==================== block 1
### M1 wires, block 1

The bar under the picture is 100 um long. Cells faint in the background.
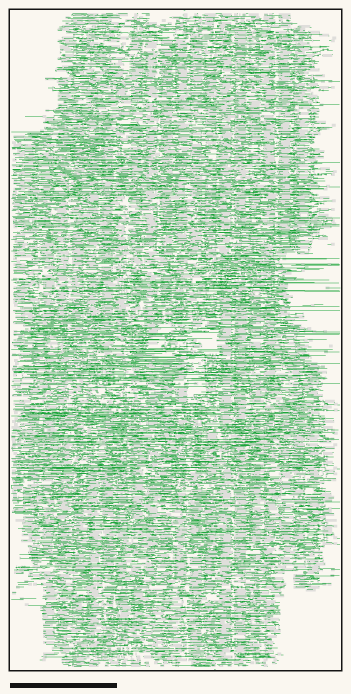

File: src/rtl/mm_result_collector.sv
// MXU result collector: de-skews per-lane results into a full-tile row buffer
// and writes completed rows, in order, to RAM over a valid/ready port.
module mm_result_collector #(
  parameter int LANES = 16,
  parameter int DW    = 8,
  parameter int DEPTH = 16,
  parameter int AW    = 8
) (
  input  logic                  clk,
  input  logic                  rst,
  input  logic                  mm_res_cfg_vld,
  input  logic [3:0]            mm_res_cfg_row_len,
  input  logic [3:0]            mm_res_cfg_col_len,
  input  logic [AW+3:0]         mm_res_cfg_dst_addr,
  input  logic [LANES-1:0]      mxu_res_vld,
  input  logic [LANES*DW-1:0]   mxu_res_data,
  output logic                  mm_res_ram_wr_vld,
  output logic [AW-1:0]         mm_res_ram_wr_addr,
  output logic [LANES*DW-1:0]   mm_res_ram_wr_data,
  input  logic                  mm_res_ram_wr_rdy,
  output logic                  mm_res_busy,
  output logic                  mm_res_done,
  output logic                  mm_res_err
);

  localparam int RW = $clog2(DEPTH);
  localparam int LW = $clog2(LANES);
  localparam int PW = RW + 1;

  typedef enum logic [1:0] {
    S_IDLE,
    S_COLLECT,
    S_DONE
  } state_t;

  state_t               state_q, state_d;
  logic [RW-1:0]        row_len_q, row_len_d;
  logic [LW-1:0]        col_len_q, col_len_d;
  logic [AW-1:0]        dst_row_q, dst_row_d;
  logic                 err_q, err_d;
  logic [PW-1:0]        ptr_q [LANES];
  logic [PW-1:0]        ptr_d [LANES];
  logic [PW-1:0]        wr_row_q, wr_row_d;
  logic                 wr_last_q, wr_last_d;
  logic                 wr_vld_q, wr_vld_d;
  logic [AW-1:0]        wr_addr_q, wr_addr_d;
  logic [LANES*DW-1:0]  wr_data_q, wr_data_d;

  logic [LANES*DW-1:0]  rowbuf_q [DEPTH];
  logic [LANES-1:0]     cap;
  logic                 row_cplt;
  logic [LANES*DW-1:0]  rd_row;
  logic [LANES*DW-1:0]  masked_row;
  logic                 xfer;
  logic                 load;

  logic unused_addr_bits;
  assign unused_addr_bits = ^mm_res_cfg_dst_addr[3:0];

  // Row wr_row is complete once every active lane's pointer has moved past it.
  always_comb begin
    row_cplt = 1'b1;
    for (int j = 0; j < LANES; j++) begin
      if ((LW'(j) <= col_len_q) && (ptr_q[j] <= wr_row_q)) row_cplt = 1'b0;
    end
  end

  assign rd_row = rowbuf_q[wr_row_q[RW-1:0]];

  always_comb begin
    masked_row = '0;
    for (int j = 0; j < LANES; j++) begin
      if (LW'(j) <= col_len_q) masked_row[j*DW +: DW] = rd_row[j*DW +: DW];
    end
  end

  assign xfer = wr_vld_q & mm_res_ram_wr_rdy;
  assign load = (state_q == S_COLLECT) && (!wr_vld_q || mm_res_ram_wr_rdy) &&
                (wr_row_q <= {1'b0, row_len_q}) && row_cplt;

  always_comb begin
    state_d   = state_q;
    row_len_d = row_len_q;
    col_len_d = col_len_q;
    dst_row_d = dst_row_q;
    err_d     = err_q;
    wr_row_d  = wr_row_q;
    wr_last_d = wr_last_q;
    wr_vld_d  = wr_vld_q;
    wr_addr_d = wr_addr_q;
    wr_data_d = wr_data_q;
    cap       = '0;
    for (int j = 0; j < LANES; j++) ptr_d[j] = ptr_q[j];

    case (state_q)
      S_IDLE: begin
        if (mm_res_cfg_vld) begin
          state_d   = S_COLLECT;
          row_len_d = mm_res_cfg_row_len[RW-1:0];
          col_len_d = mm_res_cfg_col_len[LW-1:0];
          dst_row_d = mm_res_cfg_dst_addr[AW+3:4];
          err_d     = 1'b0;
          wr_row_d  = '0;
          wr_last_d = 1'b0;
          for (int j = 0; j < LANES; j++) ptr_d[j] = '0;
        end
      end
      S_COLLECT: begin
        // Lanes capture independently; out-of-range bytes are dropped and flagged.
        for (int j = 0; j < LANES; j++) begin
          if (mxu_res_vld[j]) begin
            if ((LW'(j) <= col_len_q) && (ptr_q[j] <= {1'b0, row_len_q})) begin
              cap[j]   = 1'b1;
              ptr_d[j] = ptr_q[j] + PW'(1);
            end else begin
              err_d = 1'b1;
            end
          end
        end
        if (xfer) begin
          wr_vld_d = 1'b0;
          if (wr_last_q) state_d = S_DONE;
        end
        if (load) begin
          wr_vld_d  = 1'b1;
          wr_addr_d = dst_row_q + AW'(wr_row_q);
          wr_data_d = masked_row;
          wr_row_d  = wr_row_q + PW'(1);
          wr_last_d = (wr_row_q == {1'b0, row_len_q});
        end
      end
      S_DONE: begin
        state_d = S_IDLE;
      end
      default: begin
        state_d = S_IDLE;
      end
    endcase
  end

  always_ff @(posedge clk or posedge rst) begin
    if (rst) begin
      state_q   <= S_IDLE;
      row_len_q <= '0;
      col_len_q <= '0;
      dst_row_q <= '0;
      err_q     <= 1'b0;
      wr_row_q  <= '0;
      wr_last_q <= 1'b0;
      wr_vld_q  <= 1'b0;
      wr_addr_q <= '0;
      wr_data_q <= '0;
      for (int j = 0; j < LANES; j++) ptr_q[j] <= '0;
    end else begin
      state_q   <= state_d;
      row_len_q <= row_len_d;
      col_len_q <= col_len_d;
      dst_row_q <= dst_row_d;
      err_q     <= err_d;
      wr_row_q  <= wr_row_d;
      wr_last_q <= wr_last_d;
      wr_vld_q  <= wr_vld_d;
      wr_addr_q <= wr_addr_d;
      wr_data_q <= wr_data_d;
      for (int j = 0; j < LANES; j++) ptr_q[j] <= ptr_d[j];
    end
  end

  // Row buffer holds data only, so it carries no reset.
  always_ff @(posedge clk) begin
    for (int j = 0; j < LANES; j++) begin
      if (cap[j]) rowbuf_q[ptr_q[j][RW-1:0]][j*DW +: DW] <= mxu_res_data[j*DW +: DW];
    end
  end

  assign mm_res_ram_wr_vld  = wr_vld_q;
  assign mm_res_ram_wr_addr = wr_addr_q;
  assign mm_res_ram_wr_data = wr_data_q;
  assign mm_res_busy        = (state_q != S_IDLE);
  assign mm_res_done        = (state_q == S_DONE);
  assign mm_res_err         = err_q;

endmodule
File: config.mk
export PLATFORM = sky130hd
export DESIGN_NAME = mm_result_collector
export DESIGN_NICKNAME = d
export VERILOG_FILES = /design/src/rtl/mm_result_collector.sv
export SDC_FILE = /design/constraint.sdc
export NUM_CORES = 2
export LEC_CHECK = 0
export ABC_AREA = 1
export ABC_CLOCK_PERIOD_IN_PS = 9200
export CELL_PAD_IN_SITES_DETAIL_PLACEMENT = 1
export CELL_PAD_IN_SITES_GLOBAL_PLACEMENT = 1
export CORE_ASPECT_RATIO = 2
export CORE_UTILIZATION = 50
export DETAILED_ROUTE_END_ITERATION = 6
export PLACE_DENSITY = 0.8
export SLEW_MARGIN = 40
export SYNTH_ARGS = -nofsm -noshare
export SYNTH_HDL_FRONTEND = slang
export SYNTH_SLANG_ARGS = --single-unit
File: constraint.sdc
create_clock -name clk -period 9.2 [get_ports clk]
set_input_delay 1.38 -clock clk [delete_from_list [all_inputs] [get_ports clk]]
set_output_delay 1.38 -clock clk [all_outputs]
set_load 0.05 [all_outputs]
==================== block 2
$ cat src/rtl/ps2_byte_receiver.sv
// PS/2 device-to-host byte receiver: synchronises and glitch-filters the mouse lines,
// deframes start/8 data/odd parity/stop frames and flags parity, stop and timeout faults.
module ps2_byte_receiver #(
  parameter int FILTER_LEN     = 8,
  parameter int TIMEOUT_CYCLES = 20000
) (
  input  logic       CLK,
  input  logic       RESET,
  input  logic       ENABLE,
  input  logic       CLK_MOUSE_IN,
  input  logic       DATA_MOUSE_IN,
  output logic [7:0] BYTE_READ,
  output logic       BYTE_READY,
  output logic [1:0] BYTE_ERROR,
  output logic       TIMEOUT,
  output logic       BUSY
);

  localparam int FW = $clog2(FILTER_LEN + 1);
  localparam int TW = $clog2(TIMEOUT_CYCLES + 1);

  localparam logic [1:0] IDLE   = 2'd0;
  localparam logic [1:0] DATA   = 2'd1;
  localparam logic [1:0] PARITY = 2'd2;
  localparam logic [1:0] STOP   = 2'd3;

  logic          clk_mouse_p0, clk_mouse_p1;
  logic          data_mouse_p0, data_mouse_p1;
  logic [FW-1:0] filt_cnt;
  logic          filt_clk, filt_clk_d;
  logic          strobe;
  logic [1:0]    state;
  logic [3:0]    bitcnt;
  logic [7:0]    shift;
  logic          par_bit;
  logic [TW-1:0] tcnt;

  function automatic logic [TW-1:0] sat_inc(input logic [TW-1:0] v);
    return (v == TW'(TIMEOUT_CYCLES)) ? v : v + 1'b1;
  endfunction

  // stage p0/p1: two-flop synchroniser on both PS/2 lines
  always_ff @(posedge CLK or negedge RESET) begin
    if (!RESET) begin
      clk_mouse_p0  <= 1'b1;
      clk_mouse_p1  <= 1'b1;
      data_mouse_p0 <= 1'b1;
      data_mouse_p1 <= 1'b1;
    end else begin
      clk_mouse_p0  <= CLK_MOUSE_IN;
      clk_mouse_p1  <= clk_mouse_p0;
      data_mouse_p0 <= DATA_MOUSE_IN;
      data_mouse_p1 <= data_mouse_p0;
    end
  end

  // filter stage: the filtered clock only follows after FILTER_LEN differing samples in a row
  always_ff @(posedge CLK or negedge RESET) begin
    if (!RESET) begin
      filt_cnt   <= '0;
      filt_clk   <= 1'b1;
      filt_clk_d <= 1'b1;
    end else begin
      filt_clk_d <= filt_clk;
      if (clk_mouse_p1 == filt_clk) begin
        filt_cnt <= '0;
      end else if (filt_cnt == FW'(FILTER_LEN - 1)) begin
        filt_clk <= clk_mouse_p1;
        filt_cnt <= '0;
      end else begin
        filt_cnt <= filt_cnt + 1'b1;
      end
    end
  end

  assign strobe = filt_clk_d & ~filt_clk;
  assign BUSY   = (state != IDLE);

  // deframing stage: advances on STROBE; ENABLE low and timeout both override a strobe
  always_ff @(posedge CLK or negedge RESET) begin
    if (!RESET) begin
      state      <= IDLE;
      bitcnt     <= '0;
      shift      <= '0;
      par_bit    <= 1'b0;
      tcnt       <= '0;
      BYTE_READ  <= 8'h00;
      BYTE_READY <= 1'b0;
      BYTE_ERROR <= 2'b00;
      TIMEOUT    <= 1'b0;
    end else begin
      BYTE_READY <= 1'b0;
      TIMEOUT    <= 1'b0;
      if (!ENABLE) begin
        state   <= IDLE;
        bitcnt  <= '0;
        shift   <= '0;
        par_bit <= 1'b0;
        tcnt    <= '0;
      end else if (state != IDLE && tcnt == TW'(TIMEOUT_CYCLES)) begin
        state   <= IDLE;
        bitcnt  <= '0;
        shift   <= '0;
        par_bit <= 1'b0;
        tcnt    <= '0;
        TIMEOUT <= 1'b1;
      end else begin
        if (state == IDLE || strobe) tcnt <= '0;
        else                         tcnt <= sat_inc(tcnt);
        if (strobe) begin
          case (state)
            IDLE: begin
              if (!data_mouse_p1) begin
                state  <= DATA;
                bitcnt <= '0;
              end
            end
            DATA: begin
              shift  <= {data_mouse_p1, shift[7:1]};
              bitcnt <= bitcnt + 4'd1;
              if (bitcnt == 4'd7) state <= PARITY;
            end
            PARITY: begin
              par_bit <= data_mouse_p1;
              state   <= STOP;
            end
            default: begin
              state         <= IDLE;
              bitcnt        <= '0;
              BYTE_READY    <= 1'b1;
              BYTE_READ     <= shift;
              BYTE_ERROR[0] <= ((^shift) ^ par_bit) == 1'b0;
              BYTE_ERROR[1] <= ~data_mouse_p1;
            end
          endcase
        end
      end
    end
  end

endmodule

$ cat config.mk
export PLATFORM = sky130hd
export DESIGN_NAME = ps2_byte_receiver
export DESIGN_NICKNAME = d
export VERILOG_FILES = /design/src/rtl/ps2_byte_receiver.sv
export SDC_FILE = /design/constraint.sdc
export NUM_CORES = 1
export LEC_CHECK = 0
export CORE_MARGIN = 10
export CORE_UTILIZATION = 58
export CTS_CLUSTER_SIZE = 14
export DETAILED_ROUTE_END_ITERATION = 10
export GPL_TIMING_DRIVEN = 0
export PLACE_DENSITY = 0.79
export SYNTH_ARGS = -nofsm -noshare
export SYNTH_HDL_FRONTEND = slang
export SYNTH_SLANG_ARGS = --single-unit
$ cat constraint.sdc
create_clock -name CLK -period 2.41 [get_ports CLK]
set_input_delay 0.3615 -clock CLK [delete_from_list [all_inputs] [get_ports CLK]]
set_output_delay 0.3615 -clock CLK [all_outputs]
set_load 0.05 [all_outputs]
### Metal 3, block 1

The bar under the picture is 100 um long. Cells faint in the background.
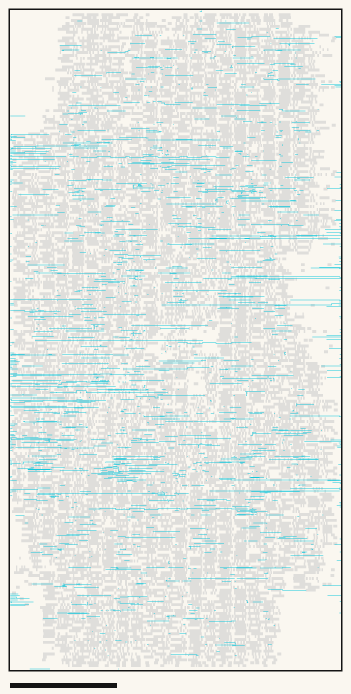
The layer holds 5.1% of the routed length. The layer carries 15,000 um of wire.
vias post-DR: 65,300
routed wire length: 297,000 um
global routing usage on met3: 4.27%

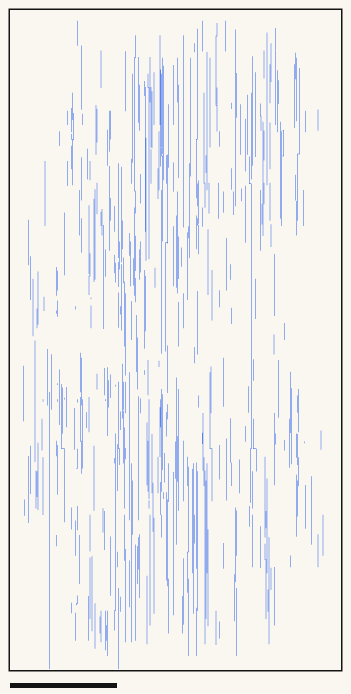
*The metal 4 layer, block 1*
The bar under the picture is 100 um long.
The wires run mostly vertical. The longest straight run is 259 um. The layer holds 6.4% of the routed length. The layer carries 19,100 um of wire. 247 nets have wire on it.

## Picture notes: 'M1 wires' of block 1
The wires run mostly horizontal. 7,914 nets have wire on it.
GR Util met1: 32.1%

==> flow_summary.json, block 1 <==
{
  "antennaDiodeCount": 6,
  "clock_latency_ns": 0.90,
  "maxSlewHeadroom_pct": 39.3,
  "largest_area_cell": "edfxtp_1",
  "arrival_ns": 5.49,
  "worstPathMaxFanout": 114,
  "ys_seq_share_pct": 71.3,
  "dpl_worst_slack_ns": 4.45,
  "yosysMostFrequentCell": "edfxtp_1",
  "hold_viol": 0,
  "top_area_share_pct": 64.9,
  "syn_area_um2": 94800,
  "ys_sh_adder_pct": 2.90,
  "clockBufferDepth": 4,
  "maxUsedRoutingLayer": "met5",
  "p_switching_mw": 12.5,
  "area_delta_synth_final_pct": 13.1,
  "syn_avg_cell_area_um2": 12.0,
  "initial_core_util_pct": 50.4,
  "fill_cells": 18900,
  "p_leak_nw": 37.1,
  "dp.cells": 10300,
  "finalPower_mw": 32.3,
  "cp-end-kind": "register",
  "largest_class": "registers",
  "worstRegToRegCells": 16,
  "syn_nets": 8265,
  "nFlopsAndLatches": 2290,
  "worst-setup-path-type": "reg -> reg",
  "intPower_mw": 19.8,
  "ctsResizeCount": 0,
  "crit_family": "buffers and inverters",
  "common_cells": "edfxtp_1 (2,048), nor2_1 (1,433), o21ai_0 (1,116)",
  "fin_tns_setup_ns": 0,
  "slew_violations": 0,
  "min_period_ns": 4.78,
  "tapCellCount": 2497,
  "buffers": 377,
  "grt_use_total_pct": 30.7,
  "cp_data_required_time_ns": 9.91,
  "p_comb_mw": 11.0,
  "pg_seq_mw": 12.8,
  "cts_root_buf": "clkbuf_16",
  "status": "complete, no violations",
  "rr_startpoint": "wr_row_q[1]",
  "post_cts_buffers": 0,
  "maxCapViolCount": 0,
  "fin_crit_sh_pct": 51.9,
  "numCtsBuffers": 204,
  "crit_buf_inv": 4,
  "comb_area_um2": 25100,
  "ys_seq_elements": 2290,
  "logic_gate_count": 4903,
  "setup_slack_ns": 4.42,
  "muxShareOfSynthArea_pct": 0,
  "wl_per_cell_um": 27.8,
  "pin_count": 308,
  "path_common_cell": "nand2_1",
  "crit_cells": 16,
  "h-tree-depth": 4,
  "ys_types": 40,
  "r2r_setup_slack_ns": 4.42,
  "ctsHoldBuffers": 0
}
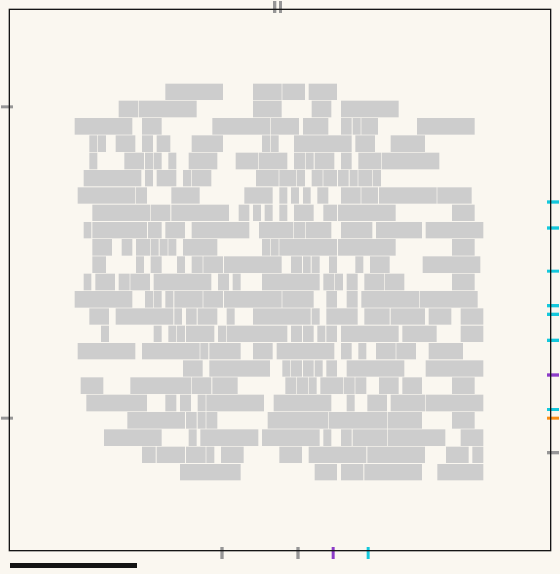
*Pin map, block 2*
The bar under the picture is 20 um long. Pins as bars across the die edge, other pins in gray.
Key: orange = `BYTE_READY` [pins 1, direction output, edge right]; purple = `BYTE_ERROR` [pins 2, direction output, edge 1 right, 1 bottom]; cyan = `BYTE_READ` [pins 8, direction output, edge 7 right, 1 bottom]
All pins by edge: 10 right, 4 bottom, 2 top, 2 left.
port bufs: 17
Die Height: 84.9 um
die width: 84.9 um

==> flow_summary.json, block 2 <==
{
  "status": "complete, no violations",
  "inv_count": 10,
  "buffer_area_share_pct": 8.35,
  "maxSlewHeadroom_pct": 61.2,
  "lay_top_count": "dfrtp_1",
  "synth-edff-count": 0,
  "tapCellCount": 50,
  "critPathSlowestCell": "dfrtp_1",
  "wl_um": 4190,
  "worst-setup-path-type": "reg -> reg",
  "hp-start": "data_mouse_p0",
  "final_core_util_pct": 69.5,
  "ys_seq_elements": 52,
  "groute.layer.met3.usage_pct": 3.54,
  "ir_worst_vdd_mv": 0.361,
  "num_vias": 1645,
  "yosys.area_share.simple_pct": 18.0,
  "initial_core_util_pct": 60.7,
  "largest_area_cell": "dfrtp_1",
  "cp-end-kind": "register",
  "hold_depth": 0,
  "arrival_ns": 2.33,
  "finalPower_mw": 2.06,
  "slew_violations": 0,
  "buffers": 24,
  "grt_pass1_vias": 1666,
  "top_area_share_pct": 47.1,
  "cts_tree": "built",
  "hold_class": "reg -> reg",
  "cts_root_buf": "clkbuf_8",
  "crit_cells": 8,
  "share_comb_of_total_power_pct": 25.8,
  "ys.flop_type": "dfrtp_1",
  "crit_buf_inv": 2,
  "syn_nets": 231,
  "power_density_nw_per_um2": 735,
  "crit_path_start_kind": "register",
  "ys_sh_adder_pct": 4.09,
  "syn_area_um2": 2450,
  "dp.cells": 286,
  "ys_types": 38,
  "fin_skew_ns": 0.0135,
  "crit_end": "BYTE_READ[1]",
  "grt_pass1_wl_um": 7510,
  "dp_hpwl_um": 3040,
  "pg_clk_mw": 0.507,
  "comb-cell-share_pct": 38.0,
  "setup_slack_ns": 0.274,
  "clockPowerShare_pct": 24.6,
  "seq_share_pct": 46.7,
  "synth-area-yosys_um2": 2450,
  "h-tree-depth": 2,
  "nFlopsAndLatches": 52,
  "drt-initial-drc-count": 135,
  "layout.nets": 257,
  "pg_seq_mw": 1.02,
  "antenna_found_initial": 0,
  "switching_share_pct": 33.7,
  "largest_reg_flops": 15,
  "critPathMaxStageDelay_ns": 0.41,
  "regMostFlops": "tcnt",
  "remaining_drc_errors": 0
}

==================== block 3
### M2 wires, block 3

The bar under the picture is 20 um long. Cells faint in the background.
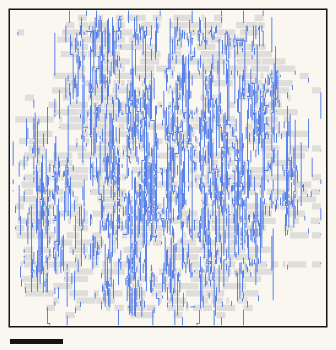

===== config.mk =====
export PLATFORM = sky130hd
export DESIGN_NAME = spi_bus_bridge
export DESIGN_NICKNAME = d
export VERILOG_FILES = /design/src/rtl/spi_bus_bridge.sv
export SDC_FILE = /design/constraint.sdc
export NUM_CORES = 1
export LEC_CHECK = 0
export CORE_MARGIN = 1.5
export CORE_UTILIZATION = 48
export DETAILED_ROUTE_END_ITERATION = 8
export GPL_ROUTABILITY_DRIVEN = 0
export PLACE_DENSITY = 0.67
export REMOVE_ABC_BUFFERS = 1
export SLEW_MARGIN = 10
export SYNTH_ARGS = -nofsm -noshare
export SYNTH_HDL_FRONTEND = slang
export SYNTH_SLANG_ARGS = --single-unit

===== constraint.sdc =====
create_clock -name clk -period 6.1 [get_ports clk]
set_input_delay 0.915 -clock clk [delete_from_list [all_inputs] [get_ports clk]]
set_output_delay 0.915 -clock clk [all_outputs]
set_load 0.02 [all_outputs]

===== src/rtl/spi_bus_bridge.sv =====
// SPI mode-0 target, oversampled on clk, that turns framed host commands into
// single-beat bus reads/writes with a one-deep request queue and reply byte.
module spi_bus_bridge #(
    parameter int ADDR_WIDTH  = 17,
    parameter int SYNC_STAGES = 2
) (
    input  logic                  clk,
    input  logic                  reset,
    input  logic                  spi_cs_n,
    input  logic                  spi_sclk,
    input  logic                  spi_rx,
    output logic                  spi_tx,
    output logic                  bus_req,
    output logic                  bus_we,
    output logic [ADDR_WIDTH-1:0] bus_addr,
    output logic [7:0]            bus_wr_data,
    input  logic [7:0]            bus_rd_data,
    input  logic                  bus_ack,
    output logic                  cmd_err,
    output logic                  rd_late
);

    typedef enum logic [2:0] {
        ST_CMD,
        ST_ADDR_HI,
        ST_ADDR_LO,
        ST_DATA,
        ST_REPLY,
        ST_DONE
    } state_t;

    logic [SYNC_STAGES-1:0] sclk_sync_q, sclk_sync_d;
    logic [SYNC_STAGES-1:0] cs_sync_q, cs_sync_d;
    logic [SYNC_STAGES-1:0] rx_sync_q, rx_sync_d;
    logic                   sclk_prev_q, sclk_prev_d;
    state_t                 state_q, state_d;
    logic [2:0]             bit_cnt_q, bit_cnt_d;
    logic [6:0]             rx_shift_q, rx_shift_d;
    logic [7:0]             tx_shift_q, tx_shift_d;
    logic [3:0]             cmd_nib_q, cmd_nib_d;
    logic [7:0]             addr_hi_q, addr_hi_d;
    logic                   is_read_q, is_read_d;
    logic [ADDR_WIDTH-1:0]  tgt_addr_q, tgt_addr_d;
    logic [ADDR_WIDTH-1:0]  addr_q, addr_d;
    logic                   bus_req_q, bus_req_d;
    logic                   bus_we_q, bus_we_d;
    logic [ADDR_WIDTH-1:0]  bus_addr_q, bus_addr_d;
    logic [7:0]             bus_wr_data_q, bus_wr_data_d;
    logic [7:0]             rd_data_q, rd_data_d;
    logic                   rd_valid_q, rd_valid_d;
    logic                   pend_q, pend_d;
    logic                   pend_we_q, pend_we_d;
    logic [ADDR_WIDTH-1:0]  pend_addr_q, pend_addr_d;
    logic [7:0]             pend_data_q, pend_data_d;
    logic                   cmd_err_q, cmd_err_d;
    logic                   rd_late_q, rd_late_d;

    logic                   sclk_s, cs_s, rx_s, sclk_rise, sclk_fall;
    logic [7:0]             rx_byte;
    logic                   issue, iss_we;
    logic [ADDR_WIDTH-1:0]  iss_addr, addr_inc, at_addr;

    assign sclk_s    = sclk_sync_q[SYNC_STAGES-1];
    assign cs_s      = cs_sync_q[SYNC_STAGES-1];
    assign rx_s      = rx_sync_q[SYNC_STAGES-1];
    assign sclk_rise = sclk_s & ~sclk_prev_q;
    assign sclk_fall = ~sclk_s & sclk_prev_q;
    assign rx_byte   = {rx_shift_q, rx_s};
    assign addr_inc  = addr_q + ADDR_WIDTH'(1);
    // Command-byte address bits at or above ADDR_WIDTH are dropped by the cast.
    assign at_addr   = ADDR_WIDTH'({cmd_nib_q, addr_hi_q, rx_byte});

    always_comb begin
        sclk_sync_d   = {sclk_sync_q[SYNC_STAGES-2:0], spi_sclk};
        cs_sync_d     = {cs_sync_q[SYNC_STAGES-2:0], spi_cs_n};
        rx_sync_d     = {rx_sync_q[SYNC_STAGES-2:0], spi_rx};
        sclk_prev_d   = sclk_s;
        state_d       = state_q;
        bit_cnt_d     = bit_cnt_q;
        rx_shift_d    = rx_shift_q;
        tx_shift_d    = tx_shift_q;
        cmd_nib_d     = cmd_nib_q;
        addr_hi_d     = addr_hi_q;
        is_read_d     = is_read_q;
        tgt_addr_d    = tgt_addr_q;
        addr_d        = addr_q;
        bus_req_d     = bus_req_q;
        bus_we_d      = bus_we_q;
        bus_addr_d    = bus_addr_q;
        bus_wr_data_d = bus_wr_data_q;
        rd_data_d     = rd_data_q;
        rd_valid_d    = rd_valid_q;
        pend_d        = pend_q;
        pend_we_d     = pend_we_q;
        pend_addr_d   = pend_addr_q;
        pend_data_d   = pend_data_q;
        cmd_err_d     = 1'b0;
        rd_late_d     = 1'b0;
        issue         = 1'b0;
        iss_we        = 1'b0;
        iss_addr      = addr_q;

        if (cs_s) begin
            bit_cnt_d  = '0;
            state_d    = ST_CMD;
            tx_shift_d = '0;
        end else if (sclk_rise) begin
            rx_shift_d = rx_byte[6:0];
            bit_cnt_d  = bit_cnt_q + 3'd1;
            if (bit_cnt_q == 3'd7) begin
                case (state_q)
                    ST_CMD: begin
                        rd_valid_d = 1'b0;
                        cmd_nib_d  = rx_byte[3:0];
                        case (rx_byte[7:4])
                            4'h0: begin is_read_d = 1'b0; state_d = ST_ADDR_HI; end
                            4'h1: begin is_read_d = 1'b1; state_d = ST_ADDR_HI; end
                            4'h2: begin tgt_addr_d = addr_inc; state_d = ST_DATA; end
                            4'h3: begin
                                issue    = 1'b1;
                                iss_addr = addr_inc;
                                state_d  = ST_REPLY;
                            end
                            default: begin cmd_err_d = 1'b1; state_d = ST_DONE; end
                        endcase
                    end
                    ST_ADDR_HI: begin
                        addr_hi_d = rx_byte;
                        state_d   = ST_ADDR_LO;
                    end
                    ST_ADDR_LO: begin
                        if (is_read_q) begin
                            issue    = 1'b1;
                            iss_addr = at_addr;
                            state_d  = ST_REPLY;
                        end else begin
                            tgt_addr_d = at_addr;
                            state_d    = ST_DATA;
                        end
                    end
                    ST_DATA: begin
                        issue    = 1'b1;
                        iss_we   = 1'b1;
                        iss_addr = tgt_addr_q;
                        state_d  = ST_DONE;
                    end
                    default: ;
                endcase
            end
        end else if (sclk_fall) begin
            if (state_q == ST_REPLY) begin
                tx_shift_d = rd_valid_q ? rd_data_q : 8'h00;
                rd_late_d  = ~rd_valid_q;
                rd_valid_d = 1'b0;
                state_d    = ST_DONE;
            end else begin
                tx_shift_d = {tx_shift_q[6:0], 1'b0};
            end
        end

        // An ack always retires the current request first; anything issued in
        // the same cycle waits in the queue and goes out one cycle later.
        if (bus_req_q) begin
            if (bus_ack) begin
                bus_req_d = 1'b0;
                if (!bus_we_q) begin
                    rd_data_d  = bus_rd_data;
                    rd_valid_d = 1'b1;
                end
            end
            if (issue) begin
                pend_d      = 1'b1;
                pend_we_d   = iss_we;
                pend_addr_d = iss_addr;
                pend_data_d = rx_byte;
            end
        end else if (pend_q) begin
            bus_req_d     = 1'b1;
            bus_we_d      = pend_we_q;
            bus_addr_d    = pend_addr_q;
            bus_wr_data_d = pend_data_q;
            pend_d        = issue;
            pend_we_d     = iss_we;
            pend_addr_d   = iss_addr;
            pend_data_d   = rx_byte;
        end else if (issue) begin
            bus_req_d     = 1'b1;
            bus_we_d      = iss_we;
            bus_addr_d    = iss_addr;
            bus_wr_data_d = rx_byte;
        end
        if (issue) addr_d = iss_addr;
    end

    always_ff @(posedge clk) begin
        if (reset) begin
            sclk_sync_q   <= '0;
            cs_sync_q     <= '1;
            rx_sync_q     <= '0;
            sclk_prev_q   <= 1'b0;
            state_q       <= ST_CMD;
            bit_cnt_q     <= '0;
            rx_shift_q    <= '0;
            tx_shift_q    <= '0;
            cmd_nib_q     <= '0;
            addr_hi_q     <= '0;
            is_read_q     <= 1'b0;
            tgt_addr_q    <= '0;
            addr_q        <= '0;
            bus_req_q     <= 1'b0;
            bus_we_q      <= 1'b0;
            bus_addr_q    <= '0;
            bus_wr_data_q <= '0;
            rd_data_q     <= '0;
            rd_valid_q    <= 1'b0;
            pend_q        <= 1'b0;
            pend_we_q     <= 1'b0;
            pend_addr_q   <= '0;
            pend_data_q   <= '0;
            cmd_err_q     <= 1'b0;
            rd_late_q     <= 1'b0;
        end else begin
            sclk_sync_q   <= sclk_sync_d;
            cs_sync_q     <= cs_sync_d;
            rx_sync_q     <= rx_sync_d;
            sclk_prev_q   <= sclk_prev_d;
            state_q       <= state_d;
            bit_cnt_q     <= bit_cnt_d;
            rx_shift_q    <= rx_shift_d;
            tx_shift_q    <= tx_shift_d;
            cmd_nib_q     <= cmd_nib_d;
            addr_hi_q     <= addr_hi_d;
            is_read_q     <= is_read_d;
            tgt_addr_q    <= tgt_addr_d;
            addr_q        <= addr_d;
            bus_req_q     <= bus_req_d;
            bus_we_q      <= bus_we_d;
            bus_addr_q    <= bus_addr_d;
            bus_wr_data_q <= bus_wr_data_d;
            rd_data_q     <= rd_data_d;
            rd_valid_q    <= rd_valid_d;
            pend_q        <= pend_d;
            pend_we_q     <= pend_we_d;
            pend_addr_q   <= pend_addr_d;
            pend_data_q   <= pend_data_d;
            cmd_err_q     <= cmd_err_d;
            rd_late_q     <= rd_late_d;
        end
    end

    assign spi_tx      = tx_shift_q[7];
    assign bus_req     = bus_req_q;
    assign bus_we      = bus_we_q;
    assign bus_addr    = bus_addr_q;
    assign bus_wr_data = bus_wr_data_q;
    assign cmd_err     = cmd_err_q;
    assign rd_late     = rd_late_q;

endmodule


==================== block 4
[src/rtl/cmd_pkg.sv]
// cmd_pkg: shared state encoding, field widths and frame sizing for cmd_modulator (CMD_MOD_CRC_EN adds CRC-8)
package cmd_pkg;
  typedef enum logic [2:0] {IDLE, PREAMBLE, BIT_PULSE, BIT_GAP, TAIL_PULSE, TAIL_GAP} state_t;
  localparam int ORD_W = 2;
  localparam int CTG_W = 2;
  localparam int FLAG_W = 8;
  localparam int SCHEME_W = 48;
  localparam int PAYLOAD_BITS = 60;
  localparam int CRC_BITS = 8;
  localparam logic [7:0] CRC_POLY = 8'h07;
`ifdef CMD_MOD_CRC_EN
  localparam int FRAME_BITS = PAYLOAD_BITS + CRC_BITS;
`else
  localparam int FRAME_BITS = PAYLOAD_BITS;
`endif
  function automatic int max2(input int a, input int b);
    return a > b ? a : b;
  endfunction
endpackage

[src/rtl/cmd_modulator_if.sv]
// cmd_modulator_if: start/field inputs and outsig/busy/done outputs; master drives commands, slave is the modulator
interface cmd_modulator_if;
  import cmd_pkg::*;
  logic start;
  logic [ORD_W-1:0] ord;
  logic [CTG_W-1:0] ctg;
  logic [FLAG_W-1:0] cur_flag;
  logic [SCHEME_W-1:0] cur_scheme;
  logic outsig;
  logic busy;
  logic done;
  modport master (output start, ord, ctg, cur_flag, cur_scheme, input outsig, busy, done);
  modport slave (input start, ord, ctg, cur_flag, cur_scheme, output outsig, busy, done);
endinterface

[src/rtl/cmd_crc8.sv]
// cmd_crc8: combinational CRC-8 (poly 0x07, init 0, no reflection) over the 60-bit payload, MSB first; in: data, out: crc
module cmd_crc8
  import cmd_pkg::*;
(
  input  logic [PAYLOAD_BITS-1:0] data,
  output logic [CRC_BITS-1:0]     crc
);
  always_comb begin
    crc = '0;
    for (int i = PAYLOAD_BITS - 1; i >= 0; i--)
      crc = {crc[CRC_BITS-2:0], 1'b0} ^ ((crc[CRC_BITS-1] ^ data[i]) ? CRC_POLY : '0);
  end
endmodule

[src/rtl/cmd_modulator.sv]
// cmd_modulator: pulse-interval command transmitter; ports clock, reset (sync, active-low), io (cmd_modulator_if.slave); CMD_MOD_CRC_EN appends CRC-8
module cmd_modulator
  import cmd_pkg::*;
#(
  parameter int PREAMBLE_LEN = 64,
  parameter int PULSE_LEN    = 8,
  parameter int ZERO_GAP     = 8,
  parameter int ONE_GAP      = 24,
  parameter int END_GAP      = 32
) (
  input logic          clock,
  input logic          reset,
  cmd_modulator_if.slave io
);
  localparam int CW = $clog2(max2(max2(max2(PREAMBLE_LEN, PULSE_LEN), max2(ZERO_GAP, ONE_GAP)), END_GAP)) + 1;
  localparam int BW = $clog2(FRAME_BITS + 1);
  localparam logic [CW-1:0] L_PRE  = CW'(PREAMBLE_LEN - 1);
  localparam logic [CW-1:0] L_PUL  = CW'(PULSE_LEN - 1);
  localparam logic [CW-1:0] L_ZERO = CW'(ZERO_GAP - 1);
  localparam logic [CW-1:0] L_ONE  = CW'(ONE_GAP - 1);
  localparam logic [CW-1:0] L_END  = CW'(END_GAP - 1);
  state_t state, state_n;
  logic [CW-1:0] cnt, cnt_n;
  logic [FRAME_BITS-1:0] sr, sr_load;
  logic [PAYLOAD_BITS-1:0] word;
  logic [BW-1:0] bits;
  logic accept, tick, shift;
  logic outsig_d, busy_d, done_d;
  logic outsig_q, busy_q, done_q;
  assign word = {io.ord, io.ctg, io.cur_flag, io.cur_scheme};
`ifdef CMD_MOD_CRC_EN
  logic [CRC_BITS-1:0] crc;
  cmd_crc8 u_crc (.data(word), .crc(crc));
  assign sr_load = {word, crc};
`else
  assign sr_load = word;
`endif
  assign accept = state == IDLE && io.start;
  assign tick = cnt == '0;
  assign shift = state == BIT_GAP && tick;
  always_ff @(posedge clock) begin
    if (!reset) begin
      state    <= IDLE;
      cnt      <= '0;
      sr       <= '0;
      bits     <= '0;
      outsig_q <= 1'b0;
      busy_q   <= 1'b0;
      done_q   <= 1'b0;
    end else begin
      state    <= state_n;
      cnt      <= cnt_n;
      sr       <= accept ? sr_load : shift ? sr << 1 : sr;
      bits     <= accept ? '0 : shift ? bits + 1'b1 : bits;
      outsig_q <= outsig_d;
      busy_q   <= busy_d;
      done_q   <= done_d;
    end
  end
  // Each state loads its duration minus one on entry and counts down to 0.
  always_comb begin
    state_n = state;
    cnt_n = tick ? cnt : cnt - 1'b1;
    unique case (state)
      IDLE: begin
        state_n = io.start ? PREAMBLE : IDLE;
        cnt_n = io.start ? L_PRE : '0;
      end
      PREAMBLE: if (tick) begin
        state_n = BIT_PULSE;
        cnt_n = L_PUL;
      end
      BIT_PULSE: if (tick) begin
        state_n = BIT_GAP;
        cnt_n = sr[FRAME_BITS-1] ? L_ONE : L_ZERO;
      end
      BIT_GAP: if (tick) begin
        state_n = bits == BW'(FRAME_BITS - 1) ? TAIL_PULSE : BIT_PULSE;
        cnt_n = L_PUL;
      end
      TAIL_PULSE: if (tick) begin
        state_n = TAIL_GAP;
        cnt_n = L_END;
      end
      TAIL_GAP: if (tick) begin
        state_n = IDLE;
        cnt_n = '0;
      end
      default: begin
        state_n = IDLE;
        cnt_n = '0;
      end
    endcase
  end
  // Outputs are registered from the next state so they change on the same edge as the state.
  always_comb begin
    outsig_d = state_n inside {PREAMBLE, BIT_PULSE, TAIL_PULSE};
    busy_d = state_n != IDLE;
    done_d = state == TAIL_GAP && tick;
  end
  assign io.outsig = outsig_q;
  assign io.busy = busy_q;
  assign io.done = done_q;
endmodule
[src/flat_wrapper.sv]
// flat-port wrapper written by rule: the top's interface ports become plain ports
module cmd_modulator_flat import cmd_pkg::*;
#(
  parameter int PREAMBLE_LEN = 64,
  parameter int PULSE_LEN    = 8,
  parameter int ZERO_GAP     = 8,
  parameter int ONE_GAP      = 24,
  parameter int END_GAP      = 32
)
  (clock, reset, io_start, io_ord, io_ctg, io_cur_flag, io_cur_scheme, io_outsig, io_busy, io_done);
  cmd_modulator_if io_i ();
  input logic clock;
  input logic reset;
  input wire logic [$bits(io_i.start)-1:0] io_start;
  input wire logic [$bits(io_i.ord)-1:0] io_ord;
  input wire logic [$bits(io_i.ctg)-1:0] io_ctg;
  input wire logic [$bits(io_i.cur_flag)-1:0] io_cur_flag;
  input wire logic [$bits(io_i.cur_scheme)-1:0] io_cur_scheme;
  output wire logic [$bits(io_i.outsig)-1:0] io_outsig;
  output wire logic [$bits(io_i.busy)-1:0] io_busy;
  output wire logic [$bits(io_i.done)-1:0] io_done;
  assign io_i.start = io_start;
  assign io_i.ord = io_ord;
  assign io_i.ctg = io_ctg;
  assign io_i.cur_flag = io_cur_flag;
  assign io_i.cur_scheme = io_cur_scheme;
  assign io_outsig = io_i.outsig;
  assign io_busy = io_i.busy;
  assign io_done = io_i.done;
  cmd_modulator #(.PREAMBLE_LEN(PREAMBLE_LEN), .PULSE_LEN(PULSE_LEN), .ZERO_GAP(ZERO_GAP), .ONE_GAP(ONE_GAP), .END_GAP(END_GAP)) u_core (.clock(clock), .reset(reset), .io(io_i));
endmodule
[config.mk]
export PLATFORM = sky130hd
export DESIGN_NAME = cmd_modulator_flat
export DESIGN_NICKNAME = d
export VERILOG_FILES = /design/src/rtl/cmd_pkg.sv /design/src/rtl/cmd_modulator_if.sv /design/src/rtl/cmd_crc8.sv /design/src/rtl/cmd_modulator.sv /design/src/flat_wrapper.sv
export SDC_FILE = /design/constraint.sdc
export NUM_CORES = 1
export LEC_CHECK = 0
export CAP_MARGIN = 20
export CORE_UTILIZATION = 56
export CTS_CLUSTER_DIAMETER = 30
export DETAILED_ROUTE_END_ITERATION = 8
export MAX_ROUTING_LAYER = met4
export PLACE_DENSITY = 0.91
export SETUP_SLACK_MARGIN = 0.15
export SLEW_MARGIN = 20
export SYNTH_ARGS = -nofsm -noshare
export SYNTH_HDL_FRONTEND = slang
export SYNTH_SLANG_ARGS = --single-unit
[constraint.sdc]
create_clock -name clock -period 5.36 [get_ports clock]
set_input_delay 0.804 -clock clock [delete_from_list [all_inputs] [get_ports clock]]
set_output_delay 0.804 -clock clock [all_outputs]
set_load 0.01 [all_outputs]
### M1 wires, block 4

The bar under the picture is 20 um long. Cells faint in the background.
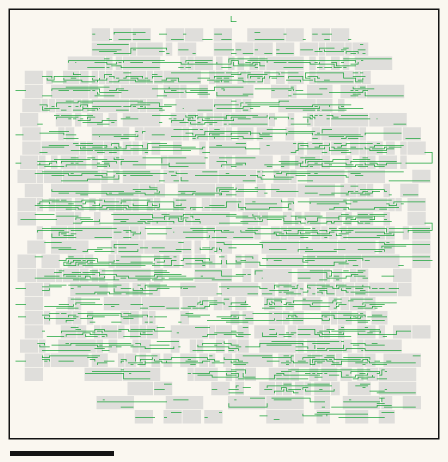
The layer carries 3,850 um of wire. 500 nets have wire on it. The layer holds 47% of the routed length. The longest straight run is 23.9 um.
vias post-DR: 3,446
routed wire length: 8290 um
GR Util met1: 32.6%

==> flow_summary.json, block 4 <==
{
  "grt_pass1_wl_um": 13500,
  "maxSlewHeadroom_pct": 31.3,
  "syn_area_um2": 3610,
  "ys_sh_adder_pct": 1.04,
  "finalNonFillerCells": 571,
  "common_cells": "nand2_1 (126), dfxtp_1 (79), nor3_1 (62)",
  "p_seq_share_pct": 49.0,
  "grt.met2_usage_pct": 43.3,
  "xor_share_pct": 1.21,
  "worstRegToRegCells": 4,
  "crit_chain": "clkdlybuf4s50_1 -> or4b_2 -> buf_4 -> nand2_2 -> a311oi_1",
  "overflow": 0,
  "fin_tns_setup_ns": 0,
  "status": "complete, no violations",
  "tool_warnings": 29,
  "topCellsByArea": "dfxtp_1 (44%), a311oi_1 (13%), nand2_1 (13%), nor3_1 (8.6%), clkbuf_1 (2.7%)",
  "syn_nets": 520,
  "cts_root_buf": "clkbuf_8",
  "largest_class": "multi-input combinational cells",
  "dr_wl_met2_um": 3950,
  "setup_viol": 0,
  "layout.nets": 558,
  "arrival_ns": 3.41,
  "pg_clk_mw": 0.376,
  "drive_gt1_share_pct": 4.64,
  "rr_startpoint": "u_core.state[1]",
  "buffers": 69,
  "largest_reg_flops": 60,
  "gr-max-usage-layer": "met2",
  "crit_buf_inv": 2,
  "h-tree-depth": 3,
  "crit_path_start_kind": "primary input",
  "clockPowerShare_pct": 25.5,
  "final_core_util_pct": 72.1,
  "comb-cell-share_pct": 42.0,
  "clockBufferDepth": 2,
  "yosysMostFrequentCell": "nand2_1",
  "reg_top3": "u_core.sr (60), u_core.cnt (7), u_core.bits (6)",
  "hold_class": "reg -> reg",
  "via_per_inst": 6.04,
  "logic_gate_count": 327,
  "cts_tree": "built",
  "wl_per_cell_um": 14.5,
  "first_pass_iters": 5,
  "top_area_share_pct": 43.8,
  "ys.flop_type": "dfxtp_1"
}
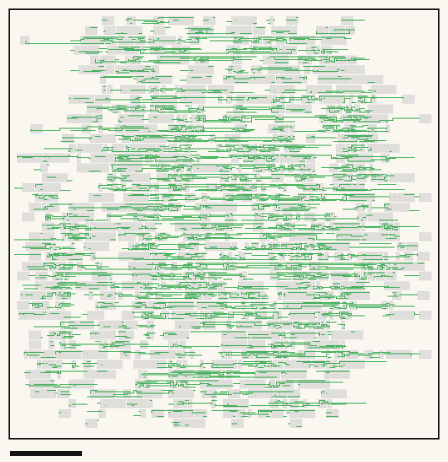
*M1 wires, block 3*
The bar under the picture is 20 um long. Cells faint in the background.
The longest straight run is 60.3 um. The layer carries 7,330 um of wire.
routed wire length: 16,100 um
vias post-DR: 5,627
GR Util met1: 31.3%

## Picture notes: 'M2 wires' of block 3
The layer holds 47% of the routed length. The wires run mostly vertical. 636 nets have wire on it. The longest straight run is 38.1 um.
met2 GRT Util: 38.2%

==> flow_summary.json, block 3 <==
{
  "p_seq_share_pct": 46.4,
  "h-tree-depth": 4,
  "cts_sinks": 137,
  "wl_met1_um": 7330,
  "dpl_worst_slack_ns": 2.70,
  "die_y_um": 119,
  "maxSlewHeadroom_pct": 22.9,
  "port_buffers": 43,
  "worst-setup-path-type": "reg -> reg",
  "tightest_slew_ns": 1.15,
  "synthArstFlopShare_pct": 0,
  "clk_pin_slew_worst_paths_ns": 0.06,
  "intPower_mw": 1.54,
  "buffers": 50,
  "clock_buffers": 25,
  "ys_cells": 767,
  "seq_share_pct": 37.0,
  "gr-max-usage-layer": "met2",
  "nFlopsAndLatches": 137,
  "max_clock_freq_mhz": 288,
  "min_to": "cs_sync_q[1]",
  "status": "complete, no violations",
  "crit_family": "AND-OR/OR-AND gates",
  "cp-end-kind": "register",
  "antenna_left": 0,
  "drt-initial-drc-count": 546,
  "first_pass_iters": 5,
  "setup.worst_path.start": "rx_shift_q[4]",
  "setup_slack_ns": 2.63,
  "ys_sh_adder_pct": 1.17,
  "largest_class": "multi-input combinational cells",
  "ir_worst_vdd_mv": 0.164,
  "grt_use_total_pct": 23.7,
  "inv_count": 8,
  "ctsResizeCount": 0,
  "fill_cells": 1217,
  "fin_crit_sh_pct": 56.9,
  "grt_pass1_vias": 5208,
  "ys_warn_count": 0,
  "fin_tns_setup_ns": 0,
  "post_cts_buffers": 0,
  "buffer_area_share_pct": 6.49,
  "arrival_ns": 3.80,
  "fin_skew_ns": 0.00435,
  "dr_wl_met2_um": 7620,
  "pg_clk_mw": 1.01,
  "numCtsBuffers": 17,
  "p_switching_mw": 0.395,
  "share_comb_of_total_power_pct": 1.7,
  "cts_tree": "built",
  "final_core_util_pct": 56.4,
  "grt_pass1_wl_um": 26400,
  "crit_cells": 7,
  "initial_core_util_pct": 48.8,
  "synth-area-yosys_um2": 6410,
  "lay_top_count": "dfxtp_1"
}

==> gallery <==
Congestion heat map.
panel A
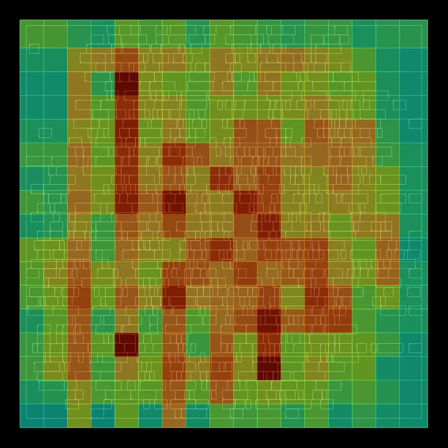
panel B
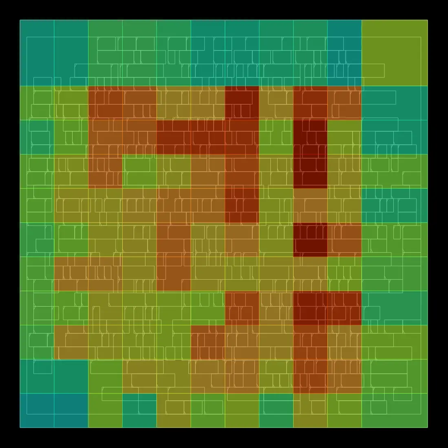
panel A: block 3
panel B: block 4
Of these, highest utilization: panel B
Of these, most wire per cell: panel A


==================== block 5
### src/rtl/pc_fetch_sequencer_pkg.sv
// Shared types and constants for the PC / fetch sequencer.
// Branch codes, fetch FSM encoding and default PC arithmetic steps.
package pc_fetch_sequencer_pkg;

    localparam logic [10:0] ALU_B  = 11'd31;
    localparam logic [10:0] ALU_BL = 11'd32;

    localparam logic [31:0] DEF_PC_STEP   = 32'd4;
    localparam logic [31:0] DEF_BR_BIAS   = 32'd8;
    localparam logic [31:0] DEF_LINK_STEP = 32'd4;

    typedef enum logic {
        FETCH  = 1'b0,
        SQUASH = 1'b1
    } fetch_state_t;

    function automatic logic is_branch(input logic [10:0] code);
        return (code == ALU_B) || (code == ALU_BL);
    endfunction

endpackage

### src/rtl/pc_fetch_sequencer_branch_target_calc.sv
// Branch target and link value from the executing instruction.
// Target = ex_pc + sign-extended word offset * 4 + pipeline bias, mod 2^32.
module branch_target_calc
    import pc_fetch_sequencer_pkg::*;
#(
    parameter logic [31:0] P_BR_BIAS   = DEF_BR_BIAS,
    parameter logic [31:0] P_LINK_STEP = DEF_LINK_STEP
) (
    input  logic [31:0] i_ex_pc,
    input  logic [23:0] i_br_address,
    output logic [31:0] o_target,
    output logic [31:0] o_link
);

    logic [31:0] w_offset;

    assign w_offset = {{6{i_br_address[23]}}, i_br_address, 2'b00};
    assign o_target = i_ex_pc + w_offset + P_BR_BIAS;
    assign o_link   = i_ex_pc + P_LINK_STEP;

endmodule

### src/rtl/pc_fetch_sequencer.sv
// Architectural PC owner: sequences fetch, buffers one word for decode,
// resolves taken B/BL with squash of stale fetches and the r14 link write.
module pc_fetch_sequencer
    import pc_fetch_sequencer_pkg::*;
#(
    parameter logic [31:0] RESET_PC = 32'h0000_0000,
    parameter logic [31:0] PC_STEP  = DEF_PC_STEP,
    parameter logic [31:0] BR_BIAS  = DEF_BR_BIAS
) (
    input  logic        clk,
    input  logic        rst_n,
    output logic        o_imem_req,
    output logic [31:0] o_imem_addr,
    input  logic        i_imem_ack,
    input  logic [31:0] i_imem_rdata,
    output logic        o_instr_valid,
    output logic [31:0] o_instr,
    output logic [31:0] o_instr_pc,
    input  logic        i_instr_ready,
    input  logic        i_ex_valid,
    input  logic [10:0] i_ex_alu_code,
    input  logic [23:0] i_ex_br_address,
    input  logic [31:0] i_ex_pc,
    input  logic        i_ex_execute,
    output logic        o_redirect,
    output logic        o_ex_stall,
    output logic        o_lr_we,
    output logic [31:0] o_lr_data,
    input  logic        i_lr_ack
);

    fetch_state_t r_state;
    fetch_state_t w_state_nxt;

    logic [31:0] r_pc;
    logic [31:0] r_sq_addr;
    logic [31:0] r_instr;
    logic [31:0] r_instr_pc;
    logic [31:0] r_lr_data;
    logic        r_valid;
    logic        r_pend;
    logic        r_active;
    logic        r_redirect;
    logic        r_lr_we;

    logic        w_req;
    logic [31:0] w_addr;
    logic        w_take;
    logic        w_fill;
    logic        w_drain;
    logic [31:0] w_target;
    logic [31:0] w_link;

    branch_target_calc #(
        .P_BR_BIAS   (BR_BIAS),
        .P_LINK_STEP (DEF_LINK_STEP)
    ) u_btc (
        .i_ex_pc      (i_ex_pc),
        .i_br_address (i_ex_br_address),
        .o_target     (w_target),
        .o_link       (w_link)
    );

    // A pending link write blocks acceptance of any further branch.
    assign w_take  = i_ex_valid & i_ex_execute
                   & is_branch(i_ex_alu_code) & ~r_lr_we;
    assign w_drain = r_valid & i_instr_ready;
    assign w_fill  = w_req & i_imem_ack & (r_state == FETCH);

    always_ff @(posedge clk) begin
        if (!rst_n) begin
            r_state <= FETCH;
        end else begin
            r_state <= w_state_nxt;
        end
    end

    always_comb begin
        w_state_nxt = r_state;
        unique case (r_state)
            FETCH: begin
                if (w_take && w_req && !i_imem_ack) begin
                    w_state_nxt = SQUASH;
                end
            end
            SQUASH: begin
                if (i_imem_ack) begin
                    w_state_nxt = FETCH;
                end
            end
            default: w_state_nxt = FETCH;
        endcase
    end

    // A raised request is held by r_pend, so it never depends on
    // i_instr_ready once the memory has seen it.
    always_comb begin
        w_req  = 1'b0;
        w_addr = r_pc;
        unique case (r_state)
            FETCH: begin
                w_req = r_pend | (r_active & (~r_valid | i_instr_ready));
            end
            SQUASH: begin
                w_req  = 1'b1;
                w_addr = r_sq_addr;
            end
            default: begin
                w_req  = 1'b0;
                w_addr = r_pc;
            end
        endcase
    end

    always_ff @(posedge clk) begin
        if (!rst_n) begin
            r_pc       <= RESET_PC;
            r_sq_addr  <= RESET_PC;
            r_instr    <= '0;
            r_instr_pc <= '0;
            r_valid    <= 1'b0;
            r_pend     <= 1'b0;
            r_active   <= 1'b0;
            r_redirect <= 1'b0;
        end else begin
            r_active   <= 1'b1;
            r_redirect <= w_take;
            r_pend     <= w_req & ~i_imem_ack;
            r_sq_addr  <= w_addr;
            if (w_take) begin
                r_pc    <= w_target;
                r_valid <= 1'b0;
            end else if (w_fill) begin
                r_instr    <= i_imem_rdata;
                r_instr_pc <= r_pc;
                r_valid    <= 1'b1;
                r_pc       <= r_pc + PC_STEP;
            end else if (w_drain) begin
                r_valid <= 1'b0;
            end
        end
    end

    always_ff @(posedge clk) begin
        if (!rst_n) begin
            r_lr_we   <= 1'b0;
            r_lr_data <= '0;
        end else if (w_take && (i_ex_alu_code == ALU_BL)) begin
            r_lr_we   <= 1'b1;
            r_lr_data <= w_link;
        end else if (i_lr_ack) begin
            r_lr_we <= 1'b0;
        end
    end

    assign o_imem_req    = w_req;
    assign o_imem_addr   = w_addr;
    assign o_instr_valid = r_valid;
    assign o_instr       = r_instr;
    assign o_instr_pc    = r_instr_pc;
    assign o_redirect    = r_redirect;
    assign o_ex_stall    = r_lr_we;
    assign o_lr_we       = r_lr_we;
    assign o_lr_data     = r_lr_data;

endmodule

### config.mk
export PLATFORM = sky130hd
export DESIGN_NAME = pc_fetch_sequencer
export DESIGN_NICKNAME = d
export VERILOG_FILES = /design/src/rtl/pc_fetch_sequencer_pkg.sv /design/src/rtl/pc_fetch_sequencer_branch_target_calc.sv /design/src/rtl/pc_fetch_sequencer.sv
export SDC_FILE = /design/constraint.sdc
export NUM_CORES = 1
export LEC_CHECK = 0
export CORE_MARGIN = 4
export CORE_UTILIZATION = 51
export DETAILED_ROUTE_END_ITERATION = 8
export PLACE_DENSITY = 0.85
export SYNTH_ARGS = -nofsm -noshare
export SYNTH_HDL_FRONTEND = slang
export SYNTH_SLANG_ARGS = --single-unit
### constraint.sdc
create_clock -name clk -period 9.2 [get_ports clk]
set_input_delay 2.76 -clock clk [delete_from_list [all_inputs] [get_ports clk]]
set_output_delay 2.76 -clock clk [all_outputs]
set_load 0.05 [all_outputs]
==================== block 6
==> config.mk <==
export PLATFORM = sky130hd
export DESIGN_NAME = sng16_parallel
export DESIGN_NICKNAME = d
export VERILOG_FILES = /design/src/rtl/sng_pkg.sv /design/src/rtl/sng_lfsr16.sv /design/src/rtl/sng16_parallel.sv
export SDC_FILE = /design/constraint.sdc
export NUM_CORES = 1
export LEC_CHECK = 0
export CAP_MARGIN = 20
export CORE_ASPECT_RATIO = 0.5
export CORE_MARGIN = 3
export CORE_UTILIZATION = 53
export CTS_CLUSTER_SIZE = 25
export DETAILED_ROUTE_END_ITERATION = 10
export PLACE_DENSITY = 0.76
export SYNTH_ARGS = -nofsm -noshare
export SYNTH_HDL_FRONTEND = slang
export SYNTH_SLANG_ARGS = --single-unit
==> constraint.sdc <==
create_clock -name clk -period 1.97 [get_ports clk]
set_clock_uncertainty 0.1 [all_clocks]
set_input_delay 0.2955 -clock clk [delete_from_list [all_inputs] [get_ports clk]]
set_output_delay 0.2955 -clock clk [all_outputs]
set_load 0.1 [all_outputs]
==> src/rtl/sng_pkg.sv <==
// Shared definitions for the 16-lane stochastic number generator: FSM states,
// lane count, LFSR taps/seed and the probability scale.
package sng_pkg;

    localparam int          LANES             = 16;
    localparam logic [15:0] LFSR_TAPS         = 16'hB400;
    localparam logic [15:0] LFSR_SEED_DEFAULT = 16'hACE1;
    localparam logic [8:0]  LEVEL_MAX         = 9'd256;

    typedef enum logic [1:0] {
        ST_IDLE = 2'd0,
        ST_RUN  = 2'd1,
        ST_DONE = 2'd2
    } sng_state_e;

    // Levels above full scale are clamped so every lane reads as "always one".
    function automatic logic [8:0] sat_level(input logic [8:0] lvl);
        return (lvl > LEVEL_MAX) ? LEVEL_MAX : lvl;
    endfunction

endpackage

==> src/rtl/sng_lfsr16.sv <==
// 16-bit left-shifting Fibonacci LFSR (x^16+x^14+x^13+x^11+1) with a step enable.
module sng_lfsr16
    import sng_pkg::*;
#(
    parameter logic [15:0] SEED = LFSR_SEED_DEFAULT
) (
    input  logic        clk,
    input  logic        rst,
    input  logic        i_advance,
    output logic [15:0] o_state
);

    logic [15:0] r_lfsr;
    logic        w_feedback;

    assign w_feedback = ^(r_lfsr & LFSR_TAPS);

    always_ff @(posedge clk or posedge rst) begin
        if (rst) begin
            r_lfsr <= SEED;
        end else if (i_advance) begin
            r_lfsr <= {r_lfsr[14:0], w_feedback};
        end
    end

    assign o_state = r_lfsr;

endmodule

==> src/rtl/sng16_parallel.sv <==
// Burst-oriented parallel SNG: each accepted beat emits 16 lanes, lane i set when
// the low byte of the LFSR rotated left by i is below the latched level.
module sng16_parallel
    import sng_pkg::*;
#(
    parameter int          LEN_W     = 8,
    parameter logic [15:0] LFSR_SEED = LFSR_SEED_DEFAULT
) (
    input  logic             clk,
    input  logic             rst,
    input  logic             start,
    input  logic [8:0]       level,
    input  logic [LEN_W-1:0] length,
    output logic             ready,
    output logic             out_valid,
    input  logic             out_ready,
    output logic [15:0]      out_bits,
    output logic             out_last,
    output logic             done
);

    sng_state_e       r_state;
    logic [LEN_W-1:0] r_cnt;
    logic [8:0]       r_level;

    logic [15:0]      w_lfsr;
    logic             w_accept;
    logic             w_cnt_one;
    logic [LANES-1:0] w_lane_bits;
    logic [7:0]       w_lane_byte [LANES];

    assign ready     = (r_state == ST_IDLE);
    assign out_valid = (r_state == ST_RUN);
    assign done      = (r_state == ST_DONE);
    assign w_accept  = out_valid & out_ready;
    assign w_cnt_one = (r_cnt == LEN_W'(1));
    assign out_last  = out_valid & w_cnt_one;
    assign out_bits  = out_valid ? w_lane_bits : 16'h0000;

    always_ff @(posedge clk or posedge rst) begin
        if (rst) begin
            r_state <= ST_IDLE;
            r_cnt   <= '0;
            r_level <= '0;
        end else begin
            case (r_state)
                ST_IDLE: begin
                    if (start) begin
                        r_level <= sat_level(level);
                        r_cnt   <= length;
                        r_state <= (length != '0) ? ST_RUN : ST_DONE;
                    end
                end
                ST_RUN: begin
                    if (w_accept) begin
                        r_cnt <= r_cnt - LEN_W'(1);
                        if (w_cnt_one) begin
                            r_state <= ST_DONE;
                        end
                    end
                end
                ST_DONE: begin
                    r_state <= ST_IDLE;
                end
                default: begin
                    r_state <= ST_IDLE;
                end
            endcase
        end
    end

    sng_lfsr16 #(
        .SEED (LFSR_SEED)
    ) u_lfsr (
        .clk       (clk),
        .rst       (rst),
        .i_advance (w_accept),
        .o_state   (w_lfsr)
    );

    // Only the low byte of each rotated view is needed, so wire it up bit by bit.
    generate
        for (genvar gi = 0; gi < LANES; gi++) begin : g_lane
            for (genvar bi = 0; bi < 8; bi++) begin : g_bit
                assign w_lane_byte[gi][bi] = w_lfsr[(bi + LANES - gi) % LANES];
            end
            assign w_lane_bits[gi] = ({1'b0, w_lane_byte[gi]} < r_level);
        end
    endgenerate

endmodule
==================== block 7
<file path="config.mk">
export PLATFORM = sky130hd
export DESIGN_NAME = recip_unit
export DESIGN_NICKNAME = d
export VERILOG_FILES = /design/src/rtl/recip_pkg.sv /design/src/rtl/recip_step.sv /design/src/rtl/recip_unit.sv
export SDC_FILE = /design/constraint.sdc
export NUM_CORES = 1
export LEC_CHECK = 0
export CORE_MARGIN = 10
export CORE_UTILIZATION = 52
export DETAILED_ROUTE_END_ITERATION = 8
export PLACE_DENSITY = 0.86
export SLEW_MARGIN = 20
export SYNTH_ARGS = -nofsm -noshare
export SYNTH_HDL_FRONTEND = slang
export SYNTH_SLANG_ARGS = --single-unit
export TNS_END_PERCENT = 50
</file>
<file path="constraint.sdc">
create_clock -name Clk -period 3 [get_ports Clk]
set_clock_uncertainty 0.2 [all_clocks]
set_input_delay 0.6 -clock Clk [delete_from_list [all_inputs] [get_ports Clk]]
set_output_delay 0.6 -clock Clk [all_outputs]
set_load 0.05 [all_outputs]
</file>
<file path="src/rtl/recip_pkg.sv">
// rtl/recip_pkg.sv - shared state encoding and round-mode constant for recip_unit
package recip_pkg;

  localparam logic [1:0] ST_IDLE = 2'd0;
  localparam logic [1:0] ST_LOAD = 2'd1;
  localparam logic [1:0] ST_DIV  = 2'd2;
  localparam logic [1:0] ST_DONE = 2'd3;

  typedef enum logic [1:0] {
    IDLE = ST_IDLE,
    LOAD = ST_LOAD,
    DIV  = ST_DIV,
    DONE = ST_DONE
  } state_t;

  localparam logic ROUND_HALF_UP = 1'b1;

endpackage

</file>
<file path="src/rtl/recip_step.sv">
// rtl/recip_step.sv - one combinational restoring-division step (shift in a bit, trial subtract)
module recip_step #(
  parameter int W = 16
) (
  input  logic [W:0]   rem,
  input  logic         nbit,
  input  logic [W-1:0] d,
  output logic [W:0]   rem_next,
  output logic         qbit
);

  logic [W+1:0] trial;
  logic [W:0]   diff;

  always_comb begin
    trial    = {rem, nbit};
    qbit     = (trial >= {2'b00, d});
    // when qbit is set the difference is below d, so W+1 bits always hold it
    diff     = trial[W:0] - {1'b0, d};
    rem_next = qbit ? diff : trial[W:0];
  end

endmodule

</file>
<file path="src/rtl/recip_unit.sv">
// rtl/recip_unit.sv - iterative Q1.(W-1) reciprocal engine, 1 quotient bit per DIV cycle
module recip_unit
  import recip_pkg::*;
#(
  parameter int W     = 16,
  parameter int CNT_W = 8
) (
  input  logic             Clk,
  input  logic             Reset,
  input  logic             Start,
  input  logic             Round,
  input  logic [W-1:0]     Divisor,
  output logic [W-1:0]     Result,
  output logic             Ack,
  output logic             Busy,
  output logic             DivZero,
  output logic [CNT_W-1:0] CycleCt
);

  localparam int BC_W = $clog2(W + 1);
  localparam logic [BC_W-1:0] BC_TOP = BC_W'(W);
  localparam logic [BC_W-1:0] BC_ONE = BC_W'(1);
  localparam logic [CNT_W-1:0] CT_ONE = CNT_W'(1);

  state_t          state, next_state;
  logic [W-1:0]    d_q;
  logic            round_q;
  logic            zero_q;
  logic [W:0]      rem;
  logic [W:0]      q;
  logic [BC_W-1:0] bitcnt;
  logic            nbit;
  logic [W:0]      rem_next;
  logic            qbit;
  logic            round_bit;

  // numerator is 2^W: only the top bit is set
  assign nbit      = (bitcnt == BC_TOP);
  assign round_bit = (round_q == ROUND_HALF_UP) & q[0];
  assign Busy      = (state == LOAD) || (state == DIV);

  recip_step #(.W(W)) u_step (
    .rem      (rem),
    .nbit     (nbit),
    .d        (d_q),
    .rem_next (rem_next),
    .qbit     (qbit)
  );

  always_comb begin
    next_state = state;
    case (state)
      IDLE:    if (Start) next_state = LOAD;
      LOAD:    next_state = DIV;
      DIV:     if (bitcnt == '0) next_state = DONE;
      DONE:    next_state = IDLE;
      default: next_state = IDLE;
    endcase
  end

  always_ff @(posedge Clk or posedge Reset) begin
    if (Reset) begin
      state   <= IDLE;
      d_q     <= '0;
      round_q <= 1'b0;
      zero_q  <= 1'b0;
      rem     <= '0;
      q       <= '0;
      bitcnt  <= '0;
      Result  <= '0;
      Ack     <= 1'b0;
      DivZero <= 1'b0;
      CycleCt <= '0;
    end else begin
      state <= next_state;
      if (state != IDLE && CycleCt != '1) CycleCt <= CycleCt + CT_ONE;
      case (state)
        IDLE: begin
          if (Start) begin
            d_q     <= Divisor;
            round_q <= Round;
            Ack     <= 1'b0;
            DivZero <= 1'b0;
            CycleCt <= '0;
          end
        end
        LOAD: begin
          rem    <= '0;
          q      <= '0;
          zero_q <= (d_q == '0);
          // a zero divisor spends a single idle DIV cycle so its latency is 3
          bitcnt <= (d_q == '0) ? '0 : BC_TOP;
        end
        DIV: begin
          if (!zero_q) begin
            rem <= rem_next;
            q   <= {q[W-1:0], qbit};
          end
          if (bitcnt != '0) bitcnt <= bitcnt - BC_ONE;
        end
        DONE: begin
          Ack     <= 1'b1;
          DivZero <= zero_q;
          Result  <= zero_q ? '1 : q[W:1] + W'(round_bit);
        end
        default: ;
      endcase
    end
  end

endmodule

</file>
==================== block 8
File: src/rtl/syncnt_sweep_ctrl.sv
// syncnt_sweep_ctrl
// Sequences an up/down counter (no load input) so its count first seeks to lo,
// then sweeps lo->hi->lo for a programmed number of passes, then pulses done.
// Ports:
//   clk, nrst        clock (rising) / synchronous active-low reset, shared with the counter
//   start, abort     sweep request (IDLE only) / immediate stop (any state)
//   lo, hi, reps     bounds and pass count, latched on an accepted start; reps=0 runs forever
//   cnt_q            counter value
//   cnt_en, cnt_down counter controls, combinational from state and cnt_q
//   busy, done, err  registered status; done/err are single-cycle pulses
//   pass_cnt         completed passes (registered)
module syncnt_sweep_ctrl #(
  parameter int W  = 3,
  parameter int RW = 4
) (
  input  logic          clk,
  input  logic          nrst,
  input  logic          start,
  input  logic          abort,
  input  logic [W-1:0]  lo,
  input  logic [W-1:0]  hi,
  input  logic [RW-1:0] reps,
  input  logic [W-1:0]  cnt_q,
  output logic          cnt_en,
  output logic          cnt_down,
  output logic          busy,
  output logic          done,
  output logic          err,
  output logic [RW-1:0] pass_cnt
);

  typedef enum logic [1:0] {IDLE, SEEK, UP, DOWN} state_t;

  state_t        state, state_nxt;
  logic [W-1:0]  lo_r, hi_r;
  logic [RW-1:0] reps_r;
  logic          latch, pass_inc, done_nxt, err_nxt;
  logic [RW-1:0] pass_p1;
  logic          out_rng;

  assign pass_p1 = pass_cnt + RW'(1);
  // Only reachable by a counter fault: legitimate moves never leave the bounds.
  assign out_rng = (cnt_q < lo_r) || (cnt_q > hi_r);

  always_comb begin
    state_nxt = state;
    cnt_en    = 1'b0;
    cnt_down  = 1'b0;
    latch     = 1'b0;
    pass_inc  = 1'b0;
    done_nxt  = 1'b0;
    err_nxt   = 1'b0;
    unique case (state)
      IDLE: begin
        if (start && !abort) begin
          if (lo <= hi) begin
            latch     = 1'b1;
            state_nxt = SEEK;
          end else begin
            err_nxt = 1'b1;
          end
        end
      end
      SEEK: begin
        if (abort) state_nxt = IDLE;
        else if (cnt_q != lo_r) begin
          cnt_en   = 1'b1;
          cnt_down = (cnt_q > lo_r);
        end else state_nxt = UP;
      end
      UP: begin
        if (abort) state_nxt = IDLE;
        else if (out_rng) begin
          state_nxt = IDLE;
          err_nxt   = 1'b1;
        end else if (cnt_q < hi_r) cnt_en = 1'b1;
        else state_nxt = DOWN;
      end
      DOWN: begin
        cnt_down = 1'b1;
        // abort wins over a pass completing in the same cycle
        if (abort) state_nxt = IDLE;
        else if (out_rng) begin
          state_nxt = IDLE;
          err_nxt   = 1'b1;
        end else if (cnt_q > lo_r) cnt_en = 1'b1;
        else begin
          pass_inc = 1'b1;
          if (reps_r != '0 && pass_p1 == reps_r) begin
            state_nxt = IDLE;
            done_nxt  = 1'b1;
          end else state_nxt = UP;
        end
      end
      default: state_nxt = IDLE;
    endcase
  end

  always_ff @(posedge clk) begin
    if (!nrst) begin
      state    <= IDLE;
      busy     <= 1'b0;
      done     <= 1'b0;
      err      <= 1'b0;
      pass_cnt <= '0;
      lo_r     <= '0;
      hi_r     <= '0;
      reps_r   <= '0;
    end else begin
      state <= state_nxt;
      busy  <= (state_nxt != IDLE);
      done  <= done_nxt;
      err   <= err_nxt;
      if (latch) begin
        lo_r     <= lo;
        hi_r     <= hi;
        reps_r   <= reps;
        pass_cnt <= '0;
      end else if (pass_inc) begin
        pass_cnt <= pass_p1;
      end
    end
  end

endmodule

File: config.mk
export PLATFORM = sky130hd
export DESIGN_NAME = syncnt_sweep_ctrl
export DESIGN_NICKNAME = d
export VERILOG_FILES = /design/src/rtl/syncnt_sweep_ctrl.sv
export SDC_FILE = /design/constraint.sdc
export NUM_CORES = 1
export LEC_CHECK = 0
export CAP_MARGIN = 5
export CORE_ASPECT_RATIO = 1.2
export CORE_UTILIZATION = 52
export CTS_CLUSTER_DIAMETER = 200
export DETAILED_ROUTE_END_ITERATION = 8
export PLACE_DENSITY = 0.89
export SETUP_SLACK_MARGIN = 0.3
export SYNTH_ARGS = -nofsm -noshare
export SYNTH_HDL_FRONTEND = slang
export SYNTH_SLANG_ARGS = --single-unit
File: constraint.sdc
create_clock -name clk -period 5 [get_ports clk]
set_clock_uncertainty 0.2 [all_clocks]
set_input_delay 1 -clock clk [delete_from_list [all_inputs] [get_ports clk]]
set_output_delay 1 -clock clk [all_outputs]
set_load 0.005 [all_outputs]
### Metal 3, block 5

The bar under the picture is 50 um long. Cells faint in the background.
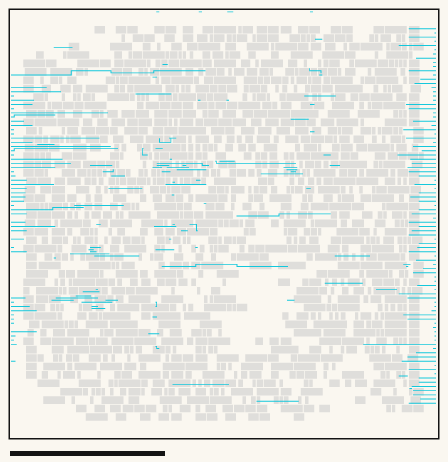
The wires run mostly horizontal. The layer holds 5.6% of the routed length. The layer carries 1,360 um of wire. 195 nets have wire on it. The longest straight run is 33.4 um.
vias post-DR: 8,245
routed wire length: 24,300 um

==> flow_summary.json, block 5 <==
{
  "status": "complete, no violations",
  "grt_pass1_wl_um": 39300,
  "layout.nets": 1407,
  "area_delta_synth_final_pct": 36.5,
  "xor_share_pct": 7.28,
  "dp_hpwl_um": 17800,
  "worstPathMaxFanout": 5,
  "muxShareOfSynthArea_pct": 4.49,
  "cp_data_required_time_ns": 6.44,
  "pg_seq_mw": 0.733,
  "crit_path_start_kind": "primary input",
  "ys.flop_type": "dfxtp_1",
  "ys_sh_aoi_pct": 16.4,
  "finalPower_mw": 1.76,
  "die_w_um": 138,
  "dp.cells": 1442,
  "first_pass_iters": 5,
  "ys_seq_share_pct": 38.4,
  "buffer_area_share_pct": 20.7,
  "setup_viol": 0,
  "inv_count": 23,
  "grt_max_degree": 75,
  "fin_tns_setup_ns": 0,
  "power_top_consumer": "sequential cells",
  "crit_end": "o_imem_req",
  "cts_sinks": 166,
  "fin_skew_ns": 0.0112,
  "crit_family": "buffers and inverters",
  "whs_ns": 0.453,
  "setup_slack_ns": 1.94,
  "min_to": "o_instr_pc[15]",
  "dieArea_um2": 19100,
  "crit_chain": "clkdlybuf4s50_1 -> nand2b_1 -> a21oi_1 -> nand2b_1 -> clkdlybuf4s50_1",
  "clock_latency_ns": 0.43,
  "p_switching_mw": 0.517,
  "ff_latch_area_um2": 3320,
  "hold_viol": 0
}
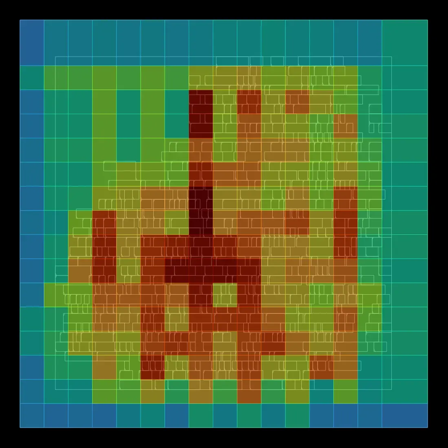
*Congestion heat map, block 7*
DR WL/cell: 17.5 um
GR Util All Layers: 17.7%
met2 GRT Util: 29.6%
GRT busiest layer: met2
GR Util met1: 21.8%

==> flow_summary.json, block 7 <==
{
  "overflow": 0,
  "pg_clk_mw": 1.02,
  "initial_core_util_pct": 53.0,
  "finalNonFillerCells": 684,
  "area_delta_synth_final_pct": 19.6,
  "antenna_found_initial": 0,
  "numCtsBuffers": 9,
  "largest_area_cell": "dfrtp_1",
  "syn_nets": 556,
  "synthArstFlopShare_pct": 100,
  "wl_met1_um": 5060,
  "buffer_area_share_pct": 10.8,
  "maxUsedRoutingLayer": "met4",
  "hp-start": "rem[16]",
  "logic_gate_count": 377,
  "yosysMostFrequentCell": "dfrtp_1",
  "nFlopsAndLatches": 85,
  "crit_path_start_kind": "register",
  "rr_startpoint": "bitcnt[0]",
  "share_comb_of_total_power_pct": 60.2,
  "buffers": 68,
  "comb-cell-share_pct": 44.0,
  "r2r_end": "rem[16]",
  "dpl_worst_slack_ns": -0.0343,
  "maxSlewHeadroom_pct": 39.3,
  "ys_types": 59,
  "pg_seq_mw": 1.94,
  "antennaDiodeCount": 0,
  "ff_latch_area_um2": 2130,
  "grt_max_degree": 39,
  "ys.flop_type": "dfrtp_1",
  "ys_sh_aoi_pct": 20.7,
  "final_cell_mix": "dfrtp_1 (85), nand2_1 (54), clkdlybuf4s50_1 (46), nor2_1 (41), o21ai_0 (36)",
  "synth-edff-count": 0,
  "status": "complete, no violations",
  "intPower_mw": 3.82,
  "setup.worst_path.start": "bitcnt[0]",
  "pin_count": 47,
  "reg_top3": "q (17), rem (17)",
  "wl_um": 12000,
  "fin_tns_setup_ns": 0,
  "core.rowCount": 35,
  "remaining_drc_errors": 0,
  "setup_viol": 0,
  "die_y_um": 117,
  "worst-setup-path-type": "reg -> reg",
  "clock_area_share_pct": 4.33
}
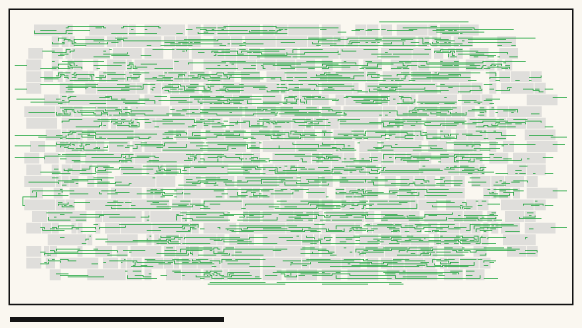
*M1 wires, block 6*
The bar under the picture is 50 um long. Cells faint in the background.
The layer holds 43% of the routed length. The longest straight run is 29.4 um. The wires run mostly horizontal. The layer carries 6,160 um of wire. 634 nets have wire on it.
GR Util met1: 33.3%
routed wire length: 14,500 um

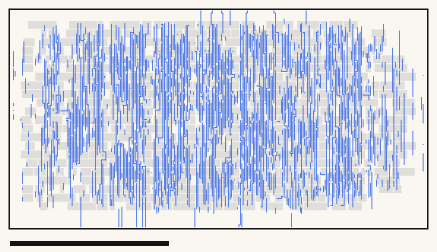
*M2 wires, block 6*
The bar under the picture is 50 um long. Cells faint in the background.
The layer holds 48% of the routed length. 622 nets have wire on it. The wires run mostly vertical.
met2 GRT Util: 51.4%
vias post-DR: 4,288

==> flow_summary.json, block 6 <==
{
  "pin_count": 41,
  "p_seq_share_pct": 10.5,
  "ys_warn_count": 0,
  "first_pass_iters": 4,
  "min_period_ns": 2.59,
  "lay_top_count": "ha_1",
  "grt_pass1_wl_um": 20000,
  "die_y_um": 68.6,
  "clock_buffers": 6,
  "h-tree-depth": 2,
  "seq_share_pct": 14.1,
  "slew_violations": 0,
  "r2r_setup_slack_ns": 0.18,
  "finalNonFillerCells": 662,
  "whs_ns": 0.317,
  "p_switching_mw": 5.59,
  "top_area_share_pct": 34.3,
  "r2r_end": "u_lfsr.o_state[12]",
  "cp_data_required_time_ns": 1.57,
  "crit_cells": 7,
  "fill_cells": 371,
  "nFlopsAndLatches": 35,
  "setup_viol": 16,
  "largest_reg_flops": 16,
  "syn_area_um2": 4150,
  "share_comb_of_total_power_pct": 80.1,
  "maxSlewHeadroom_pct": 67.1,
  "antenna_found_initial": 0,
  "ir_worst_vdd_mv": 1.26,
  "setup_slack_ns": -0.625,
  "status": "complete, but fails checks",
  "fin_area_um2": 6300,
  "final_cell_mix": "ha_1 (97), buf_4 (54), a21oi_1 (38), a21o_1 (32), buf_12 (30)",
  "ctsResizeCount": 29,
  "critPathSlowestCell": "dfstp_2",
  "intPower_mw": 4.73,
  "ys_sh_aoi_pct": 24.3,
  "violations": "negative setup slack",
  "ctsHoldBuffers": 0,
  "clock_area_share_pct": 2.82,
  "fin_tns_setup_ns": -9.14
}
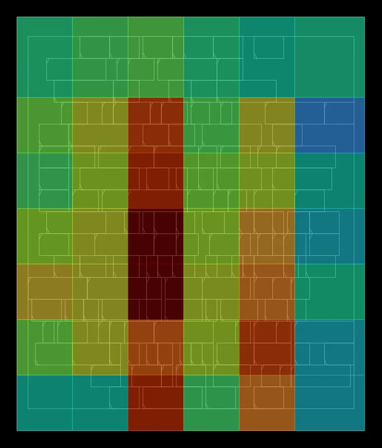
*Congestion heat map, block 8*
GRT busiest layer: met2
met2 GRT Util: 36.8%
global routing usage on met3: 3.18%
post-layout util: 72.6%

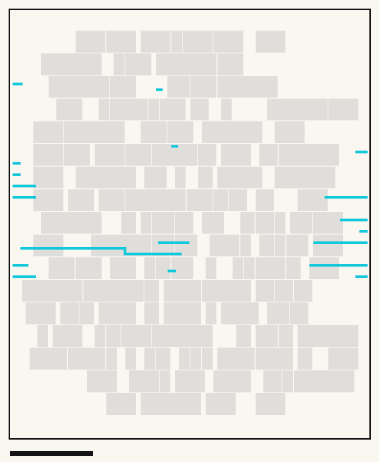
*Metal 3, block 8*
The bar under the picture is 10 um long. Cells faint in the background.
The layer carries 59.6 um of wire. The wires run mostly horizontal.
routed wire length: 2180 um
vias post-DR: 935

==> flow_summary.json, block 8 <==
{
  "finalNonFillerCells": 162,
  "remaining_drc_errors": 0,
  "crit_end": "cnt_en",
  "port_buffers": 25,
  "coreArea_um2": 1870,
  "wl_per_cell_um": 13.5,
  "comb_area_um2": 636,
  "maxCapViolCount": 0,
  "finalPower_mw": 0.299,
  "core.rowCount": 17,
  "initial_core_util_pct": 56.5,
  "grt_pass1_wl_um": 3720,
  "wl_met3_um": 59,
  "grt_use_total_pct": 22.3,
  "r2r_setup_slack_ns": 2.79,
  "worst-setup-path-type": "in -> out",
  "dpl_worst_slack_ns": 0.637,
  "ys_seq_elements": 19,
  "hold_class": "reg -> reg",
  "buffers": 26,
  "ys_types": 37,
  "ir_worst_vdd_mv": 0.189,
  "ys.flop_type": "dfxtp_1",
  "dieArea_um2": 2220,
  "worstRegToRegCells": 8,
  "tightest_slew_ns": 0.613,
  "area_delta_synth_final_pct": 28.5,
  "pg_seq_mw": 0.160,
  "overflow": 0,
  "final_cell_mix": "clkdlybuf4s50_1 (25), dfxtp_1 (19), ha_1 (10), inv_1 (9)",
  "p_comb_mw": 0.0606,
  "crit_cells": 8,
  "p_leak_nw": 0.546,
  "whs_ns": 0.290,
  "antennaDiodeCount": 0,
  "min_to": "lo_r[1]",
  "buffer_area_share_pct": 19.0,
  "p_switching_mw": 0.0807,
  "antenna_found_initial": 0,
  "share_comb_of_total_power_pct": 20.3,
  "pg_clk_mw": 0.0779,
  "worstPathMaxFanout": 5,
  "topCellsByArea": "dfxtp_1 (36%), ha_1 (12%), a22o_1 (5.0%), xnor2_1 (4.1%), inv_1 (3.2%)",
  "crit_buf_inv": 2,
  "crit_path_start_kind": "primary input",
  "dp_hpwl_um": 1740,
  "critPathMaxStageDelay_ns": 0.44,
  "cts_tree": "built",
  "lay_top_count": "clkdlybuf4s50_1",
  "top_area_share_pct": 36.0,
  "rsz0062_at_grt": "no",
  "antenna_left": 0,
  "intPower_mw": 0.218,
  "wl_met1_um": 982,
  "common_cells": "dfxtp_1 (19), ha_1 (10), inv_1 (9)",
  "clock_buffers": 3,
  "max_clock_freq_mhz": 230,
  "setup_slack_ns": 0.653,
  "drt-initial-drc-count": 9,
  "gr-usage-met1_pct": 27.1,
  "status": "complete, no violations",
  "hold_viol": 0,
  "xor_share_pct": 6.63,
  "ys_warn_count": 0,
  "cp_data_required_time_ns": 3.80,
  "die_w_um": 43.2,
  "comb-cell-share_pct": 46.8
}

==================== block 9
### The metal 4 layer, block 9

The bar under the picture is 50 um long.
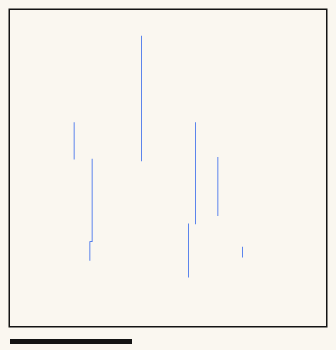

**config.mk**
```make
export PLATFORM = sky130hd
export DESIGN_NAME = imem_load_arbiter_flat
export DESIGN_NICKNAME = d
export VERILOG_FILES = /design/src/rtl/imem_load_arbiter_if.sv /design/src/rtl/imem_load_arbiter.sv /design/src/flat_wrapper.sv
export SDC_FILE = /design/constraint.sdc
export NUM_CORES = 1
export LEC_CHECK = 0
export CAP_MARGIN = 40
export CELL_PAD_IN_SITES_DETAIL_PLACEMENT = 1
export CELL_PAD_IN_SITES_GLOBAL_PLACEMENT = 2
export CORE_MARGIN = 2
export CORE_UTILIZATION = 30
export CTS_BUF_LIST = sky130_fd_sc_hd__clkbuf_4 sky130_fd_sc_hd__clkbuf_8
export DETAILED_ROUTE_END_ITERATION = 10
export GPL_TIMING_DRIVEN = 1
export HOLD_SLACK_MARGIN = 0.08
export PLACE_DENSITY_LB_ADDON = 0.1
export SLEW_MARGIN = 10
export SYNTH_ARGS = -nofsm -noshare
export SYNTH_HDL_FRONTEND = slang
export SYNTH_SLANG_ARGS = --single-unit
```
**constraint.sdc**
```tcl
create_clock -name clk -period 5 [get_ports clk]
set_clock_uncertainty 0.2 [all_clocks]
set_input_delay 1 -clock clk [delete_from_list [all_inputs] [get_ports clk]]
set_output_delay 1 -clock clk [all_outputs]
set_load 0.01 [all_outputs]
```
**src/rtl/imem_load_arbiter_if.sv**
```systemverilog
`default_nettype none
// ============================================================================
//  Module   : imem_load_arbiter_if
//  Purpose  : Bundle of the fetch, program-load and instruction-memory
//             signals around imem_load_arbiter.
//  Modports :
//    slave  - the arbiter: consumes fetch/load requests and memory read
//             data, and drives the fetch result, load handshake and
//             memory address/write signals.
//    master - the environment: fetch unit, load host and memory.
//  Signals  :
//    f_req/f_addr        fetch request and address
//    f_inst/f_valid      registered fetch result
//    f_stall             fetch must hold PC
//    ld_start/base/len   load command (sampled on ld_start)
//    ld_data/ld_valid    load word stream, accepted with ld_ready
//    ld_busy/done/sum    load status, completion pulse, checksum
//    m_addr/we/wdata     memory port (combinational)
//    m_rdata             memory read data (combinational from m_addr)
//  Revision : 1.0  initial release
// ============================================================================
interface imem_load_arbiter_if #(
  parameter int AW = 16,
  parameter int DW = 16
);
  logic          f_req;
  logic [AW-1:0] f_addr;
  logic [DW-1:0] f_inst;
  logic          f_valid;
  logic          f_stall;
  logic          ld_start;
  logic [AW-1:0] ld_base;
  logic [AW-1:0] ld_len;
  logic [DW-1:0] ld_data;
  logic          ld_valid;
  logic          ld_ready;
  logic          ld_busy;
  logic          ld_done;
  logic [DW-1:0] ld_sum;
  logic [AW-1:0] m_addr;
  logic          m_we;
  logic [DW-1:0] m_wdata;
  logic [DW-1:0] m_rdata;

  modport slave (
    input  f_req, f_addr, ld_start, ld_base, ld_len, ld_data, ld_valid, m_rdata,
    output f_inst, f_valid, f_stall, ld_ready, ld_busy, ld_done, ld_sum,
           m_addr, m_we, m_wdata
  );

  modport master (
    output f_req, f_addr, ld_start, ld_base, ld_len, ld_data, ld_valid, m_rdata,
    input  f_inst, f_valid, f_stall, ld_ready, ld_busy, ld_done, ld_sum,
           m_addr, m_we, m_wdata
  );
endinterface
`default_nettype wire

```
**src/rtl/imem_load_arbiter.sv**
```systemverilog
`default_nettype none
// ============================================================================
//  Module   : imem_load_arbiter
//  Purpose  : Shares a single-port instruction memory between the fetch
//             stage and a program-load host. RUN forwards fetch addresses
//             and registers the instruction; LOAD streams host words into
//             consecutive addresses while stalling fetch; FLUSH inserts
//             FLUSH_CYC bubble cycles before fetch resumes.
//  Ports    : clk    - clock, rising edge
//             rst_n  - asynchronous active-low reset
//             bus    - imem_load_arbiter_if.slave (fetch, load, memory)
//  Params   : AW (address width), DW (instruction width),
//             FLUSH_CYC (bubble cycles after a load, 0 allowed)
//  Option   : IMEM_CHECKSUM_EN - when defined, ld_sum carries the
//             mod-2^DW sum of the words of the last load; otherwise 0.
//  Revision : 1.0  initial release
// ============================================================================
module imem_load_arbiter #(
  parameter int AW        = 16,
  parameter int DW        = 16,
  parameter int FLUSH_CYC = 2
) (
  input wire             clk,
  input wire             rst_n,
  imem_load_arbiter_if.slave bus
);

  typedef enum logic [1:0] {
    S_RUN   = 2'd0,
    S_LOAD  = 2'd1,
    S_FLUSH = 2'd2
  } state_t;

  // Flush counter runs 0 .. FLUSH_CYC-1; keep at least one bit so the
  // FLUSH_CYC=0 build still elaborates.
  localparam int                c_FW         = (FLUSH_CYC > 1) ? $clog2(FLUSH_CYC) : 1;
  localparam logic [c_FW-1:0]   c_FLUSH_LAST = c_FW'((FLUSH_CYC > 0) ? (FLUSH_CYC - 1) : 0);
  localparam logic [c_FW-1:0]   c_FONE       = c_FW'(1);
  localparam logic [AW-1:0]     c_ONE        = AW'(1);

  state_t          r_state;
  state_t          w_state_nxt;
  logic [AW-1:0]   r_base;
  logic [AW-1:0]   r_len;
  logic [AW-1:0]   r_idx;
  logic [c_FW-1:0] r_fcnt;
  logic [DW-1:0]   r_f_inst;
  logic            r_f_valid;
  logic            r_ld_done;

  logic [AW-1:0]   w_m_addr;
  logic            w_m_we;
  logic [DW-1:0]   w_m_wdata;
  logic            w_f_stall;
  logic            w_ld_ready;
  logic            w_start;    // ld_start taken in RUN
  logic            w_accept;   // load word written this cycle
  logic            w_finish;   // load/flush completes at this edge

  // State register
  always_ff @(posedge clk or negedge rst_n) begin
    if (!rst_n) r_state <= S_RUN;
    else        r_state <= w_state_nxt;
  end

  // Next state and combinational memory/handshake outputs
  always_comb begin
    w_state_nxt = r_state;
    w_m_addr    = bus.f_addr;
    w_m_we      = 1'b0;
    w_m_wdata   = '0;
    w_f_stall   = 1'b0;
    w_ld_ready  = 1'b0;
    w_start     = 1'b0;
    w_accept    = 1'b0;
    w_finish    = 1'b0;
    case (r_state)
      S_RUN: begin
        if (bus.ld_start) begin
          w_start = 1'b1;
          if (bus.ld_len != '0) w_state_nxt = S_LOAD;
        end
      end
      S_LOAD: begin
        w_f_stall  = 1'b1;
        w_ld_ready = 1'b1;
        // Base plus index wraps naturally at AW bits.
        w_m_addr   = r_base + r_idx;
        if (bus.ld_valid) begin
          w_accept  = 1'b1;
          w_m_we    = 1'b1;
          w_m_wdata = bus.ld_data;
          if (r_idx == r_len - c_ONE) begin
            if (FLUSH_CYC == 0) begin
              w_state_nxt = S_RUN;
              w_finish    = 1'b1;
            end else begin
              w_state_nxt = S_FLUSH;
            end
          end
        end
      end
      S_FLUSH: begin
        w_f_stall = 1'b1;
        if (r_fcnt == c_FLUSH_LAST) begin
          w_state_nxt = S_RUN;
          w_finish    = 1'b1;
        end
      end
      default: w_state_nxt = S_RUN;
    endcase
  end

  // Fetch result, load bookkeeping and completion pulse
  always_ff @(posedge clk or negedge rst_n) begin
    if (!rst_n) begin
      r_f_inst  <= '0;
      r_f_valid <= 1'b0;
      r_ld_done <= 1'b0;
      r_base    <= '0;
      r_len     <= '0;
      r_idx     <= '0;
      r_fcnt    <= '0;
    end else begin
      // A zero-length load completes immediately without leaving RUN.
      r_ld_done <= w_finish | (w_start && (bus.ld_len == '0));
      case (r_state)
        S_RUN: begin
          if (bus.f_req) begin
            r_f_inst  <= bus.m_rdata;
            r_f_valid <= 1'b1;
          end else begin
            r_f_valid <= 1'b0;
          end
          if (w_start) begin
            r_base <= bus.ld_base;
            r_len  <= bus.ld_len;
            r_idx  <= '0;
          end
        end
        S_LOAD: begin
          // Present a nop to the pipeline while memory is owned by the host.
          r_f_valid <= 1'b0;
          r_f_inst  <= '0;
          r_fcnt    <= '0;
          if (w_accept) r_idx <= r_idx + c_ONE;
        end
        S_FLUSH: begin
          r_f_valid <= 1'b0;
          r_f_inst  <= '0;
          r_fcnt    <= r_fcnt + c_FONE;
        end
        default: ;
      endcase
    end
  end

`ifdef IMEM_CHECKSUM_EN
  logic [DW-1:0] r_sum;

  always_ff @(posedge clk or negedge rst_n) begin
    if (!rst_n)        r_sum <= '0;
    else if (w_start)  r_sum <= '0;
    else if (w_accept) r_sum <= r_sum + bus.ld_data;
  end

  assign bus.ld_sum = r_sum;
`else
  assign bus.ld_sum = '0;
`endif

  assign bus.f_inst   = r_f_inst;
  assign bus.f_valid  = r_f_valid;
  assign bus.f_stall  = w_f_stall;
  assign bus.ld_ready = w_ld_ready;
  assign bus.ld_busy  = (r_state != S_RUN);
  assign bus.ld_done  = r_ld_done;
  assign bus.m_addr   = w_m_addr;
  assign bus.m_we     = w_m_we;
  assign bus.m_wdata  = w_m_wdata;

endmodule
`default_nettype wire

```
**src/flat_wrapper.sv**
```systemverilog
// flat-port wrapper written by rule: the top's interface ports become plain ports
module imem_load_arbiter_flat 
#(
  parameter int AW        = 16,
  parameter int DW        = 16,
  parameter int FLUSH_CYC = 2
)
  (clk, rst_n, bus_f_req, bus_f_addr, bus_ld_start, bus_ld_base, bus_ld_len, bus_ld_data, bus_ld_valid, bus_m_rdata, bus_f_inst, bus_f_valid, bus_f_stall, bus_ld_ready, bus_ld_busy, bus_ld_done, bus_ld_sum, bus_m_addr, bus_m_we, bus_m_wdata);
  imem_load_arbiter_if #(.AW(AW), .DW(DW)) bus_i ();
  input wire clk;
  input wire rst_n;
  input wire logic [$bits(bus_i.f_req)-1:0] bus_f_req;
  input wire logic [$bits(bus_i.f_addr)-1:0] bus_f_addr;
  input wire logic [$bits(bus_i.ld_start)-1:0] bus_ld_start;
  input wire logic [$bits(bus_i.ld_base)-1:0] bus_ld_base;
  input wire logic [$bits(bus_i.ld_len)-1:0] bus_ld_len;
  input wire logic [$bits(bus_i.ld_data)-1:0] bus_ld_data;
  input wire logic [$bits(bus_i.ld_valid)-1:0] bus_ld_valid;
  input wire logic [$bits(bus_i.m_rdata)-1:0] bus_m_rdata;
  output wire logic [$bits(bus_i.f_inst)-1:0] bus_f_inst;
  output wire logic [$bits(bus_i.f_valid)-1:0] bus_f_valid;
  output wire logic [$bits(bus_i.f_stall)-1:0] bus_f_stall;
  output wire logic [$bits(bus_i.ld_ready)-1:0] bus_ld_ready;
  output wire logic [$bits(bus_i.ld_busy)-1:0] bus_ld_busy;
  output wire logic [$bits(bus_i.ld_done)-1:0] bus_ld_done;
  output wire logic [$bits(bus_i.ld_sum)-1:0] bus_ld_sum;
  output wire logic [$bits(bus_i.m_addr)-1:0] bus_m_addr;
  output wire logic [$bits(bus_i.m_we)-1:0] bus_m_we;
  output wire logic [$bits(bus_i.m_wdata)-1:0] bus_m_wdata;
  assign bus_i.f_req = bus_f_req;
  assign bus_i.f_addr = bus_f_addr;
  assign bus_i.ld_start = bus_ld_start;
  assign bus_i.ld_base = bus_ld_base;
  assign bus_i.ld_len = bus_ld_len;
  assign bus_i.ld_data = bus_ld_data;
  assign bus_i.ld_valid = bus_ld_valid;
  assign bus_i.m_rdata = bus_m_rdata;
  assign bus_f_inst = bus_i.f_inst;
  assign bus_f_valid = bus_i.f_valid;
  assign bus_f_stall = bus_i.f_stall;
  assign bus_ld_ready = bus_i.ld_ready;
  assign bus_ld_busy = bus_i.ld_busy;
  assign bus_ld_done = bus_i.ld_done;
  assign bus_ld_sum = bus_i.ld_sum;
  assign bus_m_addr = bus_i.m_addr;
  assign bus_m_we = bus_i.m_we;
  assign bus_m_wdata = bus_i.m_wdata;
  imem_load_arbiter #(.AW(AW), .DW(DW), .FLUSH_CYC(FLUSH_CYC)) u_core (.clk(clk), .rst_n(rst_n), .bus(bus_i));
endmodule
```
==================== block 10
===== src/rtl/morra_pkg.sv =====
// Shared encodings for the rock-paper-scissors match controller.
// Holds the move and result codes, the controller state enum and the precedence rule.
// No logic of its own; imported by the judge and the top.
package morra_pkg;

  // Move encoding on PRIMO / SECONDO
  typedef enum logic [1:0] {
    MOSSA_NONE = 2'b00,
    SASSO      = 2'b01,
    CARTA      = 2'b10,
    FORBICE    = 2'b11
  } mossa_t;

  // Round / match result encoding on MANCHE / PARTITA
  typedef enum logic [1:0] {
    RES_NONE = 2'b00,
    RES_P1   = 2'b01,
    RES_P2   = 2'b10,
    RES_DRAW = 2'b11
  } res_t;

  // Controller state
  typedef enum logic [1:0] {
    IDLE = 2'b00,
    PLAY = 2'b01,
    END  = 2'b10
  } state_t;

  // True when move a beats move b (both assumed valid and different).
  function automatic logic beats(input logic [1:0] a, input logic [1:0] b);
    return ((a == SASSO)   && (b == FORBICE)) ||
           ((a == FORBICE) && (b == CARTA))   ||
           ((a == CARTA)   && (b == SASSO));
  endfunction

endpackage


===== src/rtl/morra_judge.sv =====
// Purpose: combinational evaluator of one round from the two moves and the last-winner record.
// Latency: zero (pure combinational). Backpressure: none, result is valid every cycle.
// Ports: primo_i/secondo_i moves, last_win_i/last_mossa_i record, no_repeat_i rule enable, res_o result.
module morra_judge
  import morra_pkg::*;
(
  input  logic [1:0] primo_i,
  input  logic [1:0] secondo_i,
  input  logic [1:0] last_win_i,
  input  logic [1:0] last_mossa_i,
  input  logic       no_repeat_i,
  output logic [1:0] res_o
);

  logic any_none;
  logic p1_repeats;
  logic p2_repeats;

  assign any_none   = (primo_i == MOSSA_NONE) || (secondo_i == MOSSA_NONE);
  // The previous winner may not replay the move they won with.
  assign p1_repeats = no_repeat_i && (last_win_i == RES_P1) && (primo_i == last_mossa_i);
  assign p2_repeats = no_repeat_i && (last_win_i == RES_P2) && (secondo_i == last_mossa_i);

  always_comb begin
    res_o = RES_NONE;
    if (any_none || p1_repeats || p2_repeats) begin
      res_o = RES_NONE;
    end else if (primo_i == secondo_i) begin
      res_o = RES_DRAW;
    end else if (beats(primo_i, secondo_i)) begin
      res_o = RES_P1;
    end else begin
      res_o = RES_P2;
    end
  end

endmodule


===== src/rtl/morra_cinese_param.sv =====
// Purpose: two-player rock-paper-scissors match controller with configurable length, lead and no-repeat rule.
// Latency: one cycle, every output is registered. Backpressure: none, one move pair is accepted per cycle.
// Ports: clk, RST_N (sync active-low), INIZIO start, PRIMO/SECONDO moves; MANCHE round, PARTITA match, CONTEGGIO rounds.
module morra_cinese_param
  import morra_pkg::*;
#(
  parameter int  MIN_MANCHE = 4,
  parameter int  LEAD       = 2,
  parameter int  NO_REPEAT  = 1,
  localparam int CNT_W      = $clog2(MIN_MANCHE + 16)
) (
  input  logic             clk,
  input  logic             RST_N,
  input  logic             INIZIO,
  input  logic [1:0]       PRIMO,
  input  logic [1:0]       SECONDO,
  output logic [1:0]       MANCHE,
  output logic [1:0]       PARTITA,
  output logic [CNT_W-1:0] CONTEGGIO
);

  localparam logic [CNT_W-1:0] ONE     = CNT_W'(1);
  localparam logic [CNT_W-1:0] MIN_CNT = CNT_W'(MIN_MANCHE);
  localparam logic [CNT_W:0]   LEAD_X  = (CNT_W + 1)'(LEAD);

  state_t           state_q;
  logic [CNT_W-1:0] max_q;
  logic [CNT_W-1:0] score1_q;
  logic [CNT_W-1:0] score2_q;
  logic [CNT_W-1:0] cnt_q;
  logic [1:0]       last_win_q;
  logic [1:0]       last_mossa_q;
  logic [1:0]       manche_q;
  logic [1:0]       partita_q;

  logic [1:0]       round_res;
  logic             round_valid;
  logic [CNT_W-1:0] max_d;
  logic [CNT_W-1:0] score1_d;
  logic [CNT_W-1:0] score2_d;
  logic [CNT_W-1:0] cnt_d;
  logic             p1_lead;
  logic             p2_lead;
  logic             early_end;
  logic             max_end;
  logic [1:0]       leader_res;
  logic [1:0]       cmp_res;

  morra_judge u_judge (
    .primo_i      (PRIMO),
    .secondo_i    (SECONDO),
    .last_win_i   (last_win_q),
    .last_mossa_i (last_mossa_q),
    .no_repeat_i  (NO_REPEAT != 0),
    .res_o        (round_res)
  );

  assign round_valid = (round_res != RES_NONE);

  // On a start cycle the moves form a 4-bit extension of the minimum length.
  assign max_d = MIN_CNT + CNT_W'({PRIMO, SECONDO});

  // Post-update values: the end check uses the counts including this round.
  always_comb begin
    score1_d = score1_q;
    score2_d = score2_q;
    cnt_d    = cnt_q;
    if (round_valid) begin
      cnt_d = cnt_q + ONE;
    end
    if (round_res == RES_P1) begin
      score1_d = score1_q + ONE;
    end
    if (round_res == RES_P2) begin
      score2_d = score2_q + ONE;
    end
  end

  // One extra bit so adding LEAD cannot wrap.
  assign p1_lead    = {1'b0, score1_d} >= ({1'b0, score2_d} + LEAD_X);
  assign p2_lead    = {1'b0, score2_d} >= ({1'b0, score1_d} + LEAD_X);
  assign early_end  = (cnt_d >= MIN_CNT) && (p1_lead || p2_lead);
  assign leader_res = p1_lead ? RES_P1 : RES_P2;
  assign max_end    = (cnt_d == max_q);

  always_comb begin
    cmp_res = RES_DRAW;
    if (score1_d > score2_d) begin
      cmp_res = RES_P1;
    end else if (score2_d > score1_d) begin
      cmp_res = RES_P2;
    end
  end

  always_ff @(posedge clk) begin
    if (!RST_N) begin
      state_q      <= IDLE;
      max_q        <= '0;
      score1_q     <= '0;
      score2_q     <= '0;
      cnt_q        <= '0;
      last_win_q   <= RES_NONE;
      last_mossa_q <= MOSSA_NONE;
      manche_q     <= RES_NONE;
      partita_q    <= RES_NONE;
    end else if (INIZIO) begin
      // A start cycle is never a round; its moves only configure the length.
      state_q      <= PLAY;
      max_q        <= max_d;
      score1_q     <= '0;
      score2_q     <= '0;
      cnt_q        <= '0;
      last_win_q   <= RES_NONE;
      last_mossa_q <= MOSSA_NONE;
      manche_q     <= RES_NONE;
      partita_q    <= RES_NONE;
    end else begin
      case (state_q)
        IDLE: begin
          manche_q <= RES_NONE;
        end
        PLAY: begin
          manche_q <= round_res;
          if (round_valid) begin
            score1_q <= score1_d;
            score2_q <= score2_d;
            cnt_q    <= cnt_d;
            if (round_res == RES_DRAW) begin
              last_win_q   <= RES_NONE;
              last_mossa_q <= MOSSA_NONE;
            end else begin
              last_win_q   <= round_res;
              last_mossa_q <= (round_res == RES_P1) ? PRIMO : SECONDO;
            end
            // Early lead takes precedence over reaching the round limit.
            if (early_end) begin
              partita_q <= leader_res;
              state_q   <= END;
            end else if (max_end) begin
              partita_q <= cmp_res;
              state_q   <= END;
            end
          end
        end
        END: begin
          manche_q <= RES_NONE;
        end
        default: begin
          state_q  <= IDLE;
          manche_q <= RES_NONE;
        end
      endcase
    end
  end

  assign MANCHE    = manche_q;
  assign PARTITA   = partita_q;
  assign CONTEGGIO = cnt_q;

endmodule


===== config.mk =====
export PLATFORM = sky130hd
export DESIGN_NAME = morra_cinese_param
export DESIGN_NICKNAME = d
export VERILOG_FILES = /design/src/rtl/morra_pkg.sv /design/src/rtl/morra_judge.sv /design/src/rtl/morra_cinese_param.sv
export SDC_FILE = /design/constraint.sdc
export NUM_CORES = 1
export LEC_CHECK = 0
export CORE_MARGIN = 2
export CORE_UTILIZATION = 58
export DETAILED_ROUTE_END_ITERATION = 10
export HOLD_SLACK_MARGIN = 0.1
export PLACE_DENSITY_LB_ADDON = 0.25
export SYNTH_ARGS = -nofsm -noshare
export SYNTH_HDL_FRONTEND = slang
export SYNTH_SLANG_ARGS = --single-unit

===== constraint.sdc =====
create_clock -name clk -period 9.4 [get_ports clk]
set_input_delay 0.94 -clock clk [delete_from_list [all_inputs] [get_ports clk]]
set_output_delay 0.94 -clock clk [all_outputs]
set_load 0.1 [all_outputs]

==================== block 11
## config.mk

```make
export PLATFORM = sky130hd
export DESIGN_NAME = risc_controller
export DESIGN_NICKNAME = d
export VERILOG_FILES = /design/src/rtl/risc_ctrl_pkg.sv /design/src/rtl/ctrl_phase_cnt.sv /design/src/rtl/risc_controller.sv
export SDC_FILE = /design/constraint.sdc
export NUM_CORES = 1
export LEC_CHECK = 0
export ABC_CLOCK_PERIOD_IN_PS = 2660
export CELL_PAD_IN_SITES_DETAIL_PLACEMENT = 0
export CELL_PAD_IN_SITES_GLOBAL_PLACEMENT = 1
export CORE_MARGIN = 2
export CORE_UTILIZATION = 32
export CTS_CLUSTER_SIZE = 40
export DETAILED_ROUTE_END_ITERATION = 8
export GPL_TIMING_DRIVEN = 0
export PLACE_DENSITY_LB_ADDON = 0.1
export SKIP_LAST_GASP = 1
export SYNTH_ARGS = -nofsm -noshare
export SYNTH_HDL_FRONTEND = slang
export SYNTH_SLANG_ARGS = --single-unit
```

## constraint.sdc

```tcl
create_clock -name clk -period 2.66 [get_ports clk]
set_clock_uncertainty 0.05 [all_clocks]
set_input_delay 0.266 -clock clk [delete_from_list [all_inputs] [get_ports clk]]
set_output_delay 0.266 -clock clk [all_outputs]
set_load 0.01 [all_outputs]
```

## src/rtl/risc_ctrl_pkg.sv

```systemverilog
`default_nettype none
// ============================================================================
// Module   : risc_ctrl_pkg
// Brief    : Opcode encodings, phase names and helpers shared by the
//            VeriRISC instruction sequencer.
// Revision : 1.0  initial release
// ============================================================================
package risc_ctrl_pkg;

  // Instruction opcodes
  localparam logic [2:0] HLT = 3'd0;
  localparam logic [2:0] SKZ = 3'd1;
  localparam logic [2:0] ADD = 3'd2;
  localparam logic [2:0] AND = 3'd3;
  localparam logic [2:0] XOR = 3'd4;
  localparam logic [2:0] LDA = 3'd5;
  localparam logic [2:0] STO = 3'd6;
  localparam logic [2:0] JMP = 3'd7;

  // Eight phases of one fetch/execute cycle
  typedef enum logic [2:0] {
    INST_ADDR  = 3'd0,
    INST_FETCH = 3'd1,
    INST_LOAD  = 3'd2,
    IDLE       = 3'd3,
    OP_ADDR    = 3'd4,
    OP_FETCH   = 3'd5,
    ALU_OP     = 3'd6,
    STORE      = 3'd7
  } phase_e;

  // Instructions that read an operand from memory into the accumulator
  function automatic logic is_aluop(input logic [2:0] op);
    return (op == ADD) || (op == AND) || (op == XOR) || (op == LDA);
  endfunction

endpackage : risc_ctrl_pkg
`default_nettype wire

```

## src/rtl/ctrl_phase_cnt.sv

```systemverilog
`default_nettype none
// ============================================================================
// Module   : ctrl_phase_cnt
// Brief    : 3-bit wrapping phase counter with enable; async active-low reset.
// Revision : 1.0  initial release
// ============================================================================
module ctrl_phase_cnt (
  input  logic       clk,
  input  logic       rst_n,
  input  logic       en,
  output logic [2:0] count
);

  logic [2:0] count_d;
  logic [2:0] count_q;

  // Advance one phase per enabled clock; 7 wraps naturally to 0
  always_comb begin
    count_d = count_q;
    if (en) begin
      count_d = count_q + 3'd1;
    end
  end

  // Phase register
  always_ff @(posedge clk or negedge rst_n) begin
    if (!rst_n) begin
      count_q <= 3'd0;
    end else begin
      count_q <= count_d;
    end
  end

  assign count = count_q;

endmodule : ctrl_phase_cnt
`default_nettype wire

```

## src/rtl/risc_controller.sv

```systemverilog
`default_nettype none
// ============================================================================
// Module   : risc_controller
// Brief    : VeriRISC instruction sequencer. Steps the 8-phase fetch/execute
//            cycle and decodes phase + latched opcode into datapath strobes.
//            Optional build macro CTRL_SINGLE_STEP_EN adds a 'step' input that
//            gates each instruction at phase 0.
// Revision : 1.0  initial release
// ============================================================================
module risc_controller
  import risc_ctrl_pkg::*;
(
  input  logic       clk,
  input  logic       rst_n,
  input  logic [2:0] opcode,
  input  logic       zero,
`ifdef CTRL_SINGLE_STEP_EN
  input  logic       step,
`endif
  output logic       sel,
  output logic       rd,
  output logic       ld_ir,
  output logic       inc_pc,
  output logic       ld_pc,
  output logic       ld_ac,
  output logic       wr,
  output logic       data_e,
  output logic       halt,
  output logic [2:0] phase
);

  logic [2:0] cnt;
  phase_e     phase_cur;
  logic       cnt_en;
  logic       halt_now;
  logic       step_ok;

  logic [2:0] op_d;
  logic [2:0] op_q;
  logic       halted_d;
  logic       halted_q;

  assign phase_cur = phase_e'(cnt);
  assign phase     = cnt;

  // A HLT sitting in OP_ADDR must not let the counter move on, otherwise the
  // edge that sets 'halted' would also advance to OP_FETCH.
  assign halt_now = (phase_cur == OP_ADDR) && (op_q == HLT);

`ifdef CTRL_SINGLE_STEP_EN
  assign step_ok = (phase_cur != INST_ADDR) || step;
`else
  assign step_ok = 1'b1;
`endif

  assign cnt_en = !halted_q && !halt_now && step_ok;

  ctrl_phase_cnt u_phase_cnt (
    .clk   (clk),
    .rst_n (rst_n),
    .en    (cnt_en),
    .count (cnt)
  );

  // State register: latched opcode and halted flag
  always_ff @(posedge clk or negedge rst_n) begin
    if (!rst_n) begin
      op_q     <= HLT;
      halted_q <= 1'b0;
    end else begin
      op_q     <= op_d;
      halted_q <= halted_d;
    end
  end

  // Next state: capture opcode leaving IDLE, latch halt leaving OP_ADDR
  always_comb begin
    op_d     = op_q;
    halted_d = halted_q;
    // The counter is never stalled in IDLE, so this edge always leaves phase 3
    if (phase_cur == IDLE) begin
      op_d = opcode;
    end
    if (halt_now) begin
      halted_d = 1'b1;
    end
  end

  // Output decode from phase, latched opcode, live zero flag and halted state
  always_comb begin
    sel    = 1'b0;
    rd     = 1'b0;
    ld_ir  = 1'b0;
    inc_pc = 1'b0;
    ld_pc  = 1'b0;
    ld_ac  = 1'b0;
    wr     = 1'b0;
    data_e = 1'b0;
    halt   = 1'b0;
    if (halted_q) begin
      halt = 1'b1;
    end else begin
      case (phase_cur)
        INST_ADDR: begin
          sel = 1'b1;
        end
        INST_FETCH: begin
          sel = 1'b1;
          rd  = 1'b1;
        end
        INST_LOAD, IDLE: begin
          sel   = 1'b1;
          rd    = 1'b1;
          ld_ir = 1'b1;
        end
        OP_ADDR: begin
          halt   = (op_q == HLT);
          inc_pc = (op_q != HLT);
        end
        OP_FETCH: begin
          rd = is_aluop(op_q);
        end
        ALU_OP: begin
          rd     = is_aluop(op_q);
          inc_pc = (op_q == SKZ) && zero;
          ld_pc  = (op_q == JMP);
          data_e = (op_q == STO);
        end
        STORE: begin
          rd     = is_aluop(op_q);
          ld_ac  = is_aluop(op_q);
          ld_pc  = (op_q == JMP);
          data_e = (op_q == STO);
          wr     = (op_q == STO);
        end
        default: begin
          sel = 1'b0;
        end
      endcase
    end
  end

endmodule : risc_controller
`default_nettype wire

```

==================== block 12
$ cat src/rtl/sram_access_ctrl.sv
// Request/response front end for a level-sensitive single-port SRAM.
// Every SRAM pin is registered; address, data and direction only move while chip_en is low,
// so a level-write SRAM never sees a glitching write. A clear sweep walks the whole array
// writing CLR_VALUE, reusing the same SETUP/ACCESS/HOLD sequence as a normal write.
module sram_access_ctrl #(
  parameter int unsigned      ADDR_W        = 8,
  parameter int unsigned      DATA_W        = 8,
  parameter int unsigned      ACCESS_CYCLES = 1,
  parameter logic [DATA_W-1:0] CLR_VALUE    = '0
) (
  input  logic              clk,
  input  logic              rst,
  // Request channel
  input  logic              req_valid,
  output logic              req_ready,
  input  logic              req_write,
  input  logic [ADDR_W-1:0] req_addr,
  input  logic [DATA_W-1:0] req_wdata,
  // Read response channel
  output logic              rsp_valid,
  input  logic              rsp_ready,
  output logic [DATA_W-1:0] rsp_rdata,
  // Clear sweep control
  input  logic              clr_start,
  output logic              clr_done,
  output logic              busy,
  // SRAM pins
  output logic [ADDR_W-1:0] address,
  output logic [DATA_W-1:0] data_in,
  output logic              read_write,
  output logic              chip_en,
  input  logic [DATA_W-1:0] data_out
);

  typedef enum logic [2:0] {
    StIdle,
    StSetup,
    StAccess,
    StHold,
    StResp
  } state_e;

  // Down-counter reload: the ACCESS state lasts AccLoad+1 cycles.
  localparam logic [3:0]      AccLoad  = 4'(ACCESS_CYCLES - 1);
  localparam int unsigned     NumLocs  = 1 << ADDR_W;
  localparam logic [ADDR_W:0] LastAddr = (ADDR_W + 1)'(NumLocs - 1);

  state_e              state_q, state_d;
  logic                clr_mode_q, clr_mode_d;
  logic [3:0]          acc_cnt_q, acc_cnt_d;
  logic [ADDR_W:0]     sweep_q, sweep_d;
  logic [ADDR_W:0]     sweep_inc;
  logic [ADDR_W-1:0]   address_q, address_d;
  logic [DATA_W-1:0]   data_in_q, data_in_d;
  logic                read_write_q, read_write_d;
  logic                chip_en_q, chip_en_d;
  logic                rsp_valid_q, rsp_valid_d;
  logic [DATA_W-1:0]   rsp_rdata_q, rsp_rdata_d;
  logic                clr_done_q, clr_done_d;

  // A pending clear pre-empts any request presented in the same cycle.
  assign req_ready = (state_q == StIdle) && !clr_start && !rst;
  assign busy      = (state_q != StIdle);
  assign sweep_inc = sweep_q + 1'b1;

  assign rsp_valid  = rsp_valid_q;
  assign rsp_rdata  = rsp_rdata_q;
  assign clr_done   = clr_done_q;
  assign address    = address_q;
  assign data_in    = data_in_q;
  assign read_write = read_write_q;
  assign chip_en    = chip_en_q;

  // Next-state and next-pin decode for the access sequencer.
  always_comb begin
    state_d      = state_q;
    clr_mode_d   = clr_mode_q;
    acc_cnt_d    = acc_cnt_q;
    sweep_d      = sweep_q;
    address_d    = address_q;
    data_in_d    = data_in_q;
    read_write_d = read_write_q;
    chip_en_d    = chip_en_q;
    rsp_valid_d  = rsp_valid_q;
    rsp_rdata_d  = rsp_rdata_q;
    clr_done_d   = 1'b0;

    unique case (state_q)
      StIdle: begin
        if (clr_start) begin
          clr_mode_d   = 1'b1;
          sweep_d      = '0;
          address_d    = '0;
          data_in_d    = CLR_VALUE;
          read_write_d = 1'b1;
          state_d      = StSetup;
        end else if (req_valid && req_ready) begin
          clr_mode_d   = 1'b0;
          address_d    = req_addr;
          data_in_d    = req_wdata;
          read_write_d = req_write;
          state_d      = StSetup;
        end
      end
      StSetup: begin
        chip_en_d = 1'b1;
        acc_cnt_d = AccLoad;
        state_d   = StAccess;
      end
      StAccess: begin
        if (acc_cnt_q == 4'd0) begin
          chip_en_d = 1'b0;
          if (read_write_q) begin
            state_d = StHold;
          end else begin
            // data_out is sampled while chip_en is still high.
            rsp_rdata_d = data_out;
            rsp_valid_d = 1'b1;
            state_d     = StResp;
          end
        end else begin
          acc_cnt_d = acc_cnt_q - 4'd1;
        end
      end
      StHold: begin
        if (!clr_mode_q) begin
          state_d = StIdle;
        end else if (sweep_q == LastAddr) begin
          clr_mode_d = 1'b0;
          clr_done_d = 1'b1;
          state_d    = StIdle;
        end else begin
          // chip_en is low here, so advancing the address is safe.
          sweep_d   = sweep_inc;
          address_d = sweep_inc[ADDR_W-1:0];
          state_d   = StSetup;
        end
      end
      StResp: begin
        if (rsp_ready) begin
          rsp_valid_d = 1'b0;
          state_d     = StIdle;
        end
      end
      default: state_d = StIdle;
    endcase
  end

  // State and registered SRAM pins; reset drops any in-flight access or sweep.
  always_ff @(posedge clk) begin
    if (rst) begin
      state_q      <= StIdle;
      clr_mode_q   <= 1'b0;
      acc_cnt_q    <= '0;
      sweep_q      <= '0;
      address_q    <= '0;
      data_in_q    <= '0;
      read_write_q <= 1'b0;
      chip_en_q    <= 1'b0;
      rsp_valid_q  <= 1'b0;
      rsp_rdata_q  <= '0;
      clr_done_q   <= 1'b0;
    end else begin
      state_q      <= state_d;
      clr_mode_q   <= clr_mode_d;
      acc_cnt_q    <= acc_cnt_d;
      sweep_q      <= sweep_d;
      address_q    <= address_d;
      data_in_q    <= data_in_d;
      read_write_q <= read_write_d;
      chip_en_q    <= chip_en_d;
      rsp_valid_q  <= rsp_valid_d;
      rsp_rdata_q  <= rsp_rdata_d;
      clr_done_q   <= clr_done_d;
    end
  end

endmodule

$ cat config.mk
export PLATFORM = sky130hd
export DESIGN_NAME = sram_access_ctrl
export DESIGN_NICKNAME = d
export VERILOG_FILES = /design/src/rtl/sram_access_ctrl.sv
export SDC_FILE = /design/constraint.sdc
export NUM_CORES = 1
export LEC_CHECK = 0
export ABC_AREA = 1
export CORE_MARGIN = 2
export CORE_UTILIZATION = 47
export CTS_CLUSTER_SIZE = 25
export DETAILED_ROUTE_END_ITERATION = 8
export PLACE_DENSITY_LB_ADDON = 0.05
export SKIP_CTS_REPAIR_TIMING = 1
export SLEW_MARGIN = 20
export SYNTH_ARGS = -nofsm -noshare
export SYNTH_HDL_FRONTEND = slang
export SYNTH_SLANG_ARGS = --single-unit
$ cat constraint.sdc
create_clock -name clk -period 2.56 [get_ports clk]
set_clock_uncertainty 0.1 [all_clocks]
set_input_delay 0.512 -clock clk [delete_from_list [all_inputs] [get_ports clk]]
set_output_delay 0.512 -clock clk [all_outputs]
set_load 0.02 [all_outputs]
### Metal 3, block 10

The bar under the picture is 20 um long. Cells faint in the background.
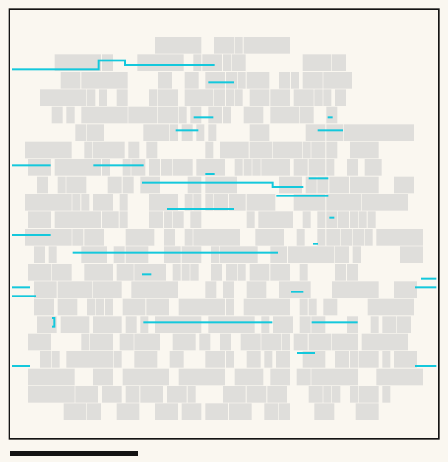
23 nets have wire on it. The layer holds 4.0% of the routed length. The layer carries 196 um of wire. The wires run mostly horizontal.
routed wire length: 4940 um
vias post-DR: 1,989
global routing usage on met3: 4.73%

==> flow_summary.json, block 10 <==
{
  "status": "complete, no violations",
  "fin_skew_ns": 0.00386,
  "crit_chain": "clkdlybuf4s50_1 -> inv_1 -> ha_1 -> o21bai_1 -> or4_1 -> or4_1 -> o221ai_1 -> xnor2_1 -> ha_1 -> a21o_1 -> a21oi_1 -> o21ai_1 -> a31oi_1 -> o21ai_1 -> a21oi_1 -> a311oi_2",
  "overflow": 0,
  "ys_seq_share_pct": 26.3,
  "ys_sh_adder_pct": 10.4,
  "grt_use_total_pct": 25.9,
  "critPathMaxStageDelay_ns": 0.71,
  "worstPathMaxFanout": 8,
  "cts_tree": "built",
  "logic_family": "simple AND/OR/NAND/NOR gates",
  "synth-edff-count": 0,
  "clockBufferDepth": 2,
  "top_area_share_pct": 26.3,
  "ys_cells": 283,
  "fin_crit_sh_pct": 51.9,
  "coreArea_um2": 3720,
  "lay_top_count": "nand2_1",
  "wl_met1_um": 2330,
  "tapCellCount": 48,
  "ir_worst_vdd_mv": 0.104,
  "pin_count": 16,
  "power_top_consumer": "sequential cells",
  "gp_congestion": 0.891,
  "grt.met2_usage_pct": 43.3,
  "die_y_um": 66.7,
  "maxUsedRoutingLayer": "met4",
  "rr_startpoint": "last_mossa_q[1]",
  "via_per_inst": 5.82,
  "pg_seq_mw": 0.133,
  "muxShareOfSynthArea_pct": 4.99,
  "setup_viol": 0,
  "area_delta_synth_final_pct": 11.6,
  "setup.worst_path.start": "PRIMO[0]",
  "numCtsBuffers": 5,
  "buffer_area_share_pct": 5.90,
  "slew_violations": 0,
  "hp-start": "last_win_q[0]",
  "nFlopsAndLatches": 30,
  "initial_core_util_pct": 61.3,
  "fin_tns_setup_ns": 0,
  "yosys.area_share.simple_pct": 26.2,
  "clock_area_share_pct": 4.18,
  "antenna_left": 0,
  "first_pass_iters": 4,
  "critPathSlowestCell": "or4_1",
  "syn_avg_cell_area_um2": 8.06,
  "dp_hpwl_um": 3720
}
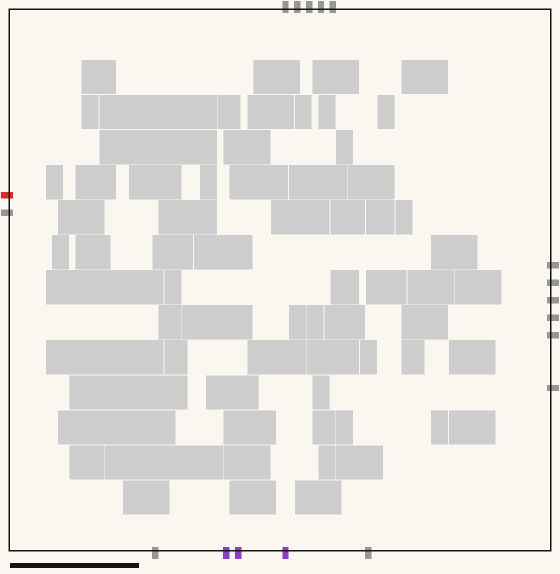
*Pin map, block 11*
The bar under the picture is 10 um long. Pins as bars across the die edge, other pins in gray.
Key: red = `halt` [pins 1, direction output, edge left]; purple = `opcode` [pins 3, direction input, edge bottom]
All pins by edge: 6 right, 5 top, 5 bottom, 2 left.
port bufs: 17
die width: 41.9 um
Die Height: 41.9 um

==> flow_summary.json, block 11 <==
{
  "status": "complete, no violations",
  "h-tree-depth": 1,
  "arrival_ns": 2.04,
  "top_area_share_pct": 38.0,
  "synthArstFlopShare_pct": 100,
  "max_clock_freq_mhz": 424,
  "post_cts_buffers": 0,
  "clock_buffers": 4,
  "pin_count": 18,
  "topCellsByArea": "dfrtp_1 (38%), ha_1 (16%), mux2_2 (7.3%), nor2_1 (5.7%), inv_1 (4.1%)",
  "gp_congestion": 0.672,
  "muxShareOfSynthArea_pct": 7.34,
  "syn_nets": 59,
  "lay_top_count": "clkdlybuf4s50_1",
  "hold_class": "in -> async",
  "ys_warn_count": 0,
  "area_delta_synth_final_pct": 46.7,
  "finalNonFillerCells": 83,
  "syn_area_um2": 460,
  "grt_use_total_pct": 11.2,
  "maxCapViolCount": 0,
  "ctsResizeCount": 0,
  "worstRegToRegCells": 5,
  "cp-end-kind": "output pin",
  "gr-max-usage-layer": "met2",
  "critPathMaxStageDelay_ns": 0.61,
  "dp.cells": 79,
  "r2r_end": "u_phase_cnt.count[1]",
  "dieArea_um2": 1760,
  "whs_ns": 0.220,
  "drive_gt1_share_pct": 16.2,
  "worst-setup-path-type": "reg -> out",
  "coreArea_um2": 1320,
  "setup_viol": 0,
  "grt_pass1_vias": 378,
  "fill_cells": 130,
  "groute.layer.met3.usage_pct": 0.870,
  "remaining_drc_errors": 0,
  "dpl_worst_slack_ns": 0.551,
  "ys.flop_type": "dfrtp_1",
  "intPower_mw": 0.475,
  "first_pass_iters": 1,
  "ff_latch_area_um2": 175,
  "gr-usage-met1_pct": 15.0,
  "common_cells": "dfrtp_1 (7), nor2_1 (7), ha_1 (6)",
  "ir_worst_vdd_mv": 0.494,
  "p_comb_mw": 0.464,
  "dpl_cell_area_um2": 649,
  "antenna_left": 0,
  "tightest_slew_ns": 0.369,
  "drt-initial-drc-count": 0,
  "dp_hpwl_um": 745,
  "maxSlewHeadroom_pct": 74.8,
  "tapCellCount": 15,
  "logic_gate_count": 33,
  "crit_family": "buffers and inverters",
  "yosys.area_share.simple_pct": 16.6,
  "setup_slack_ns": 0.302,
  "clockPowerShare_pct": 11.3,
  "crit_cells": 5
}
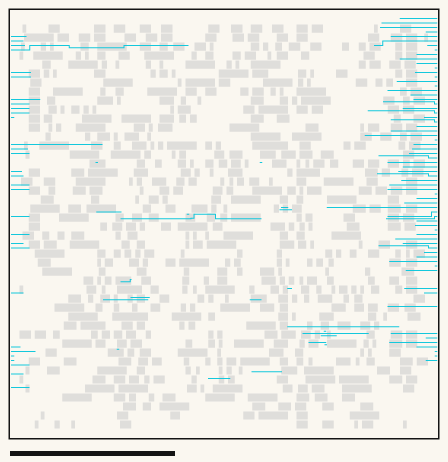
*Metal 3, block 9*
The bar under the picture is 50 um long. Cells faint in the background.
The longest straight run is 33.6 um. The wires run mostly horizontal. The layer holds 7.0% of the routed length. 108 nets have wire on it.
global routing usage on met3: 3.47%
routed wire length: 14,400 um

## Picture notes: 'The metal 4 layer' of block 9
The layer carries 200 um of wire. The wires run mostly vertical. 4 nets have wire on it. The longest straight run is 51.0 um. The layer holds 1.4% of the routed length.
vias post-DR: 4,234

==> flow_summary.json, block 9 <==
{
  "worst-setup-path-type": "reg -> out",
  "tightest_slew_ns": 0.684,
  "intPower_mw": 1.12,
  "area_delta_synth_final_pct": 37.3,
  "ys_seq_share_pct": 36.6,
  "clockPowerShare_pct": 33.1,
  "synthCells": 495,
  "p_seq_share_pct": 40.8,
  "largest_area_cell": "dfrtp_1",
  "via_per_inst": 5.01,
  "ys_types": 55,
  "comb-cell-share_pct": 42.6,
  "r2r_setup_slack_ns": 1.97,
  "remaining_drc_errors": 0,
  "wl_met3_um": 1010,
  "tool_warnings": 29,
  "dp_hpwl_um": 11100,
  "gr-usage-met1_pct": 23.0,
  "wl_met1_um": 6500,
  "cp-end-kind": "output pin",
  "maxSlewHeadroom_pct": 54.4,
  "crit_buf_inv": 2,
  "synthArstFlopShare_pct": 100,
  "antenna_found_initial": 0,
  "synth-area-yosys_um2": 4720,
  "port_buffers": 138,
  "crit_end": "bus_m_addr[12]",
  "clock_latency_ns": 0.36,
  "maxCapViolCount": 0,
  "antennaDiodeCount": 0,
  "nFlopsAndLatches": 69,
  "p_switching_mw": 0.477,
  "grt_max_degree": 43,
  "buffer_area_share_pct": 22.1,
  "ir_worst_vdd_mv": 0.139,
  "rsz0062_at_grt": "no",
  "cts_root_buf": "clkbuf_8",
  "setup.worst_path.start": "u_core.r_idx[0]",
  "maxUsedRoutingLayer": "met4",
  "pin_count": 155,
  "crit_path_start_kind": "register",
  "topCellsByArea": "dfrtp_1 (37%), mux2_2 (11%), ha_1 (5.6%), xnor2_1 (3.9%), o21ai_0 (3.7%)",
  "ys_seq_elements": 69,
  "core.rowCount": 45,
  "yosysMostFrequentCell": "dfrtp_1",
  "comb_area_um2": 2760,
  "die_w_um": 129,
  "syn_avg_cell_area_um2": 9.53,
  "fin_tns_setup_ns": 0,
  "gp_congestion": 0.847,
  "initial_core_util_pct": 30.9,
  "finalNonFillerCells": 845,
  "status": "complete, no violations",
  "max_clock_freq_mhz": 218,
  "layout.nets": 736,
  "ys_cells": 495,
  "synth-edff-count": 0
}
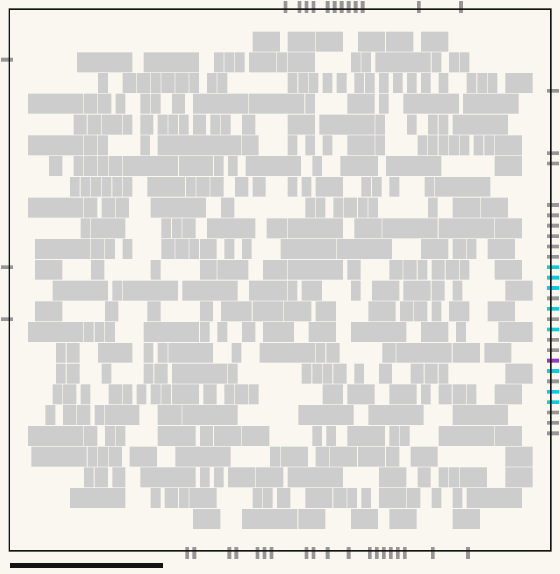
*Pin map, block 12*
The bar under the picture is 20 um long. Pins as bars across the die edge, other pins in gray.
Key: cyan = `req_wdata` [pins 8, direction input, edge right]; purple = `rst` [pins 1, direction input, edge right]
die width: 70.8 um
port bufs: 59

==> flow_summary.json, block 12 <==
{
  "antennaDiodeCount": 0,
  "clock_latency_ns": 0.30,
  "rsz0062_at_grt": "no",
  "fin_area_um2": 2850,
  "critPathSlowestCell": "clkdlybuf4s50_1",
  "crit_buf_inv": 2,
  "synthArstFlopShare_pct": 0,
  "tool_warnings": 27,
  "drive_gt1_share_pct": 6.96,
  "final_core_util_pct": 65.9,
  "num_vias": 1993,
  "ys_seq_share_pct": 43.0,
  "buffer_area_share_pct": 21.6,
  "antenna_left": 0,
  "ir_worst_vdd_mv": 0.722,
  "dp.cells": 403,
  "lay_top_count": "nand2_1",
  "coreArea_um2": 4320,
  "ys_sh_adder_pct": 2.39,
  "nFlopsAndLatches": 45,
  "pg_seq_mw": 1.04,
  "pg_clk_mw": 0.543,
  "clk_pin_slew_worst_paths_ns": 0.09,
  "topCellsByArea": "dfxtp_1 (43%), nand2_1 (13%), nor2_1 (9.5%), a21oi_1 (6.0%), nand3_1 (5.5%)",
  "h-tree-depth": 2,
  "largest_area_cell": "dfxtp_1",
  "core.rowCount": 24,
  "dpl_cell_area_um2": 2730,
  "crit_family": "buffers and inverters",
  "status": "complete, no violations",
  "groute.layer.met3.usage_pct": 5.56,
  "ys_sh_aoi_pct": 12.5,
  "whs_ns": 0.373,
  "ys_types": 29,
  "largest_reg_flops": 9,
  "fin_crit_sh_pct": 89.2,
  "via_per_inst": 4.85,
  "critPathMaxStageDelay_ns": 0.61,
  "crit_cells": 3,
  "fin_tns_setup_ns": 0,
  "xor_share_pct": 0,
  "setup_slack_ns": 0.277,
  "crit_chain": "inv_2 -> nand2_4 -> clkdlybuf4s50_1",
  "cp_data_required_time_ns": 1.95,
  "comb-cell-share_pct": 36.8,
  "tightest_slew_ns": 0.531,
  "overflow": 0,
  "crit_end": "busy",
  "dpl_worst_slack_ns": -0.0443,
  "maxUsedRoutingLayer": "met4",
  "syn_nets": 330,
  "buffers": 62,
  "logic_gate_count": 216,
  "min_period_ns": 2.28,
  "wl_um": 4760,
  "grt_pass1_wl_um": 8160,
  "initial_core_util_pct": 48.5,
  "worst-setup-path-type": "reg -> out",
  "grt_use_total_pct": 20.3,
  "ys_seq_elements": 45,
  "top_area_share_pct": 43.0,
  "finalPower_mw": 2.91,
  "dieArea_um2": 5010,
  "regMostFlops": "sweep_q",
  "synthCells": 296
}


## Gallery

M2 wires.
picture 1
The bar under the picture is 10 um long. Cells faint in the background.
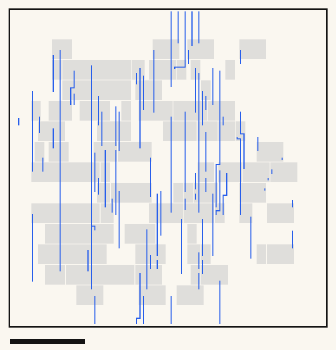
picture 2
The bar under the picture is 50 um long. Cells faint in the background.
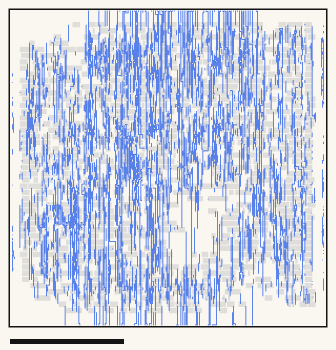
picture 3
The bar under the picture is 10 um long. Cells faint in the background.
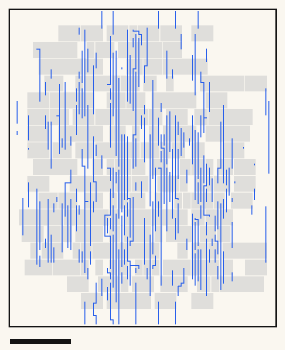
picture 4
The bar under the picture is 20 um long. Cells faint in the background.
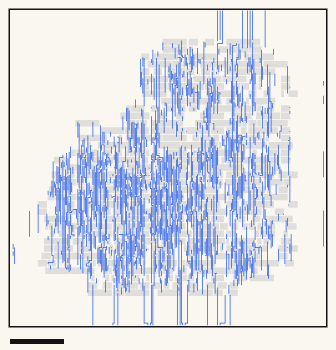
picture 5
The bar under the picture is 20 um long. Cells faint in the background.
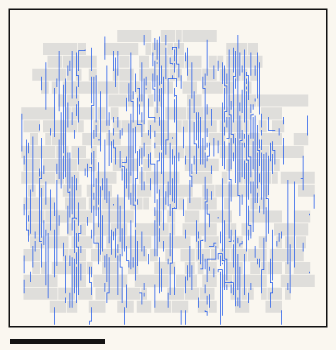
picture 6
The bar under the picture is 20 um long. Cells faint in the background.
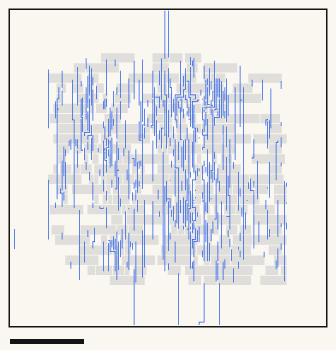
- picture 3 = block 8
- picture 5 = block 10
- picture 1 = block 11
- picture 4 = block 7
- picture 6 = block 2
- picture 2 = block 5

Key to picture 4:
The longest straight run is 39.1 um. The wires run mostly vertical.


## Gallery

M1 wires.
image #1
The bar under the picture is 20 um long. Cells faint in the background.
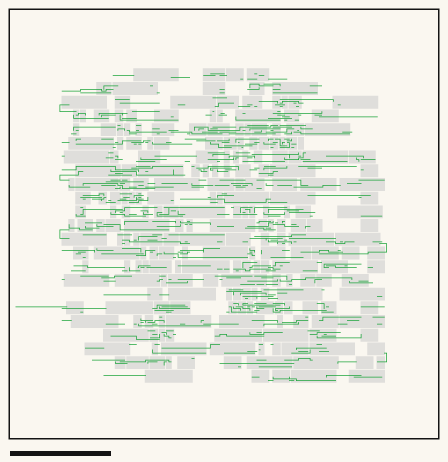
image #2
The bar under the picture is 10 um long. Cells faint in the background.
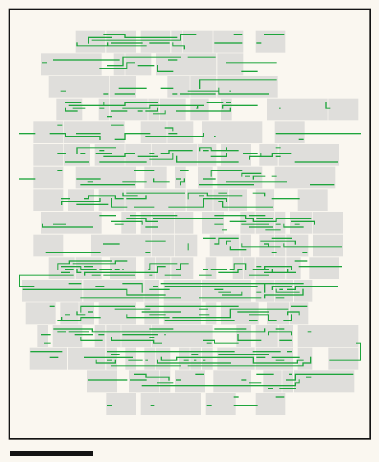
image #3
The bar under the picture is 20 um long. Cells faint in the background.
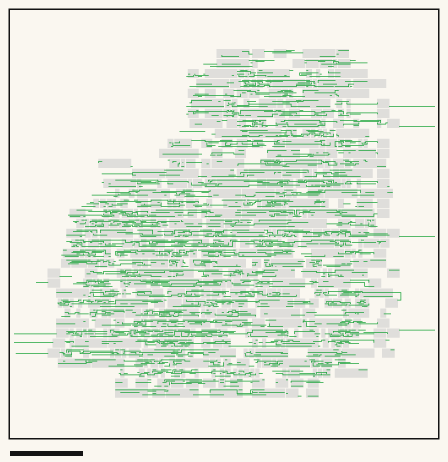
image #4
The bar under the picture is 50 um long. Cells faint in the background.
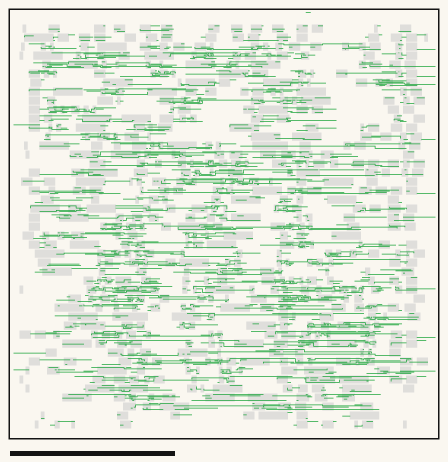
image #5
The bar under the picture is 50 um long. Cells faint in the background.
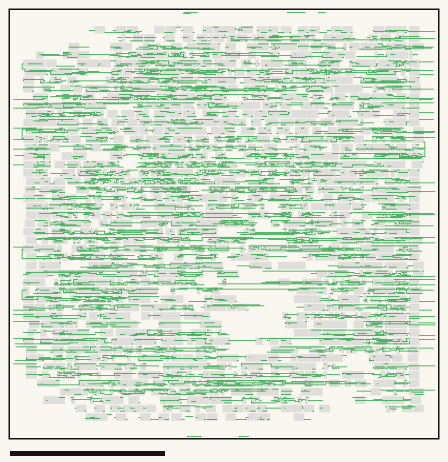
image #6
The bar under the picture is 20 um long. Cells faint in the background.
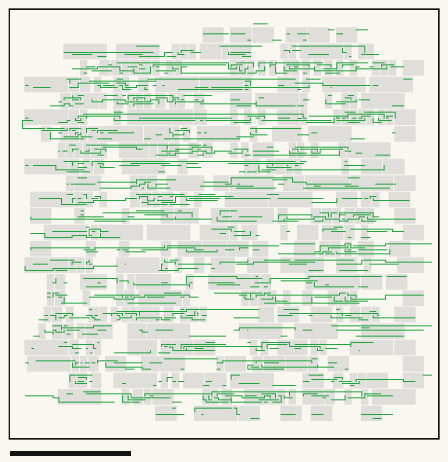
Of these, smallest die: image #2
Block 2 is image #1.
Block 12 is image #6.
Block 9 is image #4.
Block 8 is image #2.
Block 7 is image #3.
Block 5 is image #5.

Key to image #6:
349 nets have wire on it. The wires run mostly horizontal. The layer holds 50% of the routed length.

